# design 1

`config.mk`:
```
export PLATFORM = sky130hd
export DESIGN_NAME = dm_arbiter
export DESIGN_NICKNAME = d
export VERILOG_FILES = /design/src/rtl/dm_arbiter.sv
export SDC_FILE = /design/constraint.sdc
export NUM_CORES = 1
export LEC_CHECK = 0
export CAP_MARGIN = 20
export CORE_MARGIN = 4
export CORE_UTILIZATION = 35
export CTS_BUF_LIST = sky130_fd_sc_hd__clkbuf_16
export DETAILED_ROUTE_END_ITERATION = 8
export GPL_TIMING_DRIVEN = 0
export PLACE_DENSITY = 0.89
export SETUP_SLACK_MARGIN = 0.1
export SYNTH_ARGS = -nofsm -noshare
export SYNTH_HDL_FRONTEND = slang
export SYNTH_SLANG_ARGS = --single-unit
export TNS_END_PERCENT = 5
```
`constraint.sdc`:
```
create_clock -name clk -period 1.6 [get_ports clk]
set_input_delay 0.32 -clock clk [delete_from_list [all_inputs] [get_ports clk]]
set_output_delay 0.32 -clock clk [all_outputs]
set_load 0.01 [all_outputs]
```
`src/rtl/dm_arbiter.sv`:
```
// Two-requester round-robin arbiter in front of a single-port data memory.
// Each access takes one IDLE grant cycle and one ACCESS cycle, so a new access can start at most every second cycle.
module dm_arbiter #(
    parameter int CNT_W = 16
) (
    input  logic             clk,
    input  logic             reset,
    input  logic [1:0]       req_valid,
    input  logic [1:0]       req_we,
    input  logic [31:0]      req_addr0,
    input  logic [31:0]      req_addr1,
    input  logic [31:0]      req_wdata0,
    input  logic [31:0]      req_wdata1,
    output logic [1:0]       req_ready,
    output logic [1:0]       rsp_valid,
    output logic [31:0]      rsp_rdata,
    output logic             rsp_err,
    output logic             dm_we,
    output logic [31:0]      dm_addr,
    output logic [31:0]      dm_wdata,
    input  logic [31:0]      dm_rdata,
    output logic [CNT_W-1:0] svc_cnt0,
    output logic [CNT_W-1:0] svc_cnt1
);

    localparam logic [0:0] IDLE   = 1'b0;
    localparam logic [0:0] ACCESS = 1'b1;

    logic [0:0]  state;
    logic        prio;
    logic        lat_id;
    logic        lat_we;
    logic [31:0] lat_addr;
    logic [31:0] lat_wdata;
    logic [1:0]  grant;
    logic        aligned;

    always_comb begin
        grant = '0;
        if (!reset && state == IDLE) begin
            if (prio == 1'b0) begin
                if (req_valid[0])      grant = 2'b01;
                else if (req_valid[1]) grant = 2'b10;
            end else begin
                if (req_valid[1])      grant = 2'b10;
                else if (req_valid[0]) grant = 2'b01;
            end
        end
    end

    assign req_ready = grant;
    assign aligned   = (lat_addr[1:0] == 2'b00);

    // The latched request is only replaced at the next handshake, so the
    // memory address/data naturally hold their last values through IDLE.
    assign dm_addr  = lat_addr;
    assign dm_wdata = lat_wdata;
    assign dm_we    = !reset && (state == ACCESS) && lat_we && aligned;

    always_ff @(posedge clk) begin
        if (reset) begin
            state     <= IDLE;
            prio      <= 1'b0;
            lat_id    <= 1'b0;
            lat_we    <= 1'b0;
            lat_addr  <= '0;
            lat_wdata <= '0;
            rsp_valid <= '0;
            rsp_rdata <= '0;
            rsp_err   <= 1'b0;
            svc_cnt0  <= '0;
            svc_cnt1  <= '0;
        end else begin
            case (state)
                IDLE: begin
                    rsp_valid <= '0;
                    if (|grant) begin
                        lat_id    <= grant[1];
                        lat_we    <= grant[1] ? req_we[1]  : req_we[0];
                        lat_addr  <= grant[1] ? req_addr1  : req_addr0;
                        lat_wdata <= grant[1] ? req_wdata1 : req_wdata0;
                        state     <= ACCESS;
                    end
                end
                ACCESS: begin
                    rsp_valid <= lat_id ? 2'b10 : 2'b01;
                    rsp_rdata <= (!lat_we && aligned) ? dm_rdata : '0;
                    rsp_err   <= !aligned;
                    prio      <= !lat_id;
                    if (lat_id) svc_cnt1 <= svc_cnt1 + 1'b1;
                    else        svc_cnt0 <= svc_cnt0 + 1'b1;
                    state     <= IDLE;
                end
                default: state <= IDLE;
            endcase
        end
    end

endmodule
```
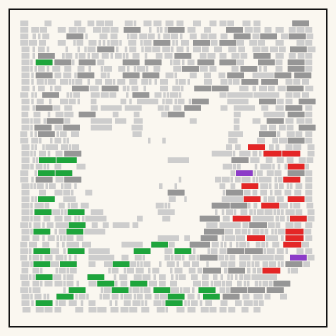
*Where the registers sit, design 1*
| signal | colour | placed flops |
|---|---|---|
| rsp_valid | purple | 2 |
| dm_addr | green | 32 |
| svc_cnt1 | red | 16 |

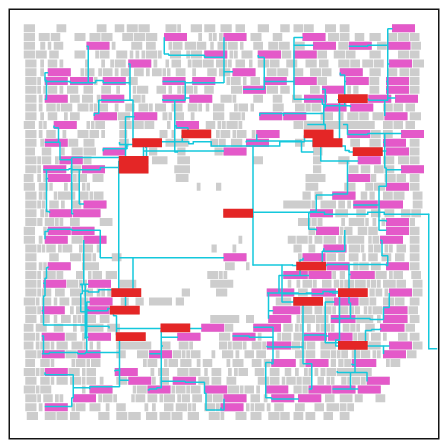
*Clock wires, drivers and flops, design 1*
[clock drivers] red | count: 17
[flip-flops] magenta | count: 135
[clock wires] cyan | length: 1850 um
flops lie: widely spread

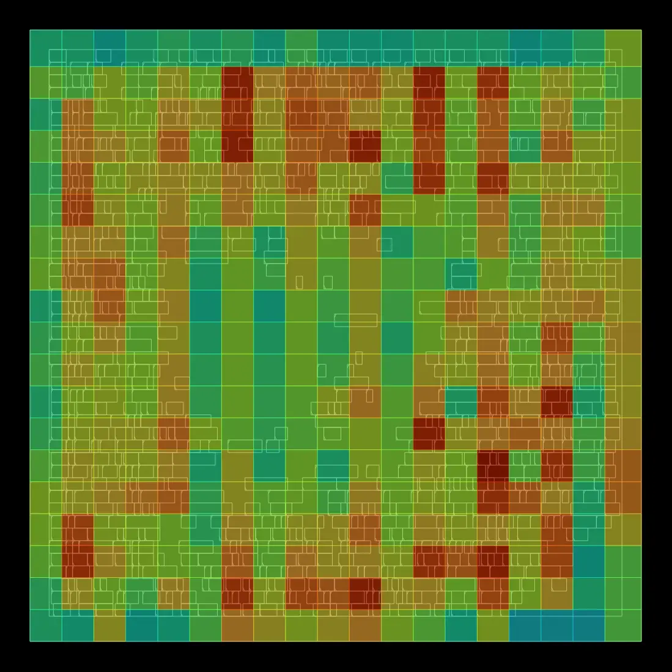
*Track usage over the die, design 1*
met2 Use GR: 0.382
met1 GRT Util: 0.243
Layout Utilization: 0.632

==> impl_metrics.ini <==
; synthesis and place-and-route metrics
[outcome]
status = finished, violations left
violations = setup timing

[setup_path]
critPathMaxFanout = 6
path_buffers = 3

[power_and_ir_drop]
maxPowerGroup = the clock network
powerComb_w = 0.00152

[final_layout]
regArea_mm2 = 0.00274
area.growth.synth_to_final_pct = 77.5
comb_area_frac = 0.269
ff_count = 135

[final_timing]
finalSetupViolCount = 9
worst_slew_pin_slew_ns = 0.646
setup_ws_ns = -0.123

[drt]
vias = 5951

[floorplan]
rows = 45

[synthesis]
ys_cells = 627
[state kept, by name (all words and copies together) (netlist names), 2 cells and up]
signal     count
dm_addr       32
dm_wdata      32
rsp_rdata     32
rsp_valid      2
svc_cnt0      16
svc_cnt1      16
[cells in the mapped netlist (3+ instances only)]
cell	number
a21oi_1	9
a22o_1	32
a311oi_1	65
and4_1	4
buf_1	5
buf_2	18
clkbuf_1	27
dfxtp_1	135
inv_1	4
nand2_1	145
nand3_1	9
nand4_1	7
nor2_1	97
nor3_1	8
o31ai_1	3
or3_1	4
or4_1	3
xnor2_1	11
xor2_1	10

# design 2

**config.mk**
```make
export PLATFORM = sky130hd
export DESIGN_NAME = ccd_dark_level_sub
export DESIGN_NICKNAME = d
export VERILOG_FILES = /design/src/rtl/ccd_dark_level_sub_pkg.sv /design/src/rtl/ccd_sat_addsub.sv /design/src/rtl/ccd_dark_level_sub.sv
export SDC_FILE = /design/constraint.sdc
export NUM_CORES = 1
export LEC_CHECK = 0
export CORE_MARGIN = 4
export CORE_UTILIZATION = 55
export CTS_BUF_LIST = sky130_fd_sc_hd__clkbuf_8
export CTS_CLUSTER_DIAMETER = 120
export CTS_CLUSTER_SIZE = 30
export DETAILED_ROUTE_END_ITERATION = 8
export PLACE_DENSITY_LB_ADDON = 0.3
export SLEW_MARGIN = 15
export SYNTH_ARGS = -nofsm -noshare
export SYNTH_HDL_FRONTEND = slang
export SYNTH_SLANG_ARGS = --single-unit
```
**constraint.sdc**
```tcl
create_clock -name pixel_clk -period 11.3 [get_ports pixel_clk]
set_input_delay 1.695 -clock pixel_clk [delete_from_list [all_inputs] [get_ports pixel_clk]]
set_output_delay 1.695 -clock pixel_clk [all_outputs]
set_load 0.02 [all_outputs]
```
**src/rtl/ccd_dark_level_sub_pkg.sv**
```systemverilog
// Shared definitions for the CCD dark-level correction slice: FSM encoding and
// sensor column geometry common with ccd2axis.
package ccd_dark_level_sub_pkg;

    typedef enum logic [1:0] {
        ST_IDLE = 2'd0,
        ST_PRE  = 2'd1,
        ST_ACC  = 2'd2,
        ST_CORR = 2'd3
    } dls_state_e;

    localparam int PRE_DUMMY_COLS  = 32;
    localparam int EFFECT_COLS     = 2048;
    localparam int POST_DUMMY_COLS = 8;

endpackage

```
**src/rtl/ccd_sat_addsub.sv**
```systemverilog
// Combinational pix - sub + add in signed DATA_WIDTH+2 bits, clamped to the
// unsigned DATA_WIDTH range. Reusable by later gain/offset stages.
module ccd_sat_addsub #(
    parameter int DATA_WIDTH = 12
) (
    input  logic [DATA_WIDTH-1:0] pix_i,
    input  logic [DATA_WIDTH-1:0] sub_i,
    input  logic [DATA_WIDTH-1:0] add_i,
    output logic [DATA_WIDTH-1:0] res_o
);

    localparam int SW = DATA_WIDTH + 2;

    logic signed [SW-1:0] sum_s;

    // Non-negative results exceed the range exactly when bit DATA_WIDTH is set.
    function automatic logic [DATA_WIDTH-1:0] clamp(input logic signed [SW-1:0] v);
        logic [DATA_WIDTH-1:0] r;
        if (v[SW-1]) begin
            r = '0;
        end else if (v[DATA_WIDTH]) begin
            r = '1;
        end else begin
            r = v[DATA_WIDTH-1:0];
        end
        return r;
    endfunction

    always_comb begin
        sum_s = $signed({2'b00, pix_i}) - $signed({2'b00, sub_i}) + $signed({2'b00, add_i});
        res_o = clamp(sum_s);
    end

endmodule

```
**src/rtl/ccd_dark_level_sub.sv**
```systemverilog
// Optical-black correction: averages a window of shielded pixels at the start of
// each line, IIR-filters it across lines, and subtracts it (plus pedestal) from the rest.
module ccd_dark_level_sub
    import ccd_dark_level_sub_pkg::*;
#(
    parameter int DATA_WIDTH  = 12,
    parameter int DARK_START  = 4,
    parameter int DARK_LOG2   = 4,
    parameter int ALPHA_SHIFT = 2
) (
    input  logic                  pixel_clk,
    input  logic                  rst,
    input  logic                  en,
    input  logic [DATA_WIDTH-1:0] pedestal,
    input  logic                  s_tvalid,
    input  logic [DATA_WIDTH-1:0] s_tdata,
    output logic                  m_tvalid,
    output logic [DATA_WIDTH-1:0] m_tdata,
    output logic [DATA_WIDTH-1:0] dark_level,
    output logic                  dark_valid,
    output logic                  line_short
);

    localparam int WIN_END = DARK_START + 2**DARK_LOG2;
    localparam int CNT_W   = $clog2(WIN_END + 1);
    localparam int ACC_W   = DATA_WIDTH + DARK_LOG2;
    localparam logic [CNT_W-1:0] WIN_FIRST = CNT_W'(DARK_START);
    localparam logic [CNT_W-1:0] WIN_LAST  = CNT_W'(WIN_END - 1);
    localparam logic [CNT_W-1:0] CNT_MAX   = CNT_W'(WIN_END);

    dls_state_e             state_q, state_d;
    logic [CNT_W-1:0]       pix_cnt_q, pix_cnt_d, nxt_cnt_s;
    logic [ACC_W-1:0]       acc_q, acc_d, acc_sum_s;
    logic [DATA_WIDTH-1:0]  dark_q, dark_d, avg_s, iir_s, ped_q, ped_d, sat_s;
    logic signed [DATA_WIDTH:0] diff_s, step_s;
    logic                   dark_valid_q, dark_valid_d;
    logic                   in_win_s, win_last_s, corr_flag_s, short_s;
    logic                   line_short_q, line_short_d;
    logic [DATA_WIDTH-1:0]  pix1_q, pix1_d, sat1_q, sat1_d, m_tdata_q, m_tdata_d;
    logic                   corr1_q, corr1_d, vld1_q, vld1_d, m_tvalid_q, m_tvalid_d;

    // Pixel index decides which phase of the line the next pixel belongs to.
    function automatic dls_state_e state_at(input logic [CNT_W-1:0] idx);
        dls_state_e s;
        if (idx < WIN_FIRST) begin
            s = ST_PRE;
        end else if (idx <= WIN_LAST) begin
            s = ST_ACC;
        end else begin
            s = ST_CORR;
        end
        return s;
    endfunction

    always_ff @(posedge pixel_clk or posedge rst) begin
        if (rst) begin
            state_q <= ST_IDLE;
        end else begin
            state_q <= state_d;
        end
    end

    always_comb begin
        state_d = state_q;
        case (state_q)
            ST_IDLE, ST_PRE, ST_ACC: begin
                if (s_tvalid) state_d = state_at(nxt_cnt_s);
                else          state_d = ST_IDLE;
            end
            ST_CORR: begin
                if (s_tvalid) state_d = ST_CORR;
                else          state_d = ST_IDLE;
            end
            default: state_d = ST_IDLE;
        endcase
    end

    always_comb begin
        corr_flag_s = 1'b0;
        short_s     = 1'b0;
        case (state_q)
            ST_CORR:        corr_flag_s = en && s_tvalid;
            ST_PRE, ST_ACC: short_s     = !s_tvalid;
            default: begin
                corr_flag_s = 1'b0;
                short_s     = 1'b0;
            end
        endcase
    end

    // Window accumulation, average, and the dark IIR update on the last window pixel.
    always_comb begin
        nxt_cnt_s  = (pix_cnt_q == CNT_MAX) ? pix_cnt_q : pix_cnt_q + CNT_W'(1);
        pix_cnt_d  = s_tvalid ? nxt_cnt_s : '0;
        in_win_s   = s_tvalid && (pix_cnt_q >= WIN_FIRST) && (pix_cnt_q <= WIN_LAST);
        win_last_s = s_tvalid && (pix_cnt_q == WIN_LAST);
        acc_sum_s  = ((pix_cnt_q == WIN_FIRST) ? '0 : acc_q) + ACC_W'(s_tdata);
        avg_s      = DATA_WIDTH'(acc_sum_s >> DARK_LOG2);
        diff_s     = $signed({1'b0, avg_s}) - $signed({1'b0, dark_q});
        step_s     = diff_s >>> ALPHA_SHIFT;
        iir_s      = DATA_WIDTH'($signed({1'b0, dark_q}) + step_s);

        if (!s_tvalid)     acc_d = '0;
        else if (in_win_s) acc_d = acc_sum_s;
        else               acc_d = acc_q;

        dark_d       = dark_q;
        dark_valid_d = dark_valid_q;
        if (win_last_s) begin
            dark_valid_d = 1'b1;
            if (!dark_valid_q || (ALPHA_SHIFT == 0)) dark_d = avg_s;
            else                                     dark_d = iir_s;
        end else begin
            dark_d       = dark_q;
            dark_valid_d = dark_valid_q;
        end

        if ((state_q == ST_IDLE) && s_tvalid) ped_d = pedestal;
        else                                  ped_d = ped_q;
        line_short_d = short_s;
    end

    ccd_sat_addsub #(.DATA_WIDTH(DATA_WIDTH)) u_sat (
        .pix_i (s_tdata),
        .sub_i (dark_q),
        .add_i (ped_q),
        .res_o (sat_s)
    );

    always_comb begin
        vld1_d     = s_tvalid;
        corr1_d    = corr_flag_s;
        pix1_d     = s_tvalid ? s_tdata : pix1_q;
        sat1_d     = s_tvalid ? sat_s : sat1_q;
        m_tvalid_d = vld1_q;
        if (vld1_q) m_tdata_d = corr1_q ? sat1_q : pix1_q;
        else        m_tdata_d = m_tdata_q;
    end

    always_ff @(posedge pixel_clk or posedge rst) begin
        if (rst) begin
            pix_cnt_q    <= '0;
            acc_q        <= '0;
            dark_q       <= '0;
            dark_valid_q <= 1'b0;
            ped_q        <= '0;
            line_short_q <= 1'b0;
            pix1_q       <= '0;
            sat1_q       <= '0;
            corr1_q      <= 1'b0;
            vld1_q       <= 1'b0;
            m_tdata_q    <= '0;
            m_tvalid_q   <= 1'b0;
        end else begin
            pix_cnt_q    <= pix_cnt_d;
            acc_q        <= acc_d;
            dark_q       <= dark_d;
            dark_valid_q <= dark_valid_d;
            ped_q        <= ped_d;
            line_short_q <= line_short_d;
            pix1_q       <= pix1_d;
            sat1_q       <= sat1_d;
            corr1_q      <= corr1_d;
            vld1_q       <= vld1_d;
            m_tdata_q    <= m_tdata_d;
            m_tvalid_q   <= m_tvalid_d;
        end
    end

    assign m_tvalid   = m_tvalid_q;
    assign m_tdata    = m_tdata_q;
    assign dark_level = dark_q;
    assign dark_valid = dark_valid_q;
    assign line_short = line_short_q;

endmodule

```
==> impl_metrics.ini <==
; synthesis and place-and-route metrics
[outcome]
status = finished, final reports clean

[final_layout]
layout_top_cell = dfrtp_1
drive_above_1_share = 0.0819

[worst_hold_path]
hp-class = flop to flop
min_from = acc_q[2]

[setup_path]
path_buffers = 3
cp-end-kind = flop
rr_startpoint = pix_cnt_q[0]
slowest_stage = or4_1
cp_data_required_time_ns = 11.57
timing.critical_path.cells = clkdlybuf4s50_1, ha_1, inv_1, fa_1, nor2b_1, o2111ai_1, nand4b_1, a31oi_1, o21ai_0, xnor2_1, inv_1, ha_1, nand4_1, or4_1, nand2_1, a21oi_1, xnor2_1, ha_1, or3_1, o21ai_0, a21oi_1, a21oi_1, nor4b_1, a311o_1
startpoint_type = input port
cp.depth = 24
critical_path.startpoint = s_tdata[0]

[power_and_ir_drop]
p_seq_w = 0.000413
power_frac_clock = 0.128
seqPwrFrac = 0.232
p_int_w = 0.00101
p_leak_nw = 3.28
clk-power_w = 0.000227

[synthesis]
ys_ff = 88
top_logic_kind = AND-OR/OR-AND gates
yosysChipArea_mm2 = 0.00632
ys_sh_adder = 0.139
yosys.area_share.xor_xnor = 0.0720
syn_avg_cell_area_um2 = 9.42
edf_count = 0
synth_area_mm2 = 0.00632
largest_area_cell = dfrtp_1
ys_sh_simple = 0.143
netlist_top_cells_count = 88 x dfrtp_1, 64 x ha_1, 55 x nor2_1, 51 x a21oi_1, 46 x inv_1
yosysWarnings = 0
ys.flop_type = dfrtp_1
yosys.cell_count.top_type = dfrtp_1
mux_share = 0.0714

[drt]
drt_wl_total_um = 14700
drt_iter0_markers = 285
wl_met2_um = 6890
routedWlPerCell_um = 17.0
routed.top_layer = met4
ant_nets = 0
via_per_inst = 5.82

[clock_tree]
post_cts_buffers = 0
numCtsBuffers = 9
cts_resized = 0

[final_timing]
slew_violations = 0
fin_crit_ns = 6.61
relSlewSlack = 0.239
fin_crit_sh = 0.585
setup_tns_ns = 0

[global_routing]
use_met3 = 0.0321
grt_pass1_vias = 5047
met1_usage = 0.300
grt_pass1_wl_um = 24300
grt_max_degree = 53

[placed_design]
place_ws_ns = 4.38
io_buffer_count = 54
post_dp_cell_area_mm2 = 0.00697
numPlacedInstances = 845

[floorplan]
die_area_mm2 = 0.0133
num_io_pins = 55

[run]
tool_warnings = 30
## logic make-up after synthesis
| family | count (synthesis) |
|---|---|
| flops | 88 |
| fa+ha+maj | 68 |
| mux | 42 |
| xor+xnor | 52 |
| simple gates | 185 |
| compound gates | 167 |
| buf+inv | 69 |
## layout make-up
type	instances	area [um^2]	share of cell area
timing repair buffer	57	558	0.0779
clock inverter	4	46.3	0.00646
clock buffer	11	151	0.0211
multi-input combinational	514	3860	0.539
sequential	88	2200	0.307
inverter	46	174	0.0243
tap	140	175	0.0244
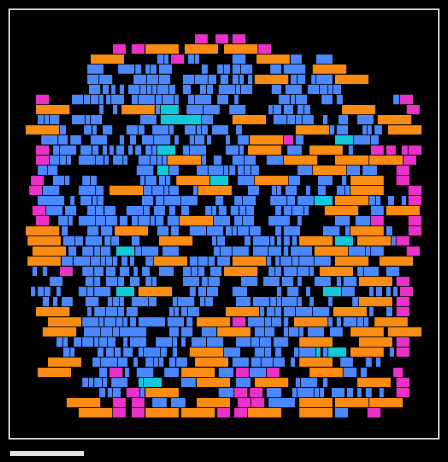
*Placement by cell class, design 2*
Scale bar: 20 um.
| class | colour | cells |
|---|---|---|
| combinational and other logic | blue | 560 |
| flops | orange | 88 |
| other buffers and delay cells | magenta | 57 |
| clock drivers and dummy loads | cyan | 15 |
Rows: 38
Layout Utilization: 0.650
core area: 0.0110 mm^2
Final Cell Area: 0.00717 mm^2


# design 3

==> src/rtl/sap1_uop_pkg.sv <==
// Shared definitions for the SAP-1 vertical microprogram: micro-op and
// sequencing encodings, opcode values and microprogram entry addresses.
package sap1_uop_pkg;

    localparam int UWORD_W = 6;

    typedef enum logic [3:0] {
        UOP_NOP      = 4'd0,
        UOP_EP_LM    = 4'd1,
        UOP_CP       = 4'd2,
        UOP_CE_LI    = 4'd3,
        UOP_EI_LM    = 4'd4,
        UOP_CE_LA    = 4'd5,
        UOP_CE_LB    = 4'd6,
        UOP_EU_LA    = 4'd7,
        UOP_EU_SU_LA = 4'd8,
        UOP_EA_LO    = 4'd9
    } uop_t;

    typedef enum logic [1:0] {
        SEQ_INC = 2'd0,
        SEQ_MAP = 2'd1,
        SEQ_END = 2'd2,
        SEQ_HLT = 2'd3
    } seq_t;

    localparam logic [3:0] OP_LDA = 4'b0000;
    localparam logic [3:0] OP_ADD = 4'b0001;
    localparam logic [3:0] OP_SUB = 4'b0010;
    localparam logic [3:0] OP_OUT = 4'b1110;
    localparam logic [3:0] OP_HLT = 4'b1111;

    localparam logic [4:0] ENTRY_LDA   = 5'd3;
    localparam logic [4:0] ENTRY_ADD   = 5'd6;
    localparam logic [4:0] ENTRY_SUB   = 5'd9;
    localparam logic [4:0] ENTRY_OUT   = 5'd12;
    localparam logic [4:0] ENTRY_HLT   = 5'd15;
    localparam logic [4:0] ENTRY_UNDEF = 5'd16;

    // Packs a micro-op and its sequencing field into one ROM word.
    function automatic logic [UWORD_W-1:0] uword(input uop_t u, input seq_t s);
        return {u, s};
    endfunction

    // Maps an opcode to the first micro-word of its execute routine;
    // anything unrecognised runs the three-NOP filler routine.
    function automatic logic [4:0] entryOf(input logic [3:0] op);
        logic [4:0] addr;
        case (op)
            OP_LDA:  addr = ENTRY_LDA;
            OP_ADD:  addr = ENTRY_ADD;
            OP_SUB:  addr = ENTRY_SUB;
            OP_OUT:  addr = ENTRY_OUT;
            OP_HLT:  addr = ENTRY_HLT;
            default: addr = ENTRY_UNDEF;
        endcase
        return addr;
    endfunction

endpackage

==> src/rtl/sap1_urom.sv <==
// Combinational 32 x 6 microprogram ROM. Each word is {uop, seq}; the
// microprogram lives here alone so it can be reworked independently.
module sap1_urom
    import sap1_uop_pkg::*;
(
    input  logic [4:0]         upc_i,
    output logic [UWORD_W-1:0] uword_o
);

    // Microprogram contents; unused addresses fall back to NOP/END.
    always_comb begin
        uword_o = uword(UOP_NOP, SEQ_END);
        case (upc_i)
            5'd0:  uword_o = uword(UOP_EP_LM,    SEQ_INC);
            5'd1:  uword_o = uword(UOP_CP,       SEQ_INC);
            5'd2:  uword_o = uword(UOP_CE_LI,    SEQ_MAP);
            5'd3:  uword_o = uword(UOP_EI_LM,    SEQ_INC);
            5'd4:  uword_o = uword(UOP_CE_LA,    SEQ_INC);
            5'd5:  uword_o = uword(UOP_NOP,      SEQ_END);
            5'd6:  uword_o = uword(UOP_EI_LM,    SEQ_INC);
            5'd7:  uword_o = uword(UOP_CE_LB,    SEQ_INC);
            5'd8:  uword_o = uword(UOP_EU_LA,    SEQ_END);
            5'd9:  uword_o = uword(UOP_EI_LM,    SEQ_INC);
            5'd10: uword_o = uword(UOP_CE_LB,    SEQ_INC);
            5'd11: uword_o = uword(UOP_EU_SU_LA, SEQ_END);
            5'd12: uword_o = uword(UOP_EA_LO,    SEQ_INC);
            5'd13: uword_o = uword(UOP_NOP,      SEQ_INC);
            5'd14: uword_o = uword(UOP_NOP,      SEQ_END);
            5'd15: uword_o = uword(UOP_NOP,      SEQ_HLT);
            5'd16: uword_o = uword(UOP_NOP,      SEQ_INC);
            5'd17: uword_o = uword(UOP_NOP,      SEQ_INC);
            5'd18: uword_o = uword(UOP_NOP,      SEQ_END);
            default: uword_o = uword(UOP_NOP, SEQ_END);
        endcase
    end

endmodule

==> src/rtl/sap1_useq.sv <==
// SAP-1 microprogrammed sequencer: IDLE/RUN/HALT control FSM, micro-PC
// with opcode entry mapping, T-state counter and micro-op decoder.
module sap1_useq
    import sap1_uop_pkg::*;
#(
    parameter int UPC_W = 5
) (
    input  logic             clk,
    input  logic             rst,
    input  logic             run,
    input  logic [3:0]       bus_op,
    output logic             cp,
    output logic             ep,
    output logic             lm,
    output logic             ce,
    output logic             li,
    output logic             ei,
    output logic             la,
    output logic             ea,
    output logic             su,
    output logic             eu,
    output logic             lb,
    output logic             lo,
    output logic             halted,
    output logic             instr_done,
    output logic [5:0]       ring,
    output logic [UPC_W-1:0] upc_o
);

    typedef enum logic [1:0] {
        ST_IDLE = 2'd0,
        ST_RUN  = 2'd1,
        ST_HALT = 2'd2
    } state_t;

    state_t             state_q, state_d;
    logic [UPC_W-1:0]   upc_q, upc_d;
    logic [2:0]         tcnt_q, tcnt_d;
    logic [UWORD_W-1:0] curWord;
    uop_t               curUop;
    seq_t               curSeq;

    sap1_urom u_rom (
        .upc_i   (upc_q[4:0]),
        .uword_o (curWord)
    );

    assign curUop = uop_t'(curWord[5:2]);
    assign curSeq = seq_t'(curWord[1:0]);

    // State, micro-PC and T-state registers; reset aborts instantly.
    always_ff @(posedge clk or negedge rst) begin
        if (!rst) begin
            state_q <= ST_IDLE;
            upc_q   <= '0;
            tcnt_q  <= '0;
        end else begin
            state_q <= state_d;
            upc_q   <= upc_d;
            tcnt_q  <= tcnt_d;
        end
    end

    // Next state: the micro-word's seq field steers the micro-PC; run is
    // only looked at on END words and in IDLE.
    always_comb begin
        state_d = state_q;
        upc_d   = upc_q;
        tcnt_d  = tcnt_q;
        case (state_q)
            ST_IDLE: begin
                upc_d  = '0;
                tcnt_d = '0;
                if (run) begin
                    state_d = ST_RUN;
                end
            end
            ST_RUN: begin
                case (curSeq)
                    SEQ_INC: begin
                        upc_d  = upc_q + UPC_W'(1);
                        tcnt_d = tcnt_q + 3'd1;
                    end
                    SEQ_MAP: begin
                        upc_d  = UPC_W'(entryOf(bus_op));
                        tcnt_d = tcnt_q + 3'd1;
                    end
                    SEQ_END: begin
                        upc_d  = '0;
                        tcnt_d = '0;
                        if (!run) begin
                            state_d = ST_IDLE;
                        end
                    end
                    default: begin
                        upc_d   = '0;
                        tcnt_d  = '0;
                        state_d = ST_HALT;
                    end
                endcase
            end
            ST_HALT: begin
                upc_d  = '0;
                tcnt_d = '0;
            end
            default: begin
                state_d = ST_IDLE;
                upc_d   = '0;
                tcnt_d  = '0;
            end
        endcase
    end

    // Micro-op decoder; control lines are live only while running.
    always_comb begin
        {cp, ep, lm, ce, li, ei, la, ea, su, eu, lb, lo} = '0;
        if (state_q == ST_RUN) begin
            case (curUop)
                UOP_EP_LM:    begin ep = 1'b1; lm = 1'b1; end
                UOP_CP:       cp = 1'b1;
                UOP_CE_LI:    begin ce = 1'b1; li = 1'b1; end
                UOP_EI_LM:    begin ei = 1'b1; lm = 1'b1; end
                UOP_CE_LA:    begin ce = 1'b1; la = 1'b1; end
                UOP_CE_LB:    begin ce = 1'b1; lb = 1'b1; end
                UOP_EU_LA:    begin eu = 1'b1; la = 1'b1; end
                UOP_EU_SU_LA: begin eu = 1'b1; su = 1'b1; la = 1'b1; end
                UOP_EA_LO:    begin ea = 1'b1; lo = 1'b1; end
                default:      ;
            endcase
        end
    end

    assign ring       = (state_q == ST_RUN) ? (6'b000001 << tcnt_q) : 6'b000000;
    assign instr_done = (state_q == ST_RUN) && (curSeq == SEQ_END);
    assign halted     = (state_q == ST_HALT);
    assign upc_o      = upc_q;

endmodule

==> config.mk <==
export PLATFORM = sky130hd
export DESIGN_NAME = sap1_useq
export DESIGN_NICKNAME = d
export VERILOG_FILES = /design/src/rtl/sap1_uop_pkg.sv /design/src/rtl/sap1_urom.sv /design/src/rtl/sap1_useq.sv
export SDC_FILE = /design/constraint.sdc
export NUM_CORES = 1
export LEC_CHECK = 0
export CORE_UTILIZATION = 42
export DETAILED_ROUTE_END_ITERATION = 16
export PLACE_DENSITY = 0.88
export SETUP_SLACK_MARGIN = 0.02
export SYNTH_ARGS = -nofsm -noshare
export SYNTH_HDL_FRONTEND = slang
export SYNTH_SLANG_ARGS = --single-unit
==> constraint.sdc <==
create_clock -name clk -period 2 [get_ports clk]
set_input_delay 0.4 -clock clk [delete_from_list [all_inputs] [get_ports clk]]
set_output_delay 0.4 -clock clk [all_outputs]
set_load 0.02 [all_outputs]
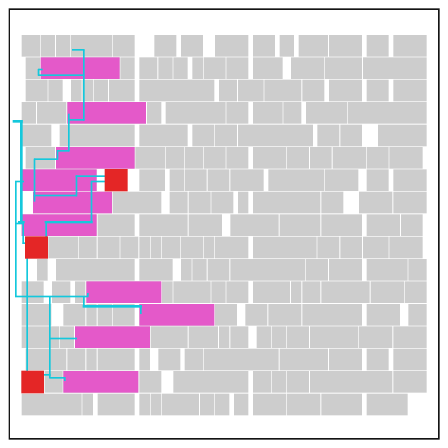
*Clock wires, drivers and flops, design 3*
[clock drivers] red | count: 3
[flip-flops] magenta | count: 10
[clock wires] cyan | length: 147 um
routed clock nets: 4

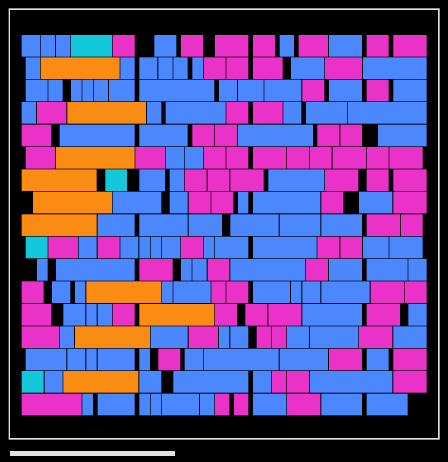
*Placement by cell class, design 3*
Scale bar: 20 um.
| class | colour | cells |
|---|---|---|
| combinational and other logic | blue | 113 |
| clock drivers and dummy loads | cyan | 4 |
| flops | orange | 10 |
| other buffers and delay cells | magenta | 77 |
Final Cell Area: 0.00216 mm^2
core area: 0.00228 mm^2
Rows: 17

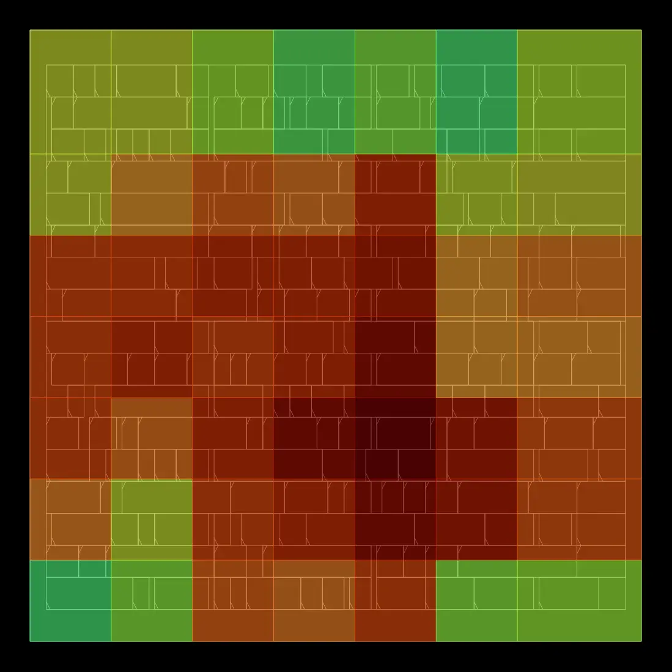
*Track usage over the die, design 3*
gr busiest metal: met2
WL/cell: 22.9 um
met3 usage: 0.0234

==> impl_metrics.ini <==
; synthesis and place-and-route metrics
[final_timing]
hold-worst-slack_ns = 0.448
finalSetupViolCount = 15
setup_ws_ns = -0.607

[synthesis]
ys_seq_frac = 0.239
mux_share = 0.0299
ys_sh_simple = 0.283
ys_ff = 10
ys.flop_type = dfrtp_1
async_flop_share = 1.00
ys_top_cells_by_area = dfrtp_1 24%, ha_1 14%, nor2_1 5.0%
synth-compound-area-share = 0.219
ys_sh_adder = 0.143
synth_area_mm2 = 0.00105

[clock_tree]
hold_buffers = 0
post_cts_buffers = 8

[global_routing]
grt_max_degree = 12
gr-total-overflow = 0

[final_layout]
lay_top_cells = 39 x buf_4, 19 x buf_6, 10 x clkdlybuf4s50_1
layoutNonFillerInstCount = 232
layout_top_cell = buf_4
layout.nonclk_buf_frac = 0.315
n_fill_cell = 60

[run]
tool_warnings = 37

[floorplan]
dieHeight_um = 51.9

[outcome]
violations = setup timing
status = finished, violations left

[setup_path]
critical_path.startpoint = upc_o[0]
rr_startpoint = upc_o[0]
critPathMaxStageDelay_ns = 0.47
cp-end-kind = output port
-- logic make-up (layout without fill, tap and decap cells) --
logic type,after synthesis,count (layout)
AND-OR/OR-AND,30,30
XOR/XNOR,2,2
adder cells (fa/ha/maj),12,12
buffers and inverters,15,91
flip-flops,10,10
multiplexers,3,3
AND/OR/NAND/NOR,56,56
-- final timing paths --
path	end	slack, ns	depth (start not counted)
worst max-delay path	ce	-0.61	10
worst min-delay path	upc_o[1]	0.45	1
worst max register to register	upc_o[4]	-0.07	9
worst min register to register	tcnt_q[0]	0.51	1
max in group asynchronous	upc_o[0]	1.21	1
min in group clk	tcnt_q[0]	0.51	1

# design 4

### Floorplan with the power grid, design 4

Pins as bars on the die edge. Tap cells in grey.
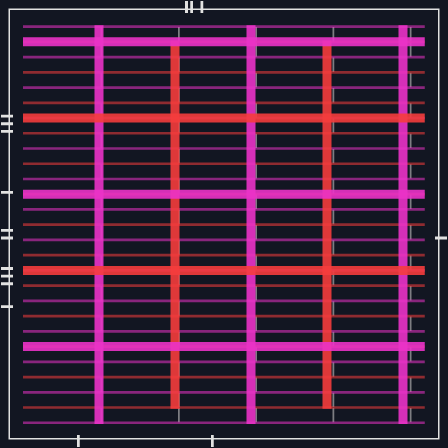
### Placement by cell class, design 4

Scale bar: 20 um.
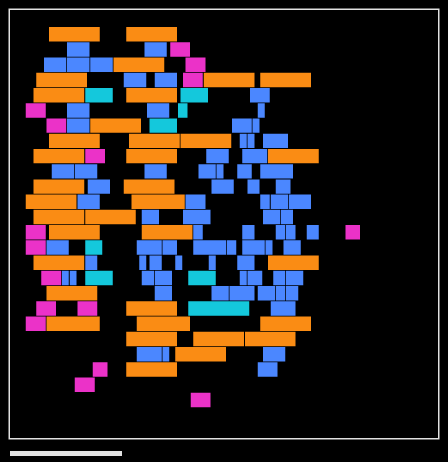
### src/rtl/uart_pkg.sv
// Shared definitions for the 16x-oversampling UART receiver.
//   rx_state_e : receiver FSM states
//   OS_RATE    : oversample ticks per bit
//   MID_TICK   : tick count at which the start bit is re-checked (bit centre)
package uart_pkg;

  typedef enum logic [2:0] {
    StIdle,
    StStart,
    StData,
    StStop,
    StBreak
  } rx_state_e;

  localparam int unsigned OS_RATE  = 16;
  localparam int unsigned MID_TICK = 7;

endpackage

### src/rtl/uart_os_tick.sv
// Free-running oversample tick generator.
//   clk_i   : clock
//   rst_n_i : asynchronous active-low reset
//   tick_o  : one-clock enable every CLK_DIV clocks
module uart_os_tick #(
  parameter int unsigned CLK_DIV = 4
) (
  input  logic clk_i,
  input  logic rst_n_i,
  output logic tick_o
);

  localparam int unsigned CntW = (CLK_DIV > 1) ? $clog2(CLK_DIV) : 1;

  logic [CntW-1:0] cnt_q;

  always_ff @(posedge clk_i or negedge rst_n_i) begin
    if (!rst_n_i) begin
      cnt_q  <= '0;
      tick_o <= 1'b0;
    end else if (cnt_q == CntW'(CLK_DIV - 1)) begin
      cnt_q  <= '0;
      tick_o <= 1'b1;
    end else begin
      cnt_q  <= cnt_q + CntW'(1);
      tick_o <= 1'b0;
    end
  end

endmodule

### src/rtl/uart_rx_os16.sv
// UART receiver, 16x oversampling, LSB first, no parity, one stop bit.
//   clk_i       : clock
//   rst_n_i     : asynchronous active-low reset
//   RxD_i       : serial line (idle high, asynchronous)
//   data_o      : last good received byte
//   valid_o     : data_o holds an unconsumed byte
//   ready_i     : consumer accepts data_o when valid_o && ready_i
//   frame_err_o : one-clock pulse, stop bit sampled low
//   overrun_o   : one-clock pulse, good byte dropped because holding register full
//   busy_o      : receiver is not idle
module uart_rx_os16
  import uart_pkg::*;
#(
  parameter int unsigned CLK_DIV   = 4,
  parameter int unsigned DATA_BITS = 8
) (
  input  logic                 clk_i,
  input  logic                 rst_n_i,
  input  logic                 RxD_i,
  output logic [DATA_BITS-1:0] data_o,
  output logic                 valid_o,
  input  logic                 ready_i,
  output logic                 frame_err_o,
  output logic                 overrun_o,
  output logic                 busy_o
);

  localparam logic [3:0] MidCnt  = 4'(MID_TICK);
  localparam logic [3:0] LastCnt = 4'(OS_RATE - 1);
  localparam logic [2:0] LastBit = 3'(DATA_BITS - 1);

  logic                 tick;
  rx_state_e            state_q;
  logic                 rxd_meta_q, rxd_sync_q, rxd_prev_q;
  logic [3:0]           tick_cnt_q;
  logic [2:0]           bit_idx_q;
  logic [DATA_BITS-1:0] shift_q;

  uart_os_tick #(
    .CLK_DIV(CLK_DIV)
  ) u_os_tick (
    .clk_i  (clk_i),
    .rst_n_i(rst_n_i),
    .tick_o (tick)
  );

  assign busy_o = (state_q != StIdle);

  always_ff @(posedge clk_i or negedge rst_n_i) begin
    if (!rst_n_i) begin
      state_q     <= StIdle;
      rxd_meta_q  <= 1'b1;
      rxd_sync_q  <= 1'b1;
      rxd_prev_q  <= 1'b1;
      tick_cnt_q  <= '0;
      bit_idx_q   <= '0;
      shift_q     <= '0;
      data_o      <= '0;
      valid_o     <= 1'b0;
      frame_err_o <= 1'b0;
      overrun_o   <= 1'b0;
    end else begin
      rxd_meta_q  <= RxD_i;
      rxd_sync_q  <= rxd_meta_q;
      rxd_prev_q  <= rxd_sync_q;
      frame_err_o <= 1'b0;
      overrun_o   <= 1'b0;

      // Consumption; a load later in this block overrides the clear.
      if (valid_o && ready_i) valid_o <= 1'b0;

      unique case (state_q)
        StIdle: begin
          if (rxd_prev_q && !rxd_sync_q) begin
            state_q    <= StStart;
            tick_cnt_q <= '0;
          end
        end
        StStart: begin
          if (tick) begin
            if (tick_cnt_q == MidCnt) begin
              tick_cnt_q <= '0;
              bit_idx_q  <= '0;
              // Line back high at bit centre: treat as a glitch.
              state_q    <= rxd_sync_q ? StIdle : StData;
            end else begin
              tick_cnt_q <= tick_cnt_q + 4'd1;
            end
          end
        end
        StData: begin
          if (tick) begin
            tick_cnt_q <= tick_cnt_q + 4'd1;  // wraps 15 -> 0
            if (tick_cnt_q == LastCnt) begin
              shift_q <= {rxd_sync_q, shift_q[DATA_BITS-1:1]};
              if (bit_idx_q == LastBit) state_q <= StStop;
              else bit_idx_q <= bit_idx_q + 3'd1;
            end
          end
        end
        StStop: begin
          if (tick) begin
            tick_cnt_q <= tick_cnt_q + 4'd1;
            if (tick_cnt_q == LastCnt) begin
              if (rxd_sync_q) begin
                state_q <= StIdle;
                if (valid_o && !ready_i) begin
                  overrun_o <= 1'b1;
                end else begin
                  data_o  <= shift_q;
                  valid_o <= 1'b1;
                end
              end else begin
                frame_err_o <= 1'b1;
                state_q     <= StBreak;
              end
            end
          end
        end
        StBreak: begin
          if (rxd_sync_q) state_q <= StIdle;
        end
        default: state_q <= StIdle;
      endcase
    end
  end

endmodule

### config.mk
export PLATFORM = sky130hd
export DESIGN_NAME = uart_rx_os16
export DESIGN_NICKNAME = d
export VERILOG_FILES = /design/src/rtl/uart_pkg.sv /design/src/rtl/uart_os_tick.sv /design/src/rtl/uart_rx_os16.sv
export SDC_FILE = /design/constraint.sdc
export NUM_CORES = 1
export LEC_CHECK = 0
export CORE_MARGIN = 2
export CORE_UTILIZATION = 30
export DETAILED_ROUTE_END_ITERATION = 10
export GPL_ROUTABILITY_DRIVEN = 0
export SYNTH_ARGS = -nofsm -noshare
export SYNTH_HDL_FRONTEND = slang
export SYNTH_HIERARCHICAL = 1
export SYNTH_SLANG_ARGS = --single-unit
### constraint.sdc
create_clock -name clk_i -period 3.37 [get_ports clk_i]
set_input_delay 0.5055 -clock clk_i [delete_from_list [all_inputs] [get_ports clk_i]]
set_output_delay 0.5055 -clock clk_i [all_outputs]
set_load 0.1 [all_outputs]
==> impl_metrics.ini <==
; synthesis and place-and-route metrics
[outcome]
status = finished, final reports clean

[global_routing]
gr-total-overflow = 0
use_met2 = 0.165
top_usage_layer = met2
met1_usage = 0.127
grt_pass1_wl_um = 4800
antenna_found_initial = 0

[synthesis]
ys.flop_type = dfrtp_1
async_flop_share = 1.00
ys_cells = 117
syn_avg_cell_area_um2 = 13.4
yosysChipArea_mm2 = 0.00157
largest_area_cell = dfrtp_1
top_area_frac = 0.509

[setup_path]
cp_top_family = buffers and inverters
rrSetupSlack_ns = 1.56
slowest_stage = clkdlybuf4s50_1
startpoint_type = flop
r2r_cells = 3

[final_layout]
lay_top_cells = 32 x dfrtp_1, 14 x clkdlybuf4s50_1, 10 x mux2_1
area.growth.synth_to_final_pct = 20.4
layout_top_cell = dfrtp_1
reg.largest.list = data_o x8, shift_q x8, tick_cnt_q x4
n_antenna_cell = 0
finalNetCount = 143

[floorplan]
fp_util = 0.310
rows = 26

[power_and_ir_drop]
pwr-share-comb = 0.194
p_seq_w = 0.000523
p_leak_nw = 0.882
clk-power_w = 0.000371
powerComb_w = 0.000215
seqPwrFrac = 0.472
maxPowerGroup = sequential cells
switching_share = 0.304

[drt]
drt_wl_total_um = 2610
m1WireLength_um = 1160
routedWlPerCell_um = 12.7
drc_errors = 0
ant_nets = 0
via_per_inst = 4.70

[clock_tree]
cts_sinks = 35
post_cts_buffers = 0
cts_tree = yes
cts-htree-levels = 2
clk_pin_slew_ns = 0.07
cts_resized = 0

[placed_design]
numPlacedInstances = 198
io_buffer_count = 15
place_ws_ns = 1.39

[final_timing]
slew_violations = 0

[worst_hold_path]
hold_path_end = rxd_sync_q
Notes on 'Floorplan with the power grid' of design 4 above:
| net | colour |
|---|---|
| VSS | magenta |
| VDD | red |
met4 straps: 5
tap cells: 70
die width: 76.4 um
VDD IR-drop max: 0.000291 V

Notes on 'Placement by cell class' of design 4 above:
| class | colour | cells |
|---|---|---|
| other buffers and delay cells | magenta | 16 |
| flops | orange | 35 |
| clock drivers and dummy loads | cyan | 8 |
| combinational and other logic | blue | 77 |
core area: 0.00507 mm^2
fraction of area in registers: 0.464
Layout Utilization: 0.373
Final Cell Area: 0.00189 mm^2

[cell type report]
class	count	area share
clock buffer	5	0.0363
sequential	35	0.464
multi-input combinational	73	0.340
clock inverter	3	0.0231
timing repair buffer	16	0.0819
tap	70	0.0462
inverter	4	0.00793
[kinds of logic (layout without fill, tap and decap cells)]
kind of cell	after synthesis	count (layout)	synth area share
compound gates	12	12	0.0637
simple gates	34	34	0.154
mux	22	22	0.155
xor+xnor	1	1	0.00557
buf+inv	9	28	0.0310
flops	35	35	0.559
fa+ha+maj	4	4	0.0318

# design 5

### Track usage over the die, design 5

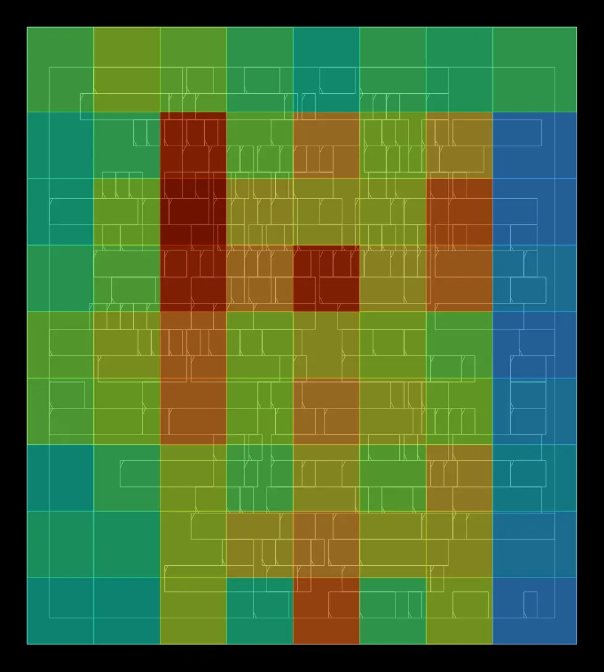
### Placement by cell class, design 5

Scale bar: 20 um.
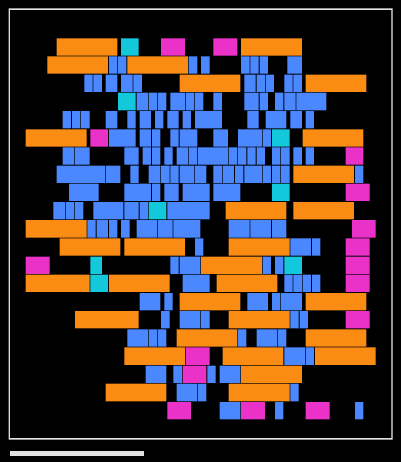
## src/rtl/uart_rx.sv

```systemverilog
// uart_rx: oversampling UART receiver.
// Frame: start(0), [parity], d[7]..d[0] (MSB first), stop(1).
// Optional feature macro: UART_RX_PARITY_EN. When it is defined the receiver
// expects an even parity bit right after the start bit and reports mismatches
// on parity_err. When it is undefined the frame has no parity bit and
// parity_err is tied low.
//
// state     | meaning
// ----------+-----------------------------------------------------------
// IDLE      | line idle, waiting for a low sample on a baud tick
// START     | timing to the middle of the start bit to confirm it
// PARITY    | waiting for the parity-bit midpoint (parity builds only)
// DATA      | shifting in d[7]..d[0] at each bit midpoint
// STOP      | sampling the stop bit and publishing the frame
// WAIT_HIGH | stop bit was low; wait for the line to return high

module uart_rx #(
    parameter int OVERSAMPLE = 16
) (
    input  logic       clk,
    input  logic       rst,
    input  logic       baud_tick,
    input  logic       rx,
    output logic [7:0] data_out,
    output logic       valid,
    output logic       parity_err,
    output logic       frame_err,
    output logic       busy
);

    localparam int TW = $clog2(OVERSAMPLE);
    localparam logic [TW-1:0] HALF_M1 = TW'(OVERSAMPLE / 2 - 1);
    localparam logic [TW-1:0] LAST    = TW'(OVERSAMPLE - 1);

    typedef enum logic [2:0] {
        IDLE,
        START,
        PARITY,
        DATA,
        STOP,
        WAIT_HIGH
    } state_t;

    state_t         state;
    logic [TW-1:0]  tick_cnt;
    logic [2:0]     bit_cnt;
    logic [7:0]     sh;
    logic           rx_meta;
    logic           rx_s;

    // Two-flop synchronizer; resets to the idle (high) line level.
    always_ff @(posedge clk or posedge rst) begin
        if (rst) begin
            rx_meta <= 1'b1;
            rx_s    <= 1'b1;
        end else begin
            rx_meta <= rx;
            rx_s    <= rx_meta;
        end
    end

`ifdef UART_RX_PARITY_EN
    logic par_bit;
`else
    assign parity_err = 1'b0;
`endif

    // Frame FSM; all progress is gated by baud_tick, valid is a one-cycle pulse.
    always_ff @(posedge clk or posedge rst) begin
        if (rst) begin
            state     <= IDLE;
            tick_cnt  <= '0;
            bit_cnt   <= '0;
            sh        <= '0;
            data_out  <= '0;
            valid     <= 1'b0;
            frame_err <= 1'b0;
            busy      <= 1'b0;
`ifdef UART_RX_PARITY_EN
            par_bit    <= 1'b0;
            parity_err <= 1'b0;
`endif
        end else begin
            valid <= 1'b0;
            if (baud_tick) begin
                case (state)
                    IDLE: begin
                        if (!rx_s) begin
                            tick_cnt <= '0;
                            state    <= START;
                            busy     <= 1'b1;
                        end
                    end

                    START: begin
                        if (tick_cnt == HALF_M1) begin
                            if (!rx_s) begin
                                tick_cnt <= '0;
                                bit_cnt  <= '0;
`ifdef UART_RX_PARITY_EN
                                state    <= PARITY;
`else
                                state    <= DATA;
`endif
                            end else begin
                                state <= IDLE;
                                busy  <= 1'b0;
                            end
                        end else begin
                            tick_cnt <= tick_cnt + 1'b1;
                        end
                    end

`ifdef UART_RX_PARITY_EN
                    PARITY: begin
                        tick_cnt <= tick_cnt + 1'b1;
                        if (tick_cnt == LAST) begin
                            par_bit <= rx_s;
                            bit_cnt <= '0;
                            state   <= DATA;
                        end
                    end
`endif

                    DATA: begin
                        tick_cnt <= tick_cnt + 1'b1;
                        if (tick_cnt == LAST) begin
                            sh      <= {sh[6:0], rx_s};
                            bit_cnt <= bit_cnt + 1'b1;
                            if (bit_cnt == 3'd7) begin
                                state <= STOP;
                            end
                        end
                    end

                    STOP: begin
                        tick_cnt <= tick_cnt + 1'b1;
                        if (tick_cnt == LAST) begin
                            data_out  <= sh;
                            frame_err <= ~rx_s;
                            valid     <= 1'b1;
`ifdef UART_RX_PARITY_EN
                            parity_err <= (par_bit != ^sh);
`endif
                            if (rx_s) begin
                                state <= IDLE;
                                busy  <= 1'b0;
                            end else begin
                                state <= WAIT_HIGH;
                            end
                        end
                    end

                    WAIT_HIGH: begin
                        // A stuck-low or break line must not look like a new start bit.
                        if (rx_s) begin
                            state <= IDLE;
                            busy  <= 1'b0;
                        end
                    end

                    default: begin
                        state <= IDLE;
                        busy  <= 1'b0;
                    end
                endcase
            end
        end
    end

endmodule

```

## config.mk

```make
export PLATFORM = sky130hd
export DESIGN_NAME = uart_rx
export DESIGN_NICKNAME = d
export VERILOG_FILES = /design/src/rtl/uart_rx.sv
export SDC_FILE = /design/constraint.sdc
export NUM_CORES = 1
export LEC_CHECK = 0
export ABC_AREA = 1
export CAP_MARGIN = 15
export CORE_AREA = 2 2 55 62
export CTS_CLUSTER_DIAMETER = 50
export DETAILED_ROUTE_END_ITERATION = 10
export DIE_AREA = 0 0 57 64
export PLACE_DENSITY = 0.85
export SYNTH_ARGS = -nofsm -noshare
export SYNTH_HDL_FRONTEND = slang
export SYNTH_SLANG_ARGS = --single-unit
```

## constraint.sdc

```tcl
create_clock -name clk -period 1.76 [get_ports clk]
set_input_delay 0.352 -clock clk [delete_from_list [all_inputs] [get_ports clk]]
set_output_delay 0.352 -clock clk [all_outputs]
set_load 0.005 [all_outputs]
```

==> impl_metrics.ini <==
; synthesis and place-and-route metrics
[outcome]
status = finished, final reports clean

[run]
max_cap_viol_count = 0

[setup_path]
critPathMaxFanout = 18
cp_data_required_time_ns = 2.04
timing.critical_path.cells = ha_1, nand3_2, nor2_4, nand3_4, inv_1, nand2_1, nand2_1

[floorplan]
num_io_pins = 16

[synthesis]
netlist_top_cells_count = 60 x nand2_1, 29 x dfrtp_1, 19 x inv_1, 16 x o21ai_2, 14 x nand3_1
synthCells = 183
synth-compound-area-share = 0.0976
ys_sh_adder = 0.0229

[final_layout]
inverters = 21
lay_top_cells = 60 x nand2_1, 29 x dfrtp_1, 19 x inv_1
logic_gates = 127
layout_top_cell = nand2_1

[global_routing]
gr-total-overflow = 0
grt_max_degree = 32

[placed_design]
gp_congestion = 0.773

[clock_tree]
cts_max_path_buffers = 2
hold_buffers = 0

[power_and_ir_drop]
p_sw_w = 0.000787
p_seq_w = 0.000920
powerDensity_mw_per_mm2 = 1060

[drt]
via_per_inst = 4.96
drc_errors = 0
routed.top_layer = met4

[final_timing]
rsz0062_at_grt = no
About 'Track usage over the die' of design 5:
gr busiest metal: met2
met2 Use GR: 0.276
WL/cell: 11.2 um

About 'Placement by cell class' of design 5:
| class | colour | cells |
|---|---|---|
| other buffers and delay cells | magenta | 16 |
| combinational and other logic | blue | 148 |
| flops | orange | 31 |
| clock drivers and dummy loads | cyan | 8 |
Layout Utilization: 0.620
core area: 0.00300 mm^2
Final Cell Area: 0.00186 mm^2
fraction of area in registers: 0.419
Rows: 21

==> how the worst max path moves through the flow <==
| stage | start | endpoint | slack, ns | cells after the start |
|---|---|---|---|---|
| detailed placement | baud_tick | data_out[7] | 0.04 | 7 |
| floorplan | tick_cnt[0] | frame_err | 0.36 | 7 |
| global route | tick_cnt[0] | data_out[2] | 0.03 | 6 |
| CTS | tick_cnt[0] | data_out[7] | 0.16 | 7 |
| finish | tick_cnt[0] | data_out[7] | 0.17 | 7 |
| global placement | baud_tick | data_out[5] | 0.09 | 6 |

# design 6

`src/rtl/adpll_gain_sweep_if.sv`:
```
// rtl/adpll_gain_sweep_if.sv - per-point result stream between the gain sweeper and its consumer
interface adpll_gain_sweep_if #(
    parameter int KP_WIDTH   = 5,
    parameter int KI_WIDTH   = 8,
    parameter int TIME_WIDTH = 20
);
    logic                  result_valid_o;
    logic                  result_ready_i;
    logic [KP_WIDTH-1:0]   result_kp_o;
    logic [KI_WIDTH-1:0]   result_ki_o;
    logic [TIME_WIDTH-1:0] result_time_o;
    logic                  result_timeout_o;

    modport master (
        output result_valid_o,
        output result_kp_o,
        output result_ki_o,
        output result_time_o,
        output result_timeout_o,
        input  result_ready_i
    );

    modport slave (
        input  result_valid_o,
        input  result_kp_o,
        input  result_ki_o,
        input  result_time_o,
        input  result_timeout_o,
        output result_ready_i
    );
endinterface

```
`src/rtl/adpll_gain_sweep.sv`:
```
// rtl/adpll_gain_sweep.sv - sweeps ADPLL Kp/Ki grid, measures lock time per point, tracks the fastest
module adpll_gain_sweep #(
    parameter int KP_WIDTH       = 5,
    parameter int KI_WIDTH       = 8,
    parameter int ERR_WIDTH      = 8,
    parameter int TIME_WIDTH     = 20,
    parameter int LOCK_THRESH    = 2,
    parameter int LOCK_HOLD      = 16,
    parameter int DISABLE_CYCLES = 64
) (
    input  logic                  fpga_clk_i,
    input  logic                  reset_i,
    input  logic                  start_i,
    input  logic [KP_WIDTH-1:0]   kp_max_i,
    input  logic [KI_WIDTH-1:0]   ki_max_i,
    input  logic [ERR_WIDTH-1:0]  error_i,
    input  logic                  error_valid_i,
    output logic                  pll_enable_o,
    output logic [KP_WIDTH-1:0]   kp_o,
    output logic [KI_WIDTH-1:0]   ki_o,
    adpll_gain_sweep_if.master    res_if,
    output logic                  best_valid_o,
    output logic [KP_WIDTH-1:0]   best_kp_o,
    output logic [KI_WIDTH-1:0]   best_ki_o,
    output logic [TIME_WIDTH-1:0] best_time_o,
    output logic                  busy_o,
    output logic                  done_o
);
    localparam logic [2:0] S_IDLE    = 3'd0;
    localparam logic [2:0] S_DISABLE = 3'd1;
    localparam logic [2:0] S_RUN     = 3'd2;
    localparam logic [2:0] S_REPORT  = 3'd3;
    localparam logic [2:0] S_NEXT    = 3'd4;
    localparam logic [2:0] S_DONE    = 3'd5;

    localparam int DIS_W  = $clog2(DISABLE_CYCLES + 1);
    localparam int HOLD_W = $clog2(LOCK_HOLD + 1);
    localparam logic [DIS_W-1:0]      DIS_LAST   = DIS_W'(DISABLE_CYCLES - 1);
    localparam logic [HOLD_W-1:0]     HOLD_LAST  = HOLD_W'(LOCK_HOLD - 1);
    localparam logic [ERR_WIDTH:0]    THRESH     = (ERR_WIDTH + 1)'(LOCK_THRESH);
    localparam logic [TIME_WIDTH-1:0] TIME_ONES  = {TIME_WIDTH{1'b1}};

    logic [2:0]            state_q, state_d;
    logic [KP_WIDTH-1:0]   kp_q, kp_d;
    logic [KI_WIDTH-1:0]   ki_q, ki_d;
    logic [DIS_W-1:0]      dis_cnt_q, dis_cnt_d;
    logic [TIME_WIDTH-1:0] time_cnt_q, time_cnt_d;
    logic [HOLD_W-1:0]     hold_cnt_q, hold_cnt_d;
    logic [KP_WIDTH-1:0]   res_kp_q, res_kp_d;
    logic [KI_WIDTH-1:0]   res_ki_q, res_ki_d;
    logic [TIME_WIDTH-1:0] res_time_q, res_time_d;
    logic                  res_to_q, res_to_d;
    logic                  best_valid_q, best_valid_d;
    logic [KP_WIDTH-1:0]   best_kp_q, best_kp_d;
    logic [KI_WIDTH-1:0]   best_ki_q, best_ki_d;
    logic [TIME_WIDTH-1:0] best_time_q, best_time_d;

    // One extra bit so that the most-negative error has magnitude 2^(ERR_WIDTH-1) and never qualifies.
    logic [ERR_WIDTH:0] err_ext;
    logic [ERR_WIDTH:0] err_abs;
    logic               err_ok;
    logic               lock_hit;

    always_comb begin
        err_ext  = {error_i[ERR_WIDTH-1], error_i};
        err_abs  = err_ext[ERR_WIDTH] ? (~err_ext + 1'b1) : err_ext;
        err_ok   = (err_abs <= THRESH);
        lock_hit = error_valid_i && err_ok && (hold_cnt_q == HOLD_LAST);
    end

    always_comb begin
        state_d      = state_q;
        kp_d         = kp_q;
        ki_d         = ki_q;
        dis_cnt_d    = dis_cnt_q;
        time_cnt_d   = time_cnt_q;
        hold_cnt_d   = hold_cnt_q;
        res_kp_d     = res_kp_q;
        res_ki_d     = res_ki_q;
        res_time_d   = res_time_q;
        res_to_d     = res_to_q;
        best_valid_d = best_valid_q;
        best_kp_d    = best_kp_q;
        best_ki_d    = best_ki_q;
        best_time_d  = best_time_q;

        case (state_q)
            S_IDLE, S_DONE: begin
                if (start_i) begin
                    kp_d         = '0;
                    ki_d         = '0;
                    best_valid_d = 1'b0;
                    best_time_d  = TIME_ONES;
                    dis_cnt_d    = '0;
                    state_d      = S_DISABLE;
                end
            end
            S_DISABLE: begin
                if (dis_cnt_q == DIS_LAST) begin
                    time_cnt_d = '0;
                    hold_cnt_d = '0;
                    state_d    = S_RUN;
                end else begin
                    dis_cnt_d = dis_cnt_q + 1'b1;
                end
            end
            S_RUN: begin
                time_cnt_d = time_cnt_q + 1'b1;
                if (error_valid_i) begin
                    hold_cnt_d = err_ok ? hold_cnt_q + 1'b1 : '0;
                end
                res_kp_d = kp_q;
                res_ki_d = ki_q;
                // Lock is checked first so a lock on the final counted cycle is not reported as a timeout.
                if (lock_hit) begin
                    res_time_d = time_cnt_q;
                    res_to_d   = 1'b0;
                    state_d    = S_REPORT;
                end else if (time_cnt_q == TIME_ONES) begin
                    res_time_d = TIME_ONES;
                    res_to_d   = 1'b1;
                    state_d    = S_REPORT;
                end
            end
            S_REPORT: begin
                if (res_if.result_ready_i) begin
                    if (!res_to_q && (res_time_q < best_time_q)) begin
                        best_valid_d = 1'b1;
                        best_kp_d    = res_kp_q;
                        best_ki_d    = res_ki_q;
                        best_time_d  = res_time_q;
                    end
                    state_d = S_NEXT;
                end
            end
            S_NEXT: begin
                dis_cnt_d = '0;
                if (ki_q == ki_max_i) begin
                    ki_d = '0;
                    if (kp_q == kp_max_i) begin
                        state_d = S_DONE;
                    end else begin
                        kp_d    = kp_q + 1'b1;
                        state_d = S_DISABLE;
                    end
                end else begin
                    ki_d    = ki_q + 1'b1;
                    state_d = S_DISABLE;
                end
            end
            default: state_d = S_IDLE;
        endcase
    end

    always_ff @(posedge fpga_clk_i) begin
        if (reset_i) begin
            state_q      <= S_IDLE;
            kp_q         <= '0;
            ki_q         <= '0;
            dis_cnt_q    <= '0;
            time_cnt_q   <= '0;
            hold_cnt_q   <= '0;
            res_kp_q     <= '0;
            res_ki_q     <= '0;
            res_time_q   <= '0;
            res_to_q     <= 1'b0;
            best_valid_q <= 1'b0;
            best_kp_q    <= '0;
            best_ki_q    <= '0;
            best_time_q  <= '0;
        end else begin
            state_q      <= state_d;
            kp_q         <= kp_d;
            ki_q         <= ki_d;
            dis_cnt_q    <= dis_cnt_d;
            time_cnt_q   <= time_cnt_d;
            hold_cnt_q   <= hold_cnt_d;
            res_kp_q     <= res_kp_d;
            res_ki_q     <= res_ki_d;
            res_time_q   <= res_time_d;
            res_to_q     <= res_to_d;
            best_valid_q <= best_valid_d;
            best_kp_q    <= best_kp_d;
            best_ki_q    <= best_ki_d;
            best_time_q  <= best_time_d;
        end
    end

    assign pll_enable_o            = (state_q == S_RUN) || (state_q == S_REPORT);
    assign busy_o                  = (state_q != S_IDLE) && (state_q != S_DONE);
    assign done_o                  = (state_q == S_DONE);
    assign kp_o                    = kp_q;
    assign ki_o                    = ki_q;
    assign res_if.result_valid_o   = (state_q == S_REPORT);
    assign res_if.result_kp_o      = res_kp_q;
    assign res_if.result_ki_o      = res_ki_q;
    assign res_if.result_time_o    = res_time_q;
    assign res_if.result_timeout_o = res_to_q;
    assign best_valid_o            = best_valid_q;
    assign best_kp_o               = best_kp_q;
    assign best_ki_o               = best_ki_q;
    assign best_time_o             = best_time_q;
endmodule

```
`src/flat_wrapper.sv`:
```
// flat-port wrapper written by rule: the top's interface ports become plain ports
module adpll_gain_sweep_flat 
#(
    parameter int KP_WIDTH       = 5,
    parameter int KI_WIDTH       = 8,
    parameter int ERR_WIDTH      = 8,
    parameter int TIME_WIDTH     = 20,
    parameter int LOCK_THRESH    = 2,
    parameter int LOCK_HOLD      = 16,
    parameter int DISABLE_CYCLES = 64
)
  (fpga_clk_i, reset_i, start_i, kp_max_i, ki_max_i, error_i, error_valid_i, pll_enable_o, kp_o, ki_o, best_valid_o, best_kp_o, best_ki_o, best_time_o, busy_o, done_o, res_if_result_valid_o, res_if_result_kp_o, res_if_result_ki_o, res_if_result_time_o, res_if_result_timeout_o, res_if_result_ready_i);
  adpll_gain_sweep_if #(.KP_WIDTH(KP_WIDTH), .KI_WIDTH(KI_WIDTH), .TIME_WIDTH(TIME_WIDTH)) res_if_i ();
  input  logic fpga_clk_i;
  input  logic reset_i;
  input  logic start_i;
  input  logic [KP_WIDTH-1:0] kp_max_i;
  input  logic [KI_WIDTH-1:0] ki_max_i;
  input  logic [ERR_WIDTH-1:0] error_i;
  input  logic error_valid_i;
  output logic pll_enable_o;
  output logic [KP_WIDTH-1:0] kp_o;
  output logic [KI_WIDTH-1:0] ki_o;
  output logic best_valid_o;
  output logic [KP_WIDTH-1:0] best_kp_o;
  output logic [KI_WIDTH-1:0] best_ki_o;
  output logic [TIME_WIDTH-1:0] best_time_o;
  output logic busy_o;
  output logic done_o;
  output wire logic [$bits(res_if_i.result_valid_o)-1:0] res_if_result_valid_o;
  output wire logic [$bits(res_if_i.result_kp_o)-1:0] res_if_result_kp_o;
  output wire logic [$bits(res_if_i.result_ki_o)-1:0] res_if_result_ki_o;
  output wire logic [$bits(res_if_i.result_time_o)-1:0] res_if_result_time_o;
  output wire logic [$bits(res_if_i.result_timeout_o)-1:0] res_if_result_timeout_o;
  input wire logic [$bits(res_if_i.result_ready_i)-1:0] res_if_result_ready_i;
  assign res_if_result_valid_o = res_if_i.result_valid_o;
  assign res_if_result_kp_o = res_if_i.result_kp_o;
  assign res_if_result_ki_o = res_if_i.result_ki_o;
  assign res_if_result_time_o = res_if_i.result_time_o;
  assign res_if_result_timeout_o = res_if_i.result_timeout_o;
  assign res_if_i.result_ready_i = res_if_result_ready_i;
  adpll_gain_sweep #(.KP_WIDTH(KP_WIDTH), .KI_WIDTH(KI_WIDTH), .ERR_WIDTH(ERR_WIDTH), .TIME_WIDTH(TIME_WIDTH), .LOCK_THRESH(LOCK_THRESH), .LOCK_HOLD(LOCK_HOLD), .DISABLE_CYCLES(DISABLE_CYCLES)) u_core (.fpga_clk_i(fpga_clk_i), .reset_i(reset_i), .start_i(start_i), .kp_max_i(kp_max_i), .ki_max_i(ki_max_i), .error_i(error_i), .error_valid_i(error_valid_i), .pll_enable_o(pll_enable_o), .kp_o(kp_o), .ki_o(ki_o), .res_if(res_if_i), .best_valid_o(best_valid_o), .best_kp_o(best_kp_o), .best_ki_o(best_ki_o), .best_time_o(best_time_o), .busy_o(busy_o), .done_o(done_o));
endmodule
```
`config.mk`:
```
export PLATFORM = sky130hd
export DESIGN_NAME = adpll_gain_sweep_flat
export DESIGN_NICKNAME = d
export VERILOG_FILES = /design/src/rtl/adpll_gain_sweep_if.sv /design/src/rtl/adpll_gain_sweep.sv /design/src/flat_wrapper.sv
export SDC_FILE = /design/constraint.sdc
export NUM_CORES = 1
export LEC_CHECK = 0
export ABC_AREA = 0
export CORE_AREA = 8 8 137 139
export DETAILED_ROUTE_END_ITERATION = 10
export DIE_AREA = 0 0 145 147
export PLACE_DENSITY_LB_ADDON = 0.12
export SETUP_SLACK_MARGIN = 0.2
export SLEW_MARGIN = 20
export SYNTH_ARGS = -nofsm -noshare
export SYNTH_HDL_FRONTEND = slang
export SYNTH_SLANG_ARGS = --single-unit
```
`constraint.sdc`:
```
create_clock -name fpga_clk_i -period 5 [get_ports fpga_clk_i]
set_input_delay 1.5 -clock fpga_clk_i [delete_from_list [all_inputs] [get_ports fpga_clk_i]]
set_output_delay 1.5 -clock fpga_clk_i [all_outputs]
set_load 0.02 [all_outputs]
```
==> impl_metrics.ini <==
; synthesis and place-and-route metrics
[synthesis]
syn_nets = 744
syn_avg_cell_area_um2 = 8.27
ys_sh_adder = 0.0569
ys_sh_simple = 0.256
netlist_top_cells_count = 116 x dfxtp_1, 110 x nor2_1, 53 x nand2_1, 48 x inv_1, 43 x a21oi_1

[worst_hold_path]
hold_path_end = u_core.hold_cnt_q[4]
hold_depth = 2

[final_layout]
final_cell_area_mm2 = 0.00761
n_antenna_cell = 0
clk_share = 0.0830
area.growth.synth_to_final_pct = 33.0
layout_top_cell = dfxtp_1
clkbuf_count = 24
lay_top_cells = 116 x dfxtp_1, 110 x nor2_1, 109 x clkdlybuf4s50_1

[global_routing]
grt_pass1_vias = 5040
grt_max_degree = 94
antenna_found_initial = 0

[final_timing]
fin_crit_ns = 3.75
relSlewSlack = 0.351

[drt]
vias = 5215
ant_nets = 0

[setup_path]
cp.depth = 3
rrSetupSlack_ns = 1.91
cp_data_arrival_time_ns = 2.25
cp-end-kind = output port
startpoint_type = flop

[power_and_ir_drop]
switching_share = 0.221
seqPwrFrac = 0.397
maxPowerGroup = the clock network

[outcome]
status = finished, final reports clean

[placed_design]
io_buffer_count = 110

[floorplan]
taps = 225
[through the flow]
step,hold slack [ns],total power (W),setup WS (ns),utilization
3_5_place_dp,0.453,0.00117,0.852,0.416
6_report,0.456,0.00243,1.25,0.454
3_3_place_gp,0.438,0.00116,0.894,0.416
4_1_cts,0.459,0.00245,1.24,0.454
2_1_floorplan,0.431,0.00109,1.78,-
5_1_grt,0.480,0.00251,1.00,0.454
[routing by layer]
metal	track usage	share of wire	wire [um]
met3	0.0409	0.049	786
met4	0.0537	0.013	215
met1	0.195	0.47	7490
met2	0.241	0.47	7480
met5	0	0	0
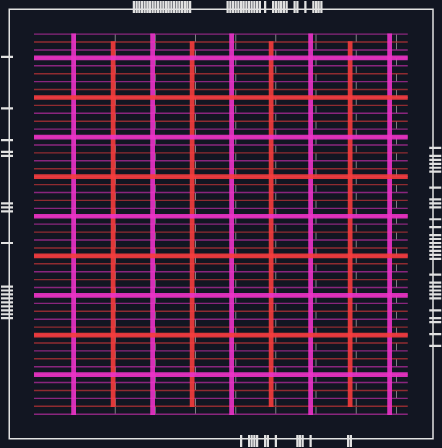
*Floorplan with the power grid, design 6*
Pins as bars on the die edge. Tap cells in grey.
| net | colour |
|---|---|
| VSS | magenta |
| VDD | red |
tap cells: 225
met4 straps: 9
met1 rails: 49
signal pins: 111
met5 straps: 9
VDD IR-drop max: 0.000245 V
Die H: 147 um

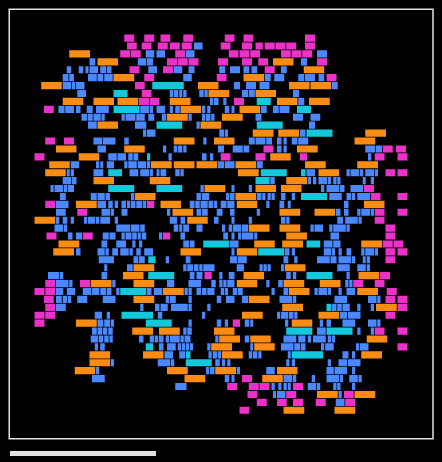
*Placement by cell class, design 6*
Scale bar: 50 um.
| class | colour | cells |
|---|---|---|
| combinational and other logic | blue | 541 |
| clock drivers and dummy loads | cyan | 32 |
| other buffers and delay cells | magenta | 115 |
| flops | orange | 116 |

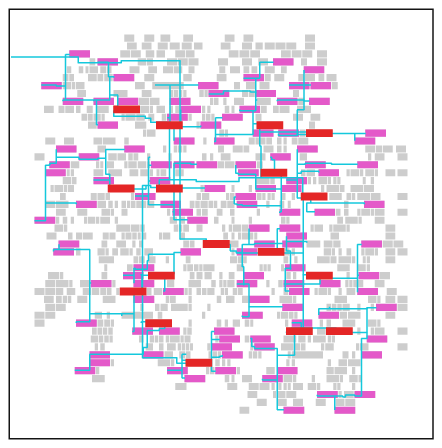
*Clock wires, drivers and flops, design 6*
[flip-flops] magenta | count: 116
[clock wires] cyan | length: 1620 um
[clock drivers] red | count: 17
routed clock nets: 18


# design 7

### Clock wires, drivers and flops, design 7

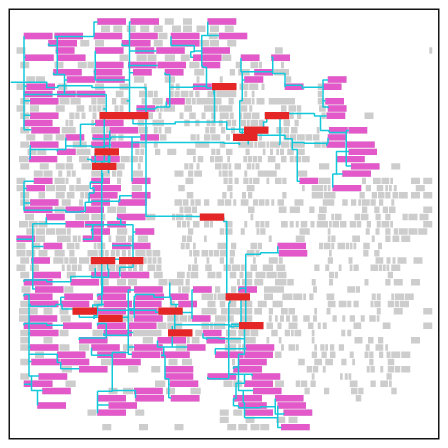
### Placement by cell class, design 7

Scale bar: 50 um.
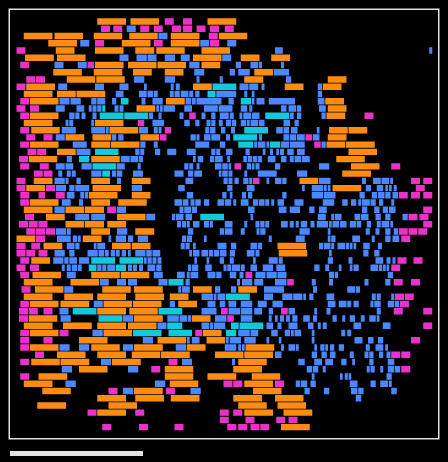
## src/rtl/yd_wb_sched_if.sv

```systemverilog
// Writeback-scheduler bus: producer requests in, register-file write ports and pending scoreboard out.
interface yd_wb_sched_if #(
    parameter int DW = 16,
    parameter int AW = 4
);
    logic            flush;
    logic [2:0]      req_valid;
    logic [2:0]      req_ready;
    logic [3*AW-1:0] req_addr;
    logic [3*DW-1:0] req_data;
    logic            we0;
    logic [AW-1:0]   waddr0;
    logic [DW-1:0]   din0;
    logic            we1;
    logic [AW-1:0]   waddr1;
    logic [DW-1:0]   din1;
    logic            jpc;
    logic [15:0]     pend;

    // Handshake: producer i transfers on a rising edge where req_valid[i] && req_ready[i].
    // req_ready depends on registered occupancy only; a transfer during flush is accepted and discarded.
    modport master (
        output flush, req_valid, req_addr, req_data,
        input  req_ready, we0, waddr0, din0, we1, waddr1, din1, jpc, pend
    );

    modport slave (
        input  flush, req_valid, req_addr, req_data,
        output req_ready, we0, waddr0, din0, we1, waddr1, din1, jpc, pend
    );
endinterface

```

## src/rtl/yd_wb_sched.sv

```systemverilog
// Writeback scheduler: three producer FIFOs arbitrated round-robin onto two register-file write ports.
module yd_wb_sched #(
    parameter int DEPTH = 2,
    parameter int DW    = 16,
    parameter int AW    = 4
) (
    input  logic         clk,
    input  logic         rst,
    yd_wb_sched_if.slave bus
);
    localparam int IW = $clog2(DEPTH);
    localparam int PW = IW + 1;
    localparam logic [AW-1:0] PC_ADDR = AW'(15);

    logic [AW-1:0] fa_q [3][DEPTH];
    logic [DW-1:0] fd_q [3][DEPTH];
    logic [PW-1:0] wp_q [3];
    logic [PW-1:0] rp_q [3];
    logic [PW-1:0] wp_d [3];
    logic [PW-1:0] rp_d [3];
    logic [1:0]    rr_q, rr_d;

    logic          we0_q, we1_q, jpc_q;
    logic [AW-1:0] waddr0_q, waddr1_q;
    logic [DW-1:0] din0_q, din1_q;

    logic [2:0]    full, empty, push, pop, drop, elig, grant;
    logic [AW-1:0] head_a [3];
    logic [DW-1:0] head_d [3];

    function automatic logic [1:0] rr_next(input logic [1:0] idx);
        return (idx == 2'd2) ? 2'd0 : idx + 2'd1;
    endfunction

    always_comb begin
        for (int i = 0; i < 3; i++) begin
            empty[i]  = (wp_q[i] == rp_q[i]);
            full[i]   = (wp_q[i][IW] != rp_q[i][IW]) && (wp_q[i][IW-1:0] == rp_q[i][IW-1:0]);
            head_a[i] = fa_q[i][rp_q[i][IW-1:0]];
            head_d[i] = fd_q[i][rp_q[i][IW-1:0]];
            drop[i]   = !empty[i] && (head_a[i] == '0);
            elig[i]   = !empty[i] && (head_a[i] != '0) && !bus.flush;
            push[i]   = bus.req_valid[i] && !full[i] && !bus.flush;
        end
    end

    // Slot A is the first eligible head in rotated order; slot B the next one with a different address.
    logic       a_vld, b_vld;
    logic [1:0] a_idx, b_idx, scan_idx;
    logic [2:0] scan_sum;

    always_comb begin
        a_vld    = 1'b0;
        b_vld    = 1'b0;
        a_idx    = '0;
        b_idx    = '0;
        scan_idx = '0;
        scan_sum = '0;
        for (int k = 0; k < 3; k++) begin
            scan_sum = {1'b0, rr_q} + 3'(k);
            scan_idx = (scan_sum >= 3'd3) ? 2'(scan_sum - 3'd3) : scan_sum[1:0];
            if (elig[scan_idx]) begin
                if (!a_vld) begin
                    a_vld = 1'b1;
                    a_idx = scan_idx;
                end else if (!b_vld && (head_a[scan_idx] != head_a[a_idx])) begin
                    b_vld = 1'b1;
                    b_idx = scan_idx;
                end
            end
        end
    end

    logic          swap;
    logic [AW-1:0] p0_a, p1_a;
    logic [DW-1:0] p0_d, p1_d;

    assign grant = (a_vld ? (3'b001 << a_idx) : 3'b000) | (b_vld ? (3'b001 << b_idx) : 3'b000);
    assign pop   = grant | drop;
    assign swap  = b_vld && (head_a[b_idx] == PC_ADDR);
    assign p0_a  = swap ? head_a[b_idx] : head_a[a_idx];
    assign p0_d  = swap ? head_d[b_idx] : head_d[a_idx];
    assign p1_a  = swap ? head_a[a_idx] : head_a[b_idx];
    assign p1_d  = swap ? head_d[a_idx] : head_d[b_idx];
    assign rr_d  = !a_vld ? rr_q : (b_vld ? rr_next(b_idx) : rr_next(a_idx));

    always_comb begin
        for (int i = 0; i < 3; i++) begin
            wp_d[i] = bus.flush ? '0 : wp_q[i] + PW'(push[i]);
            rp_d[i] = bus.flush ? '0 : rp_q[i] + PW'(pop[i]);
        end
    end

    always_ff @(posedge clk) begin
        if (rst) begin
            for (int i = 0; i < 3; i++) begin
                wp_q[i] <= '0;
                rp_q[i] <= '0;
            end
            rr_q     <= '0;
            we0_q    <= 1'b0;
            we1_q    <= 1'b0;
            jpc_q    <= 1'b0;
            waddr0_q <= '0;
            waddr1_q <= '0;
            din0_q   <= '0;
            din1_q   <= '0;
        end else begin
            for (int i = 0; i < 3; i++) begin
                wp_q[i] <= wp_d[i];
                rp_q[i] <= rp_d[i];
            end
            rr_q     <= rr_d;
            we0_q    <= a_vld;
            we1_q    <= b_vld;
            jpc_q    <= a_vld && (p0_a == PC_ADDR);
            waddr0_q <= p0_a;
            waddr1_q <= p1_a;
            din0_q   <= p0_d;
            din1_q   <= p1_d;
        end
    end

    always_ff @(posedge clk) begin
        for (int i = 0; i < 3; i++) begin
            if (push[i]) begin
                fa_q[i][wp_q[i][IW-1:0]] <= bus.req_addr[i*AW +: AW];
                fd_q[i][wp_q[i][IW-1:0]] <= bus.req_data[i*DW +: DW];
            end
        end
    end

    // Live entries are those whose offset from the read pointer is below the occupancy count.
    logic [15:0]   pend_c;
    logic [PW-1:0] cnt;
    logic [IW-1:0] off;

    always_comb begin
        pend_c = '0;
        cnt    = '0;
        off    = '0;
        for (int i = 0; i < 3; i++) begin
            cnt = wp_q[i] - rp_q[i];
            for (int j = 0; j < DEPTH; j++) begin
                off = IW'(j) - rp_q[i][IW-1:0];
                if ({1'b0, off} < cnt) pend_c = pend_c | (16'd1 << fa_q[i][j]);
            end
        end
        if (we0_q) pend_c = pend_c | (16'd1 << waddr0_q);
        if (we1_q) pend_c = pend_c | (16'd1 << waddr1_q);
        pend_c[0] = 1'b0;
    end

    assign bus.req_ready = ~full;
    assign bus.we0       = we0_q;
    assign bus.waddr0    = waddr0_q;
    assign bus.din0      = din0_q;
    assign bus.we1       = we1_q;
    assign bus.waddr1    = waddr1_q;
    assign bus.din1      = din1_q;
    assign bus.jpc       = jpc_q;
    assign bus.pend      = pend_c;
endmodule

```

## src/flat_wrapper.sv

```systemverilog
// flat-port wrapper written by rule: the top's interface ports become plain ports
module yd_wb_sched_flat 
#(
    parameter int DEPTH = 2,
    parameter int DW    = 16,
    parameter int AW    = 4
)
  (clk, rst, bus_flush, bus_req_valid, bus_req_addr, bus_req_data, bus_req_ready, bus_we0, bus_waddr0, bus_din0, bus_we1, bus_waddr1, bus_din1, bus_jpc, bus_pend);
  yd_wb_sched_if #(.DW(DW), .AW(AW)) bus_i ();
  input  logic clk;
  input  logic rst;
  input wire logic [$bits(bus_i.flush)-1:0] bus_flush;
  input wire logic [$bits(bus_i.req_valid)-1:0] bus_req_valid;
  input wire logic [$bits(bus_i.req_addr)-1:0] bus_req_addr;
  input wire logic [$bits(bus_i.req_data)-1:0] bus_req_data;
  output wire logic [$bits(bus_i.req_ready)-1:0] bus_req_ready;
  output wire logic [$bits(bus_i.we0)-1:0] bus_we0;
  output wire logic [$bits(bus_i.waddr0)-1:0] bus_waddr0;
  output wire logic [$bits(bus_i.din0)-1:0] bus_din0;
  output wire logic [$bits(bus_i.we1)-1:0] bus_we1;
  output wire logic [$bits(bus_i.waddr1)-1:0] bus_waddr1;
  output wire logic [$bits(bus_i.din1)-1:0] bus_din1;
  output wire logic [$bits(bus_i.jpc)-1:0] bus_jpc;
  output wire logic [$bits(bus_i.pend)-1:0] bus_pend;
  assign bus_i.flush = bus_flush;
  assign bus_i.req_valid = bus_req_valid;
  assign bus_i.req_addr = bus_req_addr;
  assign bus_i.req_data = bus_req_data;
  assign bus_req_ready = bus_i.req_ready;
  assign bus_we0 = bus_i.we0;
  assign bus_waddr0 = bus_i.waddr0;
  assign bus_din0 = bus_i.din0;
  assign bus_we1 = bus_i.we1;
  assign bus_waddr1 = bus_i.waddr1;
  assign bus_din1 = bus_i.din1;
  assign bus_jpc = bus_i.jpc;
  assign bus_pend = bus_i.pend;
  yd_wb_sched #(.DEPTH(DEPTH), .DW(DW), .AW(AW)) u_core (.clk(clk), .rst(rst), .bus(bus_i));
endmodule
```

## config.mk

```make
export PLATFORM = sky130hd
export DESIGN_NAME = yd_wb_sched_flat
export DESIGN_NICKNAME = d
export VERILOG_FILES = /design/src/rtl/yd_wb_sched_if.sv /design/src/rtl/yd_wb_sched.sv /design/src/flat_wrapper.sv
export SDC_FILE = /design/constraint.sdc
export NUM_CORES = 1
export LEC_CHECK = 0
export CORE_MARGIN = 2
export CORE_UTILIZATION = 40
export CTS_BUF_LIST = sky130_fd_sc_hd__clkbuf_16
export CTS_CLUSTER_SIZE = 20
export DETAILED_ROUTE_END_ITERATION = 16
export GPL_TIMING_DRIVEN = 1
export PLACE_DENSITY = 0.69
export SLEW_MARGIN = 10
export SYNTH_ARGS = -nofsm -noshare
export SYNTH_HDL_FRONTEND = slang
export SYNTH_SLANG_ARGS = --single-unit
```

## constraint.sdc

```tcl
create_clock -name clk -period 7.1 [get_ports clk]
set_input_delay 1.42 -clock clk [delete_from_list [all_inputs] [get_ports clk]]
set_output_delay 1.42 -clock clk [all_outputs]
set_load 0.05 [all_outputs]
```

==> impl_metrics.ini <==
; synthesis and place-and-route metrics
[final_timing]
hold-worst-slack_ns = 0.528
hold_viol_final = 0

[floorplan]
dieHeight_um = 161
fp_util = 0.405
fp.dieW_um = 161
rows = 57

[setup_path]
path_buffers = 1
critical_path.startpoint = bus_flush

[final_layout]
layoutNonFillerInstCount = 1355
lay_top_cells = 126 x clkdlybuf4s50_1, 120 x edfxtp_1, 67 x a21oi_1
finalNetCount = 1104

[global_routing]
top_usage_layer = met2
met1_usage = 0.307

[synthesis]
ys_sh_adder = 0.0255
yosys.cell_count.top_type = edfxtp_1
yosysChipArea_mm2 = 0.00982
synthCells = 919
syn_avg_cell_area_um2 = 10.7
ys_top_cells_by_area = edfxtp_1 37%, dfxtp_1 12%, mux2_2 5.6%
ys_seq_frac = 0.483
async_flop_share = 0
ys_ff = 177
mux_share = 0.112
synthDistinctLibCells = 80

[drt]
m1WireLength_um = 13300
drt_wl_total_um = 31800

[clock_tree]
post_cts_buffers = 0
clk_pin_slew_ns = 0.08

[worst_hold_path]
hold_path_end = u_core.rr_q[0]

[placed_design]
hpwlAfterDp_um = 23000

[outcome]
status = finished, final reports clean
Notes on 'Clock wires, drivers and flops' of design 7 above:
[clock drivers] red | count: 17
[flip-flops] magenta | count: 177
[clock wires] cyan | length: 2070 um
routed clock nets: 18

Notes on 'Placement by cell class' of design 7 above:
| class | colour | cells |
|---|---|---|
| other buffers and delay cells | magenta | 142 |
| combinational and other logic | blue | 680 |
| clock drivers and dummy loads | cyan | 32 |
| flops | orange | 177 |
fraction of area in registers: 0.398
core area: 0.0242 mm^2

==> cell type report <==
type / instances / share of cell area
multi-input cells: 658 / 0.394
inverters: 22 / 0.00693
clock buffers: 17 / 0.0357
flip-flops and latches: 177 / 0.398
well taps: 324 / 0.0340
repair buffers: 142 / 0.116
clock inverters: 15 / 0.0153
==> power by group <==
group / internal (W) / switching, W
sequential: 0.00118 / 0.0000782
clock: 0.000509 / 0.000455
combinational: 0.000419 / 0.000730

# design 8

$ cat src/rtl/rs_encoder_255_251.sv
// Systematic RS(255,251) encoder over GF(2^8), poly 0x11D, t=2.
// Message symbols pass through with one cycle of latency, then four parity symbols follow.
module rs_encoder_255_251 #(
    parameter int NN   = 255,
    parameter int KK   = 251,
    parameter int NPAR = 4
) (
    input  logic       clk,
    input  logic       rst_n,
    input  logic       din_val,
    input  logic       din_sop,
    input  logic       din_eop,
    input  logic [7:0] din,
    output logic       dout_val,
    output logic       dout_sop,
    output logic       dout_eop,
    output logic [7:0] dout,
    output logic       busy
);

    localparam int CW = $clog2(NN);

    // Multiply by a constant in GF(2^8); the constant operand collapses this to XOR trees.
    function automatic logic [7:0] gf_mul(input logic [7:0] a, input logic [7:0] b);
        logic [7:0] p;
        logic [7:0] x;
        p = 8'h00;
        x = a;
        for (int i = 0; i < 8; i++) begin
            if (b[i]) p ^= x;
            x = {x[6:0], 1'b0} ^ (x[7] ? 8'h1D : 8'h00);
        end
        return p;
    endfunction

    logic [NPAR-1:0][7:0] r_par;
    logic [CW-1:0]        r_cnt;
    logic [1:0]           r_fcnt;

    logic [NPAR-1:0][7:0] w_prev;
    logic [NPAR-1:0][7:0] w_next;
    logic [7:0]           w_fb;
    logic [CW-1:0]        w_cnt;
    logic                 w_end;

    // A sop restarts from zero state, dropping whatever block was in flight.
    always_comb begin
        w_prev    = din_sop ? '0 : r_par;
        w_fb      = din ^ w_prev[3];
        w_next[3] = w_prev[2] ^ gf_mul(w_fb, 8'h0F);
        w_next[2] = w_prev[1] ^ gf_mul(w_fb, 8'h36);
        w_next[1] = w_prev[0] ^ gf_mul(w_fb, 8'h78);
        w_next[0] = gf_mul(w_fb, 8'h40);
        w_cnt     = (din_sop ? '0 : r_cnt) + 1'b1;
        w_end     = din_eop | (w_cnt == CW'(KK));
    end

    always_ff @(posedge clk) begin
        if (!rst_n) begin
            dout_val <= 1'b0;
            dout_sop <= 1'b0;
            dout_eop <= 1'b0;
            dout     <= 8'h00;
            busy     <= 1'b0;
            r_par    <= '0;
            r_cnt    <= '0;
            r_fcnt   <= '0;
        end else begin
            dout_val <= 1'b0;
            dout_sop <= 1'b0;
            dout_eop <= 1'b0;
            dout     <= 8'h00;
            if (busy) begin
                // Flush shifts parity out highest degree first; zero-fill leaves the LFSR clear.
                dout_val <= 1'b1;
                dout     <= r_par[NPAR-1];
                r_par    <= {r_par[NPAR-2:0], 8'h00};
                r_fcnt   <= r_fcnt + 2'd1;
                if (r_fcnt == 2'(NPAR - 1)) begin
                    busy     <= 1'b0;
                    dout_eop <= 1'b1;
                end
            end else if (din_val) begin
                dout_val <= 1'b1;
                dout_sop <= din_sop;
                dout     <= din;
                r_par    <= w_next;
                if (w_end) begin
                    busy   <= 1'b1;
                    r_cnt  <= '0;
                    r_fcnt <= '0;
                end else begin
                    r_cnt <= w_cnt;
                end
            end
        end
    end

endmodule

$ cat config.mk
export PLATFORM = sky130hd
export DESIGN_NAME = rs_encoder_255_251
export DESIGN_NICKNAME = d
export VERILOG_FILES = /design/src/rtl/rs_encoder_255_251.sv
export SDC_FILE = /design/constraint.sdc
export NUM_CORES = 1
export LEC_CHECK = 0
export CAP_MARGIN = 20
export CELL_PAD_IN_SITES_DETAIL_PLACEMENT = 1
export CELL_PAD_IN_SITES_GLOBAL_PLACEMENT = 2
export CORE_MARGIN = 3
export CORE_UTILIZATION = 42
export CTS_BUF_LIST = sky130_fd_sc_hd__clkbuf_4
export CTS_CLUSTER_DIAMETER = 80
export DETAILED_ROUTE_END_ITERATION = 6
export GPL_TIMING_DRIVEN = 1
export PLACE_DENSITY = 0.91
export SKIP_LAST_GASP = 1
export SLEW_MARGIN = 20
export SYNTH_ARGS = -nofsm -noshare
export SYNTH_HDL_FRONTEND = slang
export SYNTH_SLANG_ARGS = --single-unit
$ cat constraint.sdc
create_clock -name clk -period 5.49 [get_ports clk]
set_input_delay 1.098 -clock clk [delete_from_list [all_inputs] [get_ports clk]]
set_output_delay 1.098 -clock clk [all_outputs]
set_load 0.005 [all_outputs]
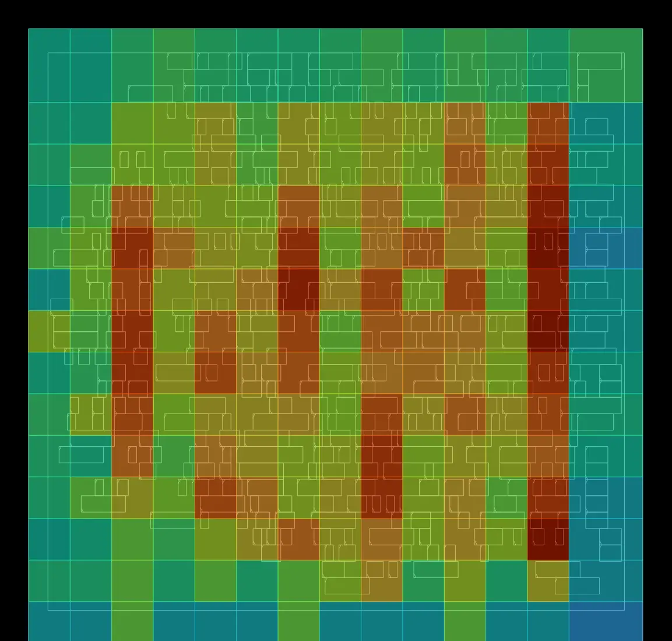
*Track usage over the die, design 8*
met1 GRT Util: 0.277
WL/cell: 18.7 um
met2 Use GR: 0.358
total track usage: 0.206

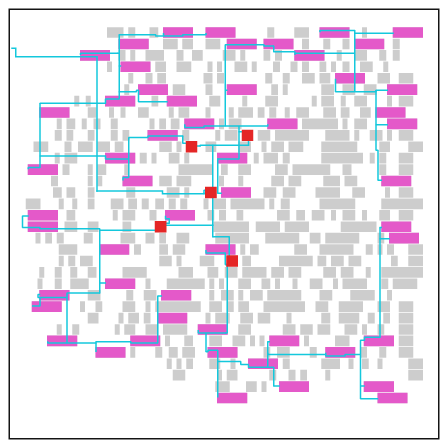
*Clock wires, drivers and flops, design 8*
[clock wires] cyan | length: 756 um
[flip-flops] magenta | count: 54
[clock drivers] red | count: 5
routed clock nets: 6

==> impl_metrics.ini <==
; synthesis and place-and-route metrics
[final_timing]
hold-worst-slack_ns = 0.487
hold_viol_final = 0
fin_crit_ns = 3.85

[power_and_ir_drop]
p_leak_nw = 1.60

[final_layout]
layout_top_cell = xnor2_1
largest_class = multi-input combinational cells

[synthesis]
ys.flop_type = dfxtp_1

[drt]
wl_met3_um = 320
wl_met2_um = 5030
m1WireLength_um = 4710

[setup_path]
cpMostUsedCell = nand3_1
critical_path.startpoint = din_sop
cp_top_family = simple AND/OR/NAND/NOR gates

[placed_design]
post_dp_cell_area_mm2 = 0.00410

[floorplan]
num_io_pins = 25

[outcome]
status = finished, final reports clean
[flip-flops by register name, summed over array words and instances (netlist names)]
name and count:
dout_val 1, dout_eop 1, dout_sop 1, r_par 32, busy 1, r_cnt 8, r_fcnt 2, dout 8
[power groups by stage]
stage / logic, W / registers, W / clock network, W
detailed placement: 0.00133 / 0.000587 / 0
CTS: 0.00134 / 0.000578 / 0.000241
floorplan: 0.00115 / 0.000528 / 0
finish: 0.00134 / 0.000579 / 0.000231
global route: 0.00147 / 0.000590 / 0.000256
global placement: 0.00129 / 0.000584 / 0

# design 9

===== src/rtl/riscv_mul_pipe.sv =====
// Pipelined RV32M/RV64M multiplier (MUL/MULH/MULHSU/MULHU/MULW) with tag,
// valid/ready back-pressure and synchronous flush; results return in order.
module riscv_mul_pipe #(
    parameter int XLEN    = 32,
    parameter int LATENCY = 2,
    parameter int TAG_W   = 5
) (
    input  logic             clk,
    input  logic             rstn,
    input  logic             flush_i,
    input  logic             in_valid_i,
    output logic             in_ready_o,
    input  logic [1:0]       in_op_i,
    input  logic             in_word_i,
    input  logic [XLEN-1:0]  in_opa_i,
    input  logic [XLEN-1:0]  in_opb_i,
    input  logic [TAG_W-1:0] in_tag_i,
    output logic             out_valid_o,
    input  logic             out_ready_i,
    output logic [XLEN-1:0]  out_r_o,
    output logic [TAG_W-1:0] out_tag_o,
    output logic             busy_o
);

    // Out-of-range latencies are clamped to the nearest legal value.
    localparam int LAT = (LATENCY < 1) ? 1 : ((LATENCY > 4) ? 4 : LATENCY);
    localparam int PW  = 2 * XLEN;

    typedef struct packed {
        logic [1:0]       op;
        logic             word;
        logic [TAG_W-1:0] tag;
    } meta_t;

    logic [LAT:0]    vld_q;
    meta_t           meta_q [LAT:0];
    logic [XLEN-1:0] ma_q, mb_q;
    logic            neg_q;
    logic [PW-1:0]   prod_q [LAT:1];

    logic            adv;
    logic            word_d, sa, sb, neg_d;
    logic [XLEN-1:0] ax, bx, ma_d, mb_d;
    logic [PW-1:0]   umul, prod_d, p_out;

    // The whole pipe advances or freezes as one unit.
    assign adv        = !(vld_q[LAT] && !out_ready_i);
    assign in_ready_o = !flush_i && adv;

    // Operand conditioning: magnitudes plus the sign of the final product.
    always_comb begin
        word_d = (XLEN == 64) && in_word_i && (in_op_i == 2'b00);
        ax     = word_d ? XLEN'($signed(in_opa_i[31:0])) : in_opa_i;
        bx     = word_d ? XLEN'($signed(in_opb_i[31:0])) : in_opb_i;
        sa     = ax[XLEN-1];
        sb     = bx[XLEN-1];
        ma_d   = ((in_op_i == 2'b11) || !sa) ? ax : -ax;
        mb_d   = (in_op_i[1] || !sb) ? bx : -bx;
        neg_d  = 1'b0;
        case (in_op_i)
            2'b00, 2'b01: neg_d = sa ^ sb;
            2'b10:        neg_d = sa;
            default:      neg_d = 1'b0;
        endcase
    end

    assign umul   = PW'(ma_q) * PW'(mb_q);
    assign prod_d = neg_q ? -umul : umul;

    always_ff @(posedge clk or negedge rstn) begin
        if (!rstn)
            vld_q <= '0;
        else if (flush_i)
            vld_q <= '0;
        else if (adv)
            vld_q <= {vld_q[LAT-1:0], in_valid_i && in_ready_o};
    end

    // Data stages carry no reset; only the valid bits qualify them.
    always_ff @(posedge clk) begin
        if (adv) begin
            ma_q      <= ma_d;
            mb_q      <= mb_d;
            neg_q     <= neg_d;
            meta_q[0] <= '{op: in_op_i, word: word_d, tag: in_tag_i};
            prod_q[1] <= prod_d;
            for (int i = 1; i <= LAT; i++)
                meta_q[i] <= meta_q[i-1];
            for (int i = 2; i <= LAT; i++)
                prod_q[i] <= prod_q[i-1];
        end
    end

    assign p_out = prod_q[LAT];

    always_comb begin
        out_r_o = p_out[PW-1:XLEN];
        if (meta_q[LAT].op == 2'b00)
            out_r_o = meta_q[LAT].word ? XLEN'($signed(p_out[31:0])) : p_out[XLEN-1:0];
    end

    assign out_valid_o = vld_q[LAT];
    assign out_tag_o   = meta_q[LAT].tag;
    assign busy_o      = |vld_q;

endmodule


===== config.mk =====
export PLATFORM = sky130hd
export DESIGN_NAME = riscv_mul_pipe
export DESIGN_NICKNAME = d
export VERILOG_FILES = /design/src/rtl/riscv_mul_pipe.sv
export SDC_FILE = /design/constraint.sdc
export NUM_CORES = 2
export LEC_CHECK = 0
export CAP_MARGIN = 5
export CORE_MARGIN = 4
export CORE_UTILIZATION = 50
export CTS_BUF_LIST = sky130_fd_sc_hd__clkbuf_4
export CTS_CLUSTER_SIZE = 25
export DETAILED_ROUTE_END_ITERATION = 12
export PLACE_DENSITY = 0.69
export SYNTH_ARGS = -nofsm -noshare
export SYNTH_HDL_FRONTEND = slang
export SYNTH_SLANG_ARGS = --single-unit

===== constraint.sdc =====
create_clock -name clk -period 9.6 [get_ports clk]
set_clock_uncertainty 0.15 [all_clocks]
set_input_delay 1.44 -clock clk [delete_from_list [all_inputs] [get_ports clk]]
set_output_delay 1.44 -clock clk [all_outputs]
set_load 0.1 [all_outputs]

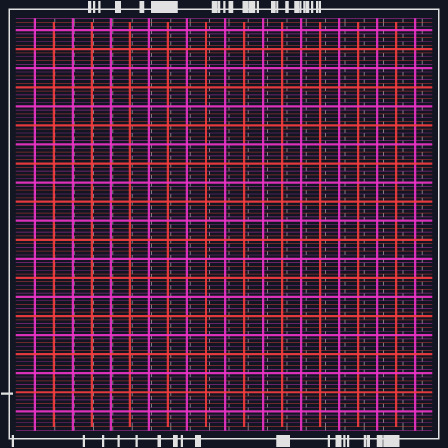
*Floorplan with the power grid, design 9*
Pins as bars on the die edge. Tap cells in grey.
| net | colour |
|---|---|
| VSS | magenta |
| VDD | red |
met1 rails: 109
met4 straps: 21
met5 straps: 21
tap cells: 1155
Die H: 305 um
die width: 305 um

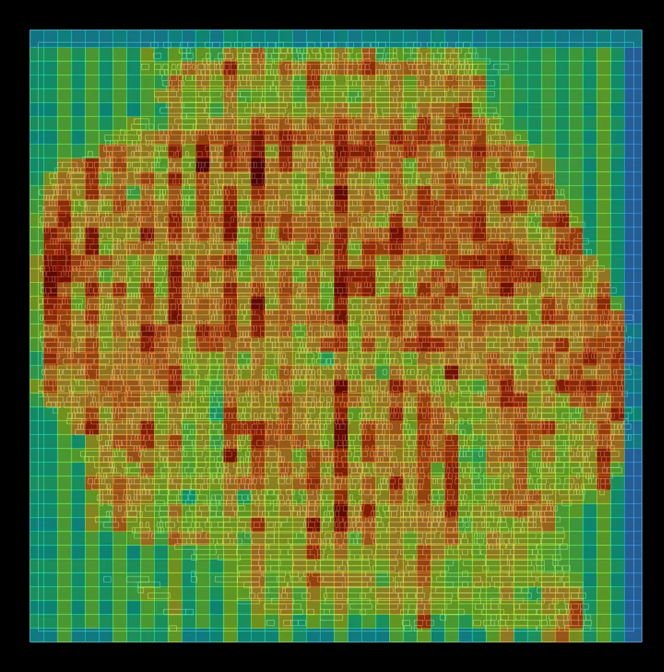
*Track usage over the die, design 9*
met2 Use GR: 0.427
met3 usage: 0.0255
WL/cell: 19.2 um
Layout Utilization: 0.551

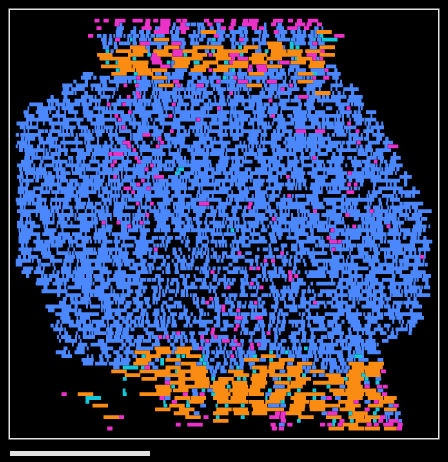
*Placement by cell class, design 9*
Scale bar: 100 um.
| class | colour | cells |
|---|---|---|
| flops | orange | 217 |
| clock drivers and dummy loads | cyan | 97 |
| other buffers and delay cells | magenta | 284 |
| combinational and other logic | blue | 4115 |
Final Cell Area: 0.0481 mm^2
Rows: 108

==> impl_metrics.ini <==
; synthesis and place-and-route metrics
[synthesis]
top_logic_kind = adder cells
mux_share = 0.00999
ys_ff = 217
ys_seq_frac = 0.147
synth-compound-area-share = 0.0602

[drt]
drt_iter0_markers = 2435
via_per_inst = 5.48

[final_timing]
worst_slew_pin_slew_ns = 1.03

[setup_path]
critPathMaxFanout = 16
cp_top_family = adder cells

[global_routing]
gr-total-overflow = 0
grt_usage = 0.246

[outcome]
status = finished, final reports clean

[floorplan]
die_area_mm2 = 0.0932
==> stage by stage <==
step | utilization | instances | cell area [um^2]
finish | 0.551 | 5869 | 48100
CTS | 0.546 | 5835 | 47700
floorplan | - | 4589 | 44200
global placement | 0.538 | 5738 | 46900
global route | 0.551 | 5869 | 48100
detailed placement | 0.538 | 5738 | 46900
==> registers in the layout (all words and copies together) (netlist names) <==
signal,flops
meta_q,21
prod_q,128
ma_q,32
vld_q,3
neg_q,1
mb_q,32

# design 10

### src/rtl/piso_shift_tx.sv
// Parallel-in/serial-out transmitter: accepts a WIDTH-bit word over valid/ready and shifts it out one bit per clock.
// Optional feature macro: PISO_TX_PARITY_EN appends an even-parity bit after the data bits.
module piso_shift_tx #(
    parameter int unsigned WIDTH     = 8,
    parameter bit          MSB_FIRST = 1'b1
) (
    input  logic             clk,
    input  logic             rst,
    input  logic             load_valid,
    output logic             load_ready,
    input  logic [WIDTH-1:0] data_in,
    output logic             ser_out,
    output logic             ser_valid,
    output logic             ser_last,
    output logic             busy,
    output logic             done
);

    localparam int unsigned CNT_W = $clog2(WIDTH + 1);

`ifdef PISO_TX_PARITY_EN
    typedef enum logic [1:0] {
        IDLE   = 2'd0,
        SHIFT  = 2'd1,
        PARITY = 2'd2
    } state_t;
`else
    typedef enum logic [1:0] {
        IDLE  = 2'd0,
        SHIFT = 2'd1
    } state_t;
`endif

    state_t             state_q, state_d;
    logic [WIDTH-1:0]   shreg_q, shreg_d;
    logic [CNT_W-1:0]   cnt_q, cnt_d;
    logic               ser_out_d, ser_valid_d, ser_last_d, done_d;
    logic               last_bit;
`ifdef PISO_TX_PARITY_EN
    logic               par_q, par_d;
`endif

    assign load_ready = (state_q == IDLE);
    assign busy       = ~load_ready;
    assign last_bit   = (cnt_q == CNT_W'(WIDTH - 1));

    // Next-state and next-output logic; outputs are registered one cycle ahead of display.
    always_comb begin
        state_d     = state_q;
        shreg_d     = shreg_q;
        cnt_d       = cnt_q;
        ser_out_d   = 1'b0;
        ser_valid_d = 1'b0;
        ser_last_d  = 1'b0;
        done_d      = 1'b0;
`ifdef PISO_TX_PARITY_EN
        par_d       = par_q;
`endif
        case (state_q)
            IDLE: begin
                if (load_valid) begin
                    state_d     = SHIFT;
                    shreg_d     = data_in;
                    cnt_d       = '0;
                    ser_valid_d = 1'b1;
                    ser_out_d   = MSB_FIRST ? data_in[WIDTH-1] : data_in[0];
`ifdef PISO_TX_PARITY_EN
                    par_d       = ^data_in;
`endif
                end
            end
            SHIFT: begin
                cnt_d   = cnt_q + CNT_W'(1);
                shreg_d = MSB_FIRST ? {shreg_q[WIDTH-2:0], 1'b0}
                                    : {1'b0, shreg_q[WIDTH-1:1]};
                if (last_bit) begin
`ifdef PISO_TX_PARITY_EN
                    state_d     = PARITY;
                    ser_valid_d = 1'b1;
                    ser_out_d   = par_q;
                    ser_last_d  = 1'b1;
`else
                    state_d     = IDLE;
                    done_d      = 1'b1;
`endif
                end else begin
                    ser_valid_d = 1'b1;
                    ser_out_d   = MSB_FIRST ? shreg_d[WIDTH-1] : shreg_d[0];
`ifdef PISO_TX_PARITY_EN
                    ser_last_d  = 1'b0;
`else
                    ser_last_d  = (cnt_q == CNT_W'(WIDTH - 2));
`endif
                end
            end
`ifdef PISO_TX_PARITY_EN
            PARITY: begin
                state_d = IDLE;
                done_d  = 1'b1;
            end
`endif
            default: begin
                state_d = IDLE;
            end
        endcase
    end

    // State and output registers with synchronous reset.
    always_ff @(posedge clk) begin
        if (rst) begin
            state_q   <= IDLE;
            shreg_q   <= '0;
            cnt_q     <= '0;
            ser_out   <= 1'b0;
            ser_valid <= 1'b0;
            ser_last  <= 1'b0;
            done      <= 1'b0;
`ifdef PISO_TX_PARITY_EN
            par_q     <= 1'b0;
`endif
        end else begin
            state_q   <= state_d;
            shreg_q   <= shreg_d;
            cnt_q     <= cnt_d;
            ser_out   <= ser_out_d;
            ser_valid <= ser_valid_d;
            ser_last  <= ser_last_d;
            done      <= done_d;
`ifdef PISO_TX_PARITY_EN
            par_q     <= par_d;
`endif
        end
    end

endmodule

### config.mk
export PLATFORM = sky130hd
export DESIGN_NAME = piso_shift_tx
export DESIGN_NICKNAME = d
export VERILOG_FILES = /design/src/rtl/piso_shift_tx.sv
export SDC_FILE = /design/constraint.sdc
export NUM_CORES = 1
export LEC_CHECK = 0
export CAP_MARGIN = 20
export CORE_ASPECT_RATIO = 1.1
export CORE_MARGIN = 2
export CORE_UTILIZATION = 25
export DETAILED_ROUTE_END_ITERATION = 10
export GPL_TIMING_DRIVEN = 0
export PLACE_DENSITY = 0.44
export REMOVE_ABC_BUFFERS = 1
export SLEW_MARGIN = 10
export SYNTH_ARGS = -nofsm -noshare
export SYNTH_HDL_FRONTEND = slang
export SYNTH_SLANG_ARGS = --single-unit
export TNS_END_PERCENT = 10
### constraint.sdc
create_clock -name clk -period 2.24 [get_ports clk]
set_input_delay 0.224 -clock clk [delete_from_list [all_inputs] [get_ports clk]]
set_output_delay 0.224 -clock clk [all_outputs]
set_load 0.01 [all_outputs]
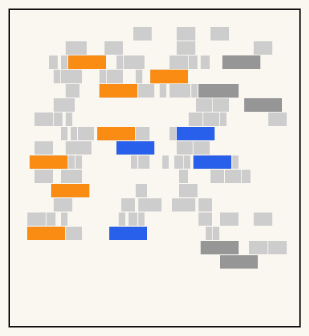
*Where the registers sit, design 10*
| signal | colour | placed flops |
|---|---|---|
| shreg_q | orange | 7 |
| cnt_q | blue | 4 |
Reg area: 322 um^2
fraction of area in registers: 0.345
Seq. pwr: 0.000313 W
Layout Utilization: 0.339

==> impl_metrics.ini <==
; synthesis and place-and-route metrics
[clock_tree]
hold_buffers = 0
post_cts_buffers = 0
clk_pin_slew_ns = 0.10
cts_tree = yes
numCtsBuffers = 3

[run]
max_cap_viol_count = 0

[floorplan]
num_io_pins = 17
die_area_mm2 = 0.00333
fp.dieW_um = 55.2
rows = 20

[final_layout]
finalNetCount = 108
n_antenna_cell = 0
layoutNonFillerInstCount = 127

[final_timing]
fin_crit_sh = 0.896
finClkSkew_ns = 0.00597
fin_crit_ns = 2.01
worst_slew_pin_slew_ns = 0.637

[outcome]
status = finished, final reports clean

[drt]
routedWlPerCell_um = 11.2
drt_wl_total_um = 1430

[synthesis]
netlist_top_cells_count = 16 x dfxtp_1, 14 x nand2_1, 6 x a21oi_1, 5 x nor2_1
ys_sh_adder = 0.0347

[setup_path]
cp_data_required_time_ns = 2.02
r2r_end = cnt_q[1]
crit_end = load_ready
slowest_stage = dfxtp_2
critPathMaxStageDelay_ns = 0.57
cp_top_family = buffers and inverters
rrSetupSlack_ns = 0.92

[power_and_ir_drop]
power_frac_clock = 0.333
ir_worst_vdd_v = 0.000349

[placed_design]
hpwlAfterDp_um = 933

[global_routing]
antenna_found_initial = 0
[power groups by stage]
stage          combinational (W)  sequential, W  clock (W)
6_report               0.0000750       0.000313   0.000194
2_1_floorplan          0.0000348       0.000317          0
4_1_cts                0.0000763       0.000313   0.000205
3_3_place_gp           0.0000751       0.000319          0
5_1_grt                0.0000831       0.000316   0.000216
3_5_place_dp           0.0000757       0.000320          0
[layer usage]
layer	vias to the layer above	GRT usage	part of all wire
li1	298	-	-
met1	255	0.120	0.46
met2	13	0.155	0.46
met3	2	0.0550	0.064
met4	0	0.0314	0.0084
met5	-	0	0

# design 11

### Placement by cell class, design 11

Scale bar: 50 um.
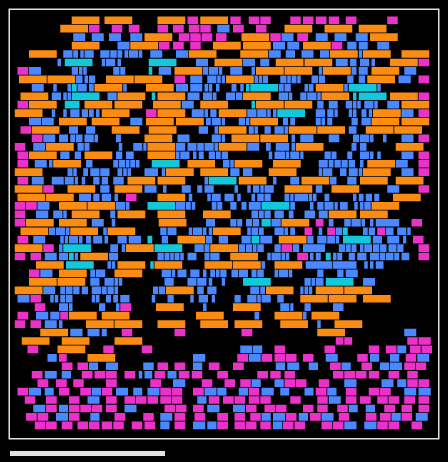
### Floorplan with the power grid, design 11

Pins as bars on the die edge. Tap cells in grey.
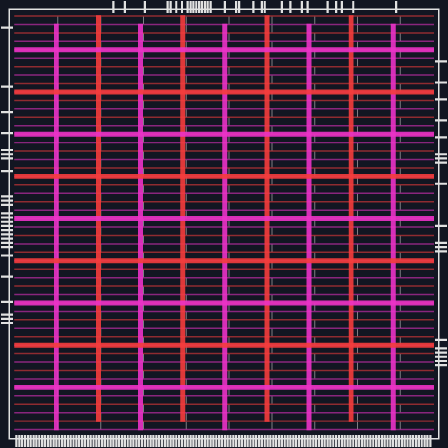
### config.mk
export PLATFORM = sky130hd
export DESIGN_NAME = decode_chain_sequencer
export DESIGN_NICKNAME = d
export VERILOG_FILES = /design/src/rtl/decode_chain_sequencer.sv
export SDC_FILE = /design/constraint.sdc
export NUM_CORES = 1
export LEC_CHECK = 0
export CORE_UTILIZATION = 48
export CTS_CLUSTER_SIZE = 28
export DETAILED_ROUTE_END_ITERATION = 6
export HOLD_SLACK_MARGIN = 0.03
export PLACE_DENSITY = 0.77
export SLEW_MARGIN = 15
export SYNTH_ARGS = -nofsm -noshare
export SYNTH_HDL_FRONTEND = slang
export SYNTH_SLANG_ARGS = --single-unit
### constraint.sdc
create_clock -name CLOCK_50_I -period 7.2 [get_ports CLOCK_50_I]
set_input_delay 1.08 -clock CLOCK_50_I [delete_from_list [all_inputs] [get_ports CLOCK_50_I]]
set_output_delay 1.08 -clock CLOCK_50_I [all_outputs]
set_load 0.05 [all_outputs]
### src/rtl/decode_chain_sequencer.sv
// ---------------------------------------------------------------------------
// decode_chain_sequencer
//   Runs the decoder milestones M3 (lossless decode) -> M2 (IDCT) -> M1
//   (colourspace) one after another once an upload has finished. It also
//   owns the mux that gives one unit at a time access to the shared
//   single-port SRAM. Each stage can be skipped, is guarded by a watchdog
//   and is timed in cycles.
//
// Ports
//   CLOCK_50_I, resetn     50 MHz clock, asynchronous active-low reset
//   go                     1-cycle pulse from the top FSM; starts a chain when idle
//   abort                  level; kills an active chain
//   skip_mask[2:0]         [2]=skip M3 [1]=skip M2 [0]=skip M1, sampled with go
//   mX_done                level completion from each unit
//   mX_start               level start to each unit, high for the whole stage
//   mX_address/we_n/wdata  SRAM request from each unit
//   sram_address/we_n/write_data  muxed SRAM request
//   busy, active_stage     stage indication (active_stage: 0 none, 1 M3, 2 M2, 3 M1)
//   done_pulse             1-cycle pulse when a chain completes
//   timeout_err            sticky watchdog flag, cleared by the next accepted go
//   stage_cycles           length of the most recently completed stage
//   total_cycles           length of the last completed chain
//
// Handshake: the start/done pair is a level handshake. mX_start rises on the
// edge that enters the stage and stays high until the unit raises mX_done.
// The done is seen on a clock edge, and on that same edge mX_start falls and
// the next stage's start rises. A unit's done is ignored unless its own
// start is high.
// ---------------------------------------------------------------------------
module decode_chain_sequencer #(
  parameter logic [31:0] WDOG_LIMIT = 32'd20_000_000,
  parameter int          CNT_W      = 32
) (
  input  logic             CLOCK_50_I,
  input  logic             resetn,
  input  logic             go,
  input  logic             abort,
  input  logic [2:0]       skip_mask,
  input  logic             m3_done,
  input  logic             m2_done,
  input  logic             m1_done,
  output logic             m3_start,
  output logic             m2_start,
  output logic             m1_start,
  input  logic [17:0]      m3_address,
  input  logic [17:0]      m2_address,
  input  logic [17:0]      m1_address,
  input  logic             m3_we_n,
  input  logic             m2_we_n,
  input  logic             m1_we_n,
  input  logic [15:0]      m3_wdata,
  input  logic [15:0]      m2_wdata,
  input  logic [15:0]      m1_wdata,
  output logic [17:0]      sram_address,
  output logic             sram_we_n,
  output logic [15:0]      sram_write_data,
  output logic             busy,
  output logic             done_pulse,
  output logic             timeout_err,
  output logic [1:0]       active_stage,
  output logic [CNT_W-1:0] stage_cycles,
  output logic [CNT_W-1:0] total_cycles
);

  localparam logic [2:0] S_IDLE = 3'd0;
  localparam logic [2:0] S_M3   = 3'd1;
  localparam logic [2:0] S_M2   = 3'd2;
  localparam logic [2:0] S_M1   = 3'd3;
  localparam logic [2:0] S_DONE = 3'd4;
  localparam logic [2:0] S_ERR  = 3'd5;

  logic [2:0]       state, next_state;
  logic [2:0]       skip_q;
  logic [31:0]      wdog;
  logic [CNT_W-1:0] stage_cnt, total_cnt;
  logic             cur_done;
  logic             in_stage, go_ok;

  // The next unskipped stage after 'from'. S_IDLE means the chain has not
  // started yet. The order is always M3, M2, M1, then S_DONE.
  function automatic logic [2:0] next_unskipped(input logic [2:0] from,
                                                input logic [2:0] skip);
    logic [2:0] r;
    r = S_DONE;
    case (from)
      S_IDLE: begin
        if (!skip[2])      r = S_M3;
        else if (!skip[1]) r = S_M2;
        else if (!skip[0]) r = S_M1;
      end
      S_M3: begin
        if (!skip[1])      r = S_M2;
        else if (!skip[0]) r = S_M1;
      end
      S_M2: if (!skip[0])  r = S_M1;
      default:             r = S_DONE;
    endcase
    return r;
  endfunction

  function automatic logic [1:0] stage_code(input logic [2:0] s);
    logic [1:0] c;
    case (s)
      S_M3:    c = 2'd1;
      S_M2:    c = 2'd2;
      S_M1:    c = 2'd3;
      default: c = 2'd0;
    endcase
    return c;
  endfunction

  function automatic logic [CNT_W-1:0] sat_inc(input logic [CNT_W-1:0] v);
    return (&v) ? v : v + CNT_W'(1);
  endfunction

  assign in_stage = (state == S_M3) || (state == S_M2) || (state == S_M1);
  // abort has priority over go in idle
  assign go_ok    = (state == S_IDLE) && go && !abort;

  always_comb begin
    next_state = state;
    cur_done   = 1'b0;
    case (state)
      S_IDLE: if (go_ok) next_state = next_unskipped(S_IDLE, skip_mask);
      S_M3, S_M2, S_M1: begin
        cur_done = (state == S_M3) ? m3_done :
                   (state == S_M2) ? m2_done : m1_done;
        // When done and watchdog expiry coincide, done wins.
        if (abort)                          next_state = S_IDLE;
        else if (cur_done)                  next_state = next_unskipped(state, skip_q);
        else if (wdog == WDOG_LIMIT - 32'd1) next_state = S_ERR;
      end
      S_DONE, S_ERR: next_state = S_IDLE;
      default:       next_state = S_IDLE;
    endcase
  end

  // All outputs except the SRAM mux are driven from next_state. This makes a
  // start rise on the same edge that enters its stage.
  always_ff @(posedge CLOCK_50_I or negedge resetn) begin
    if (!resetn) begin
      state        <= S_IDLE;
      skip_q       <= 3'b000;
      wdog         <= 32'd0;
      stage_cnt    <= '0;
      total_cnt    <= '0;
      m3_start     <= 1'b0;
      m2_start     <= 1'b0;
      m1_start     <= 1'b0;
      busy         <= 1'b0;
      done_pulse   <= 1'b0;
      timeout_err  <= 1'b0;
      active_stage <= 2'd0;
      stage_cycles <= '0;
      total_cycles <= '0;
    end else begin
      state        <= next_state;
      m3_start     <= (next_state == S_M3);
      m2_start     <= (next_state == S_M2);
      m1_start     <= (next_state == S_M1);
      busy         <= (stage_code(next_state) != 2'd0);
      active_stage <= stage_code(next_state);
      done_pulse   <= (state == S_DONE);

      if (go_ok) begin
        skip_q      <= skip_mask;
        timeout_err <= 1'b0;
        total_cnt   <= '0;
      end else if (state != S_IDLE) begin
        total_cnt   <= sat_inc(total_cnt);
      end

      // Counting restarts on every stage entry, including back-to-back ones.
      if ((next_state != state) && (stage_code(next_state) != 2'd0)) begin
        wdog      <= 32'd0;
        stage_cnt <= '0;
      end else if (in_stage) begin
        wdog      <= (&wdog) ? wdog : wdog + 32'd1;
        stage_cnt <= sat_inc(stage_cnt);
      end

      if (in_stage && !abort && cur_done) stage_cycles <= stage_cnt;
      if (in_stage && (next_state == S_ERR)) timeout_err <= 1'b1;
      if (state == S_DONE) total_cycles <= total_cnt;
    end
  end

  // Only the selected unit can reach the SRAM. With no stage active the
  // write enable is held inactive.
  always_comb begin
    sram_address    = 18'd0;
    sram_we_n       = 1'b1;
    sram_write_data = 16'd0;
    case (active_stage)
      2'd1: begin
        sram_address    = m3_address;
        sram_we_n       = m3_we_n;
        sram_write_data = m3_wdata;
      end
      2'd2: begin
        sram_address    = m2_address;
        sram_we_n       = m2_we_n;
        sram_write_data = m2_wdata;
      end
      2'd3: begin
        sram_address    = m1_address;
        sram_we_n       = m1_we_n;
        sram_write_data = m1_wdata;
      end
      default: ;
    endcase
  end

endmodule
==> impl_metrics.ini <==
; synthesis and place-and-route metrics
[floorplan]
dieHeight_um = 138
num_io_pins = 222

[final_layout]
n_antenna_cell = 0
clk_share = 0.0429
area.growth.synth_to_final_pct = 32.3
lay_top_cells = 220 x clkdlybuf4s50_1, 173 x dfrtp_1, 103 x nor2_1
num-nonclk-buffers = 229
ff_count = 173
layout_top_cell = clkdlybuf4s50_1
comb_area_frac = 0.362

[setup_path]
cp-end-kind = output port
r2r_cells = 8
critPathKind = flop to output port
critPathMaxFanout = 37

[clock_tree]
cts_tree = yes
hold_buffers = 0
numCtsBuffers = 17
cts-htree-levels = 4

[global_routing]
gr-total-overflow = 0
top_usage_layer = met2
use_met2 = 0.374
antenna_found_initial = 0

[drt]
wl_met2_um = 10200
drt_wl_total_um = 22200
routed.top_layer = met4

[worst_hold_path]
hold_depth = 1
hp-class = flop to flop

[final_timing]
relSlewSlack = 0.281
finalSetupViolCount = 0
fin_crit_sh = 0.561

[run]
tool_warnings = 28

[placed_design]
post_dp_cell_area_mm2 = 0.0112
numPlacedInstances = 1247

[synthesis]
yosysWarnings = 0
syn_avg_cell_area_um2 = 10.7
ys_seq_frac = 0.488
synth_area_mm2 = 0.00887
ys_sh_simple = 0.190
yosys.area_share.xor_xnor = 0.0819

[outcome]
status = finished, final reports clean
## Picture notes: 'Placement by cell class' of design 11
| class | colour | cells |
|---|---|---|
| clock drivers and dummy loads | cyan | 31 |
| other buffers and delay cells | magenta | 229 |
| combinational and other logic | blue | 616 |
| flops | orange | 173 |
Rows: 49
Layout Utilization: 0.651
fraction of area in registers: 0.369
core area: 0.0180 mm^2

## Picture notes: 'Floorplan with the power grid' of design 11
| net | colour |
|---|---|
| VDD | red |
| VSS | magenta |
met5 straps: 9
rows: 49
signal pins: 222
met1 rails: 50
tap cells: 229

critical path, stage by stage, from the launching register on:
cell	delay, ns
dfrtp_1	0.32
buf_4	0.42
nor2b_2	0.23
buf_4	0.35
a22o_1	0.33
clkdlybuf4s50_1	0.84
power breakdown:
part / internal, W / leakage, nW / switching (W)
registers: 0.00111 / 2.39 / 0.000105
logic: 0.000512 / 2.31 / 0.000879
clock network: 0.000446 / 0.248 / 0.000361
total: 0.00207 / 4.95 / 0.00135


==> notes/layouts.md <==
Pictures saved along the way, in no particular order.

Placement by cell class.
picture 1
Scale bar: 50 um.
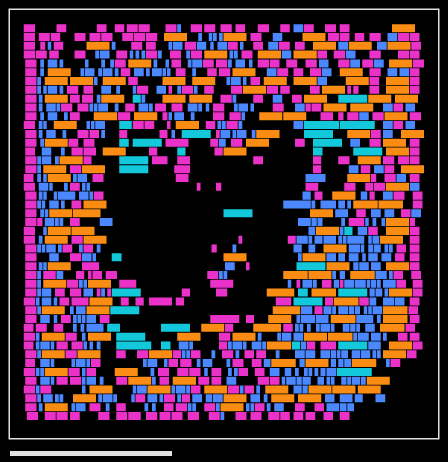
picture 2
Scale bar: 20 um.
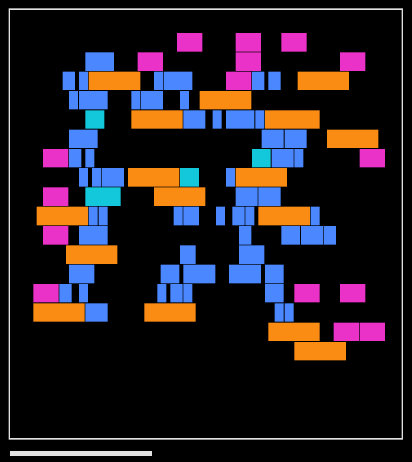
picture 3
Scale bar: 20 um.
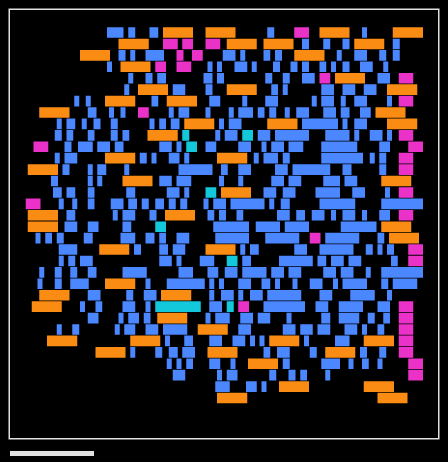
design 10 -> picture 2
design 1 -> picture 1
design 8 -> picture 3
- fewest sequential cells: picture 2
- most sequential cells: picture 1


==> notes/layouts.md <==
Pictures saved along the way, in no particular order.

Floorplan with the power grid.
Pins as bars on the die edge. Tap cells in grey.
image #1
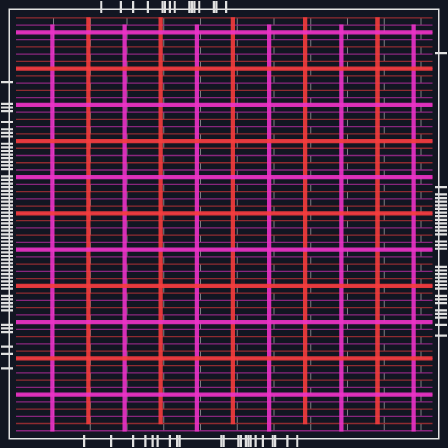
image #2
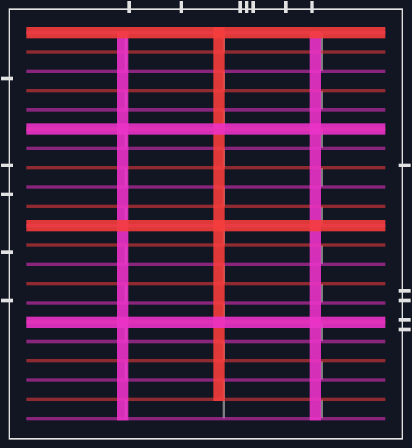
image #3
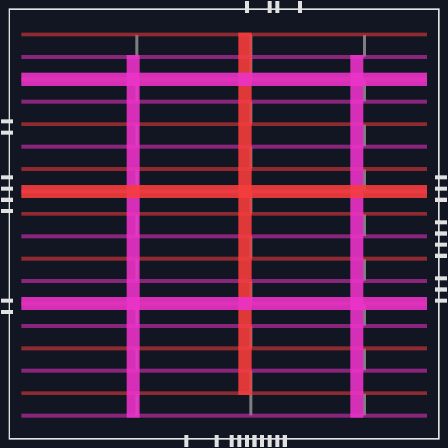
image #4
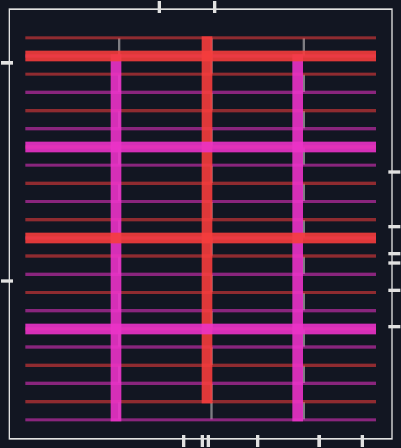
image #5
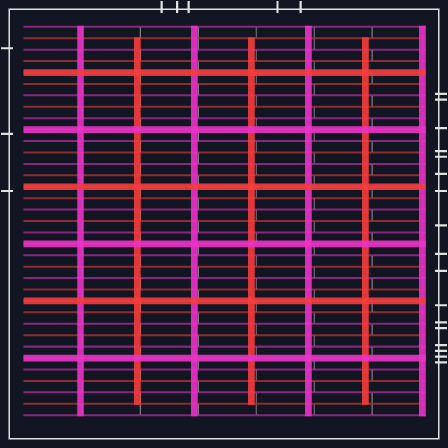
image #6
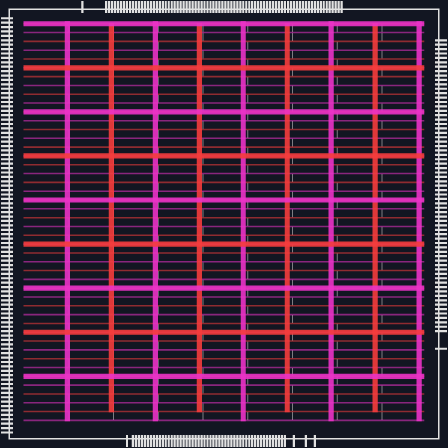
Image #4 comes from design 5.
Image #2 comes from design 10.
Image #6 comes from design 1.
Image #1 comes from design 7.
Image #5 comes from design 8.
Image #3 comes from design 3.

Power is estimated from default activity; no workload was simulated.
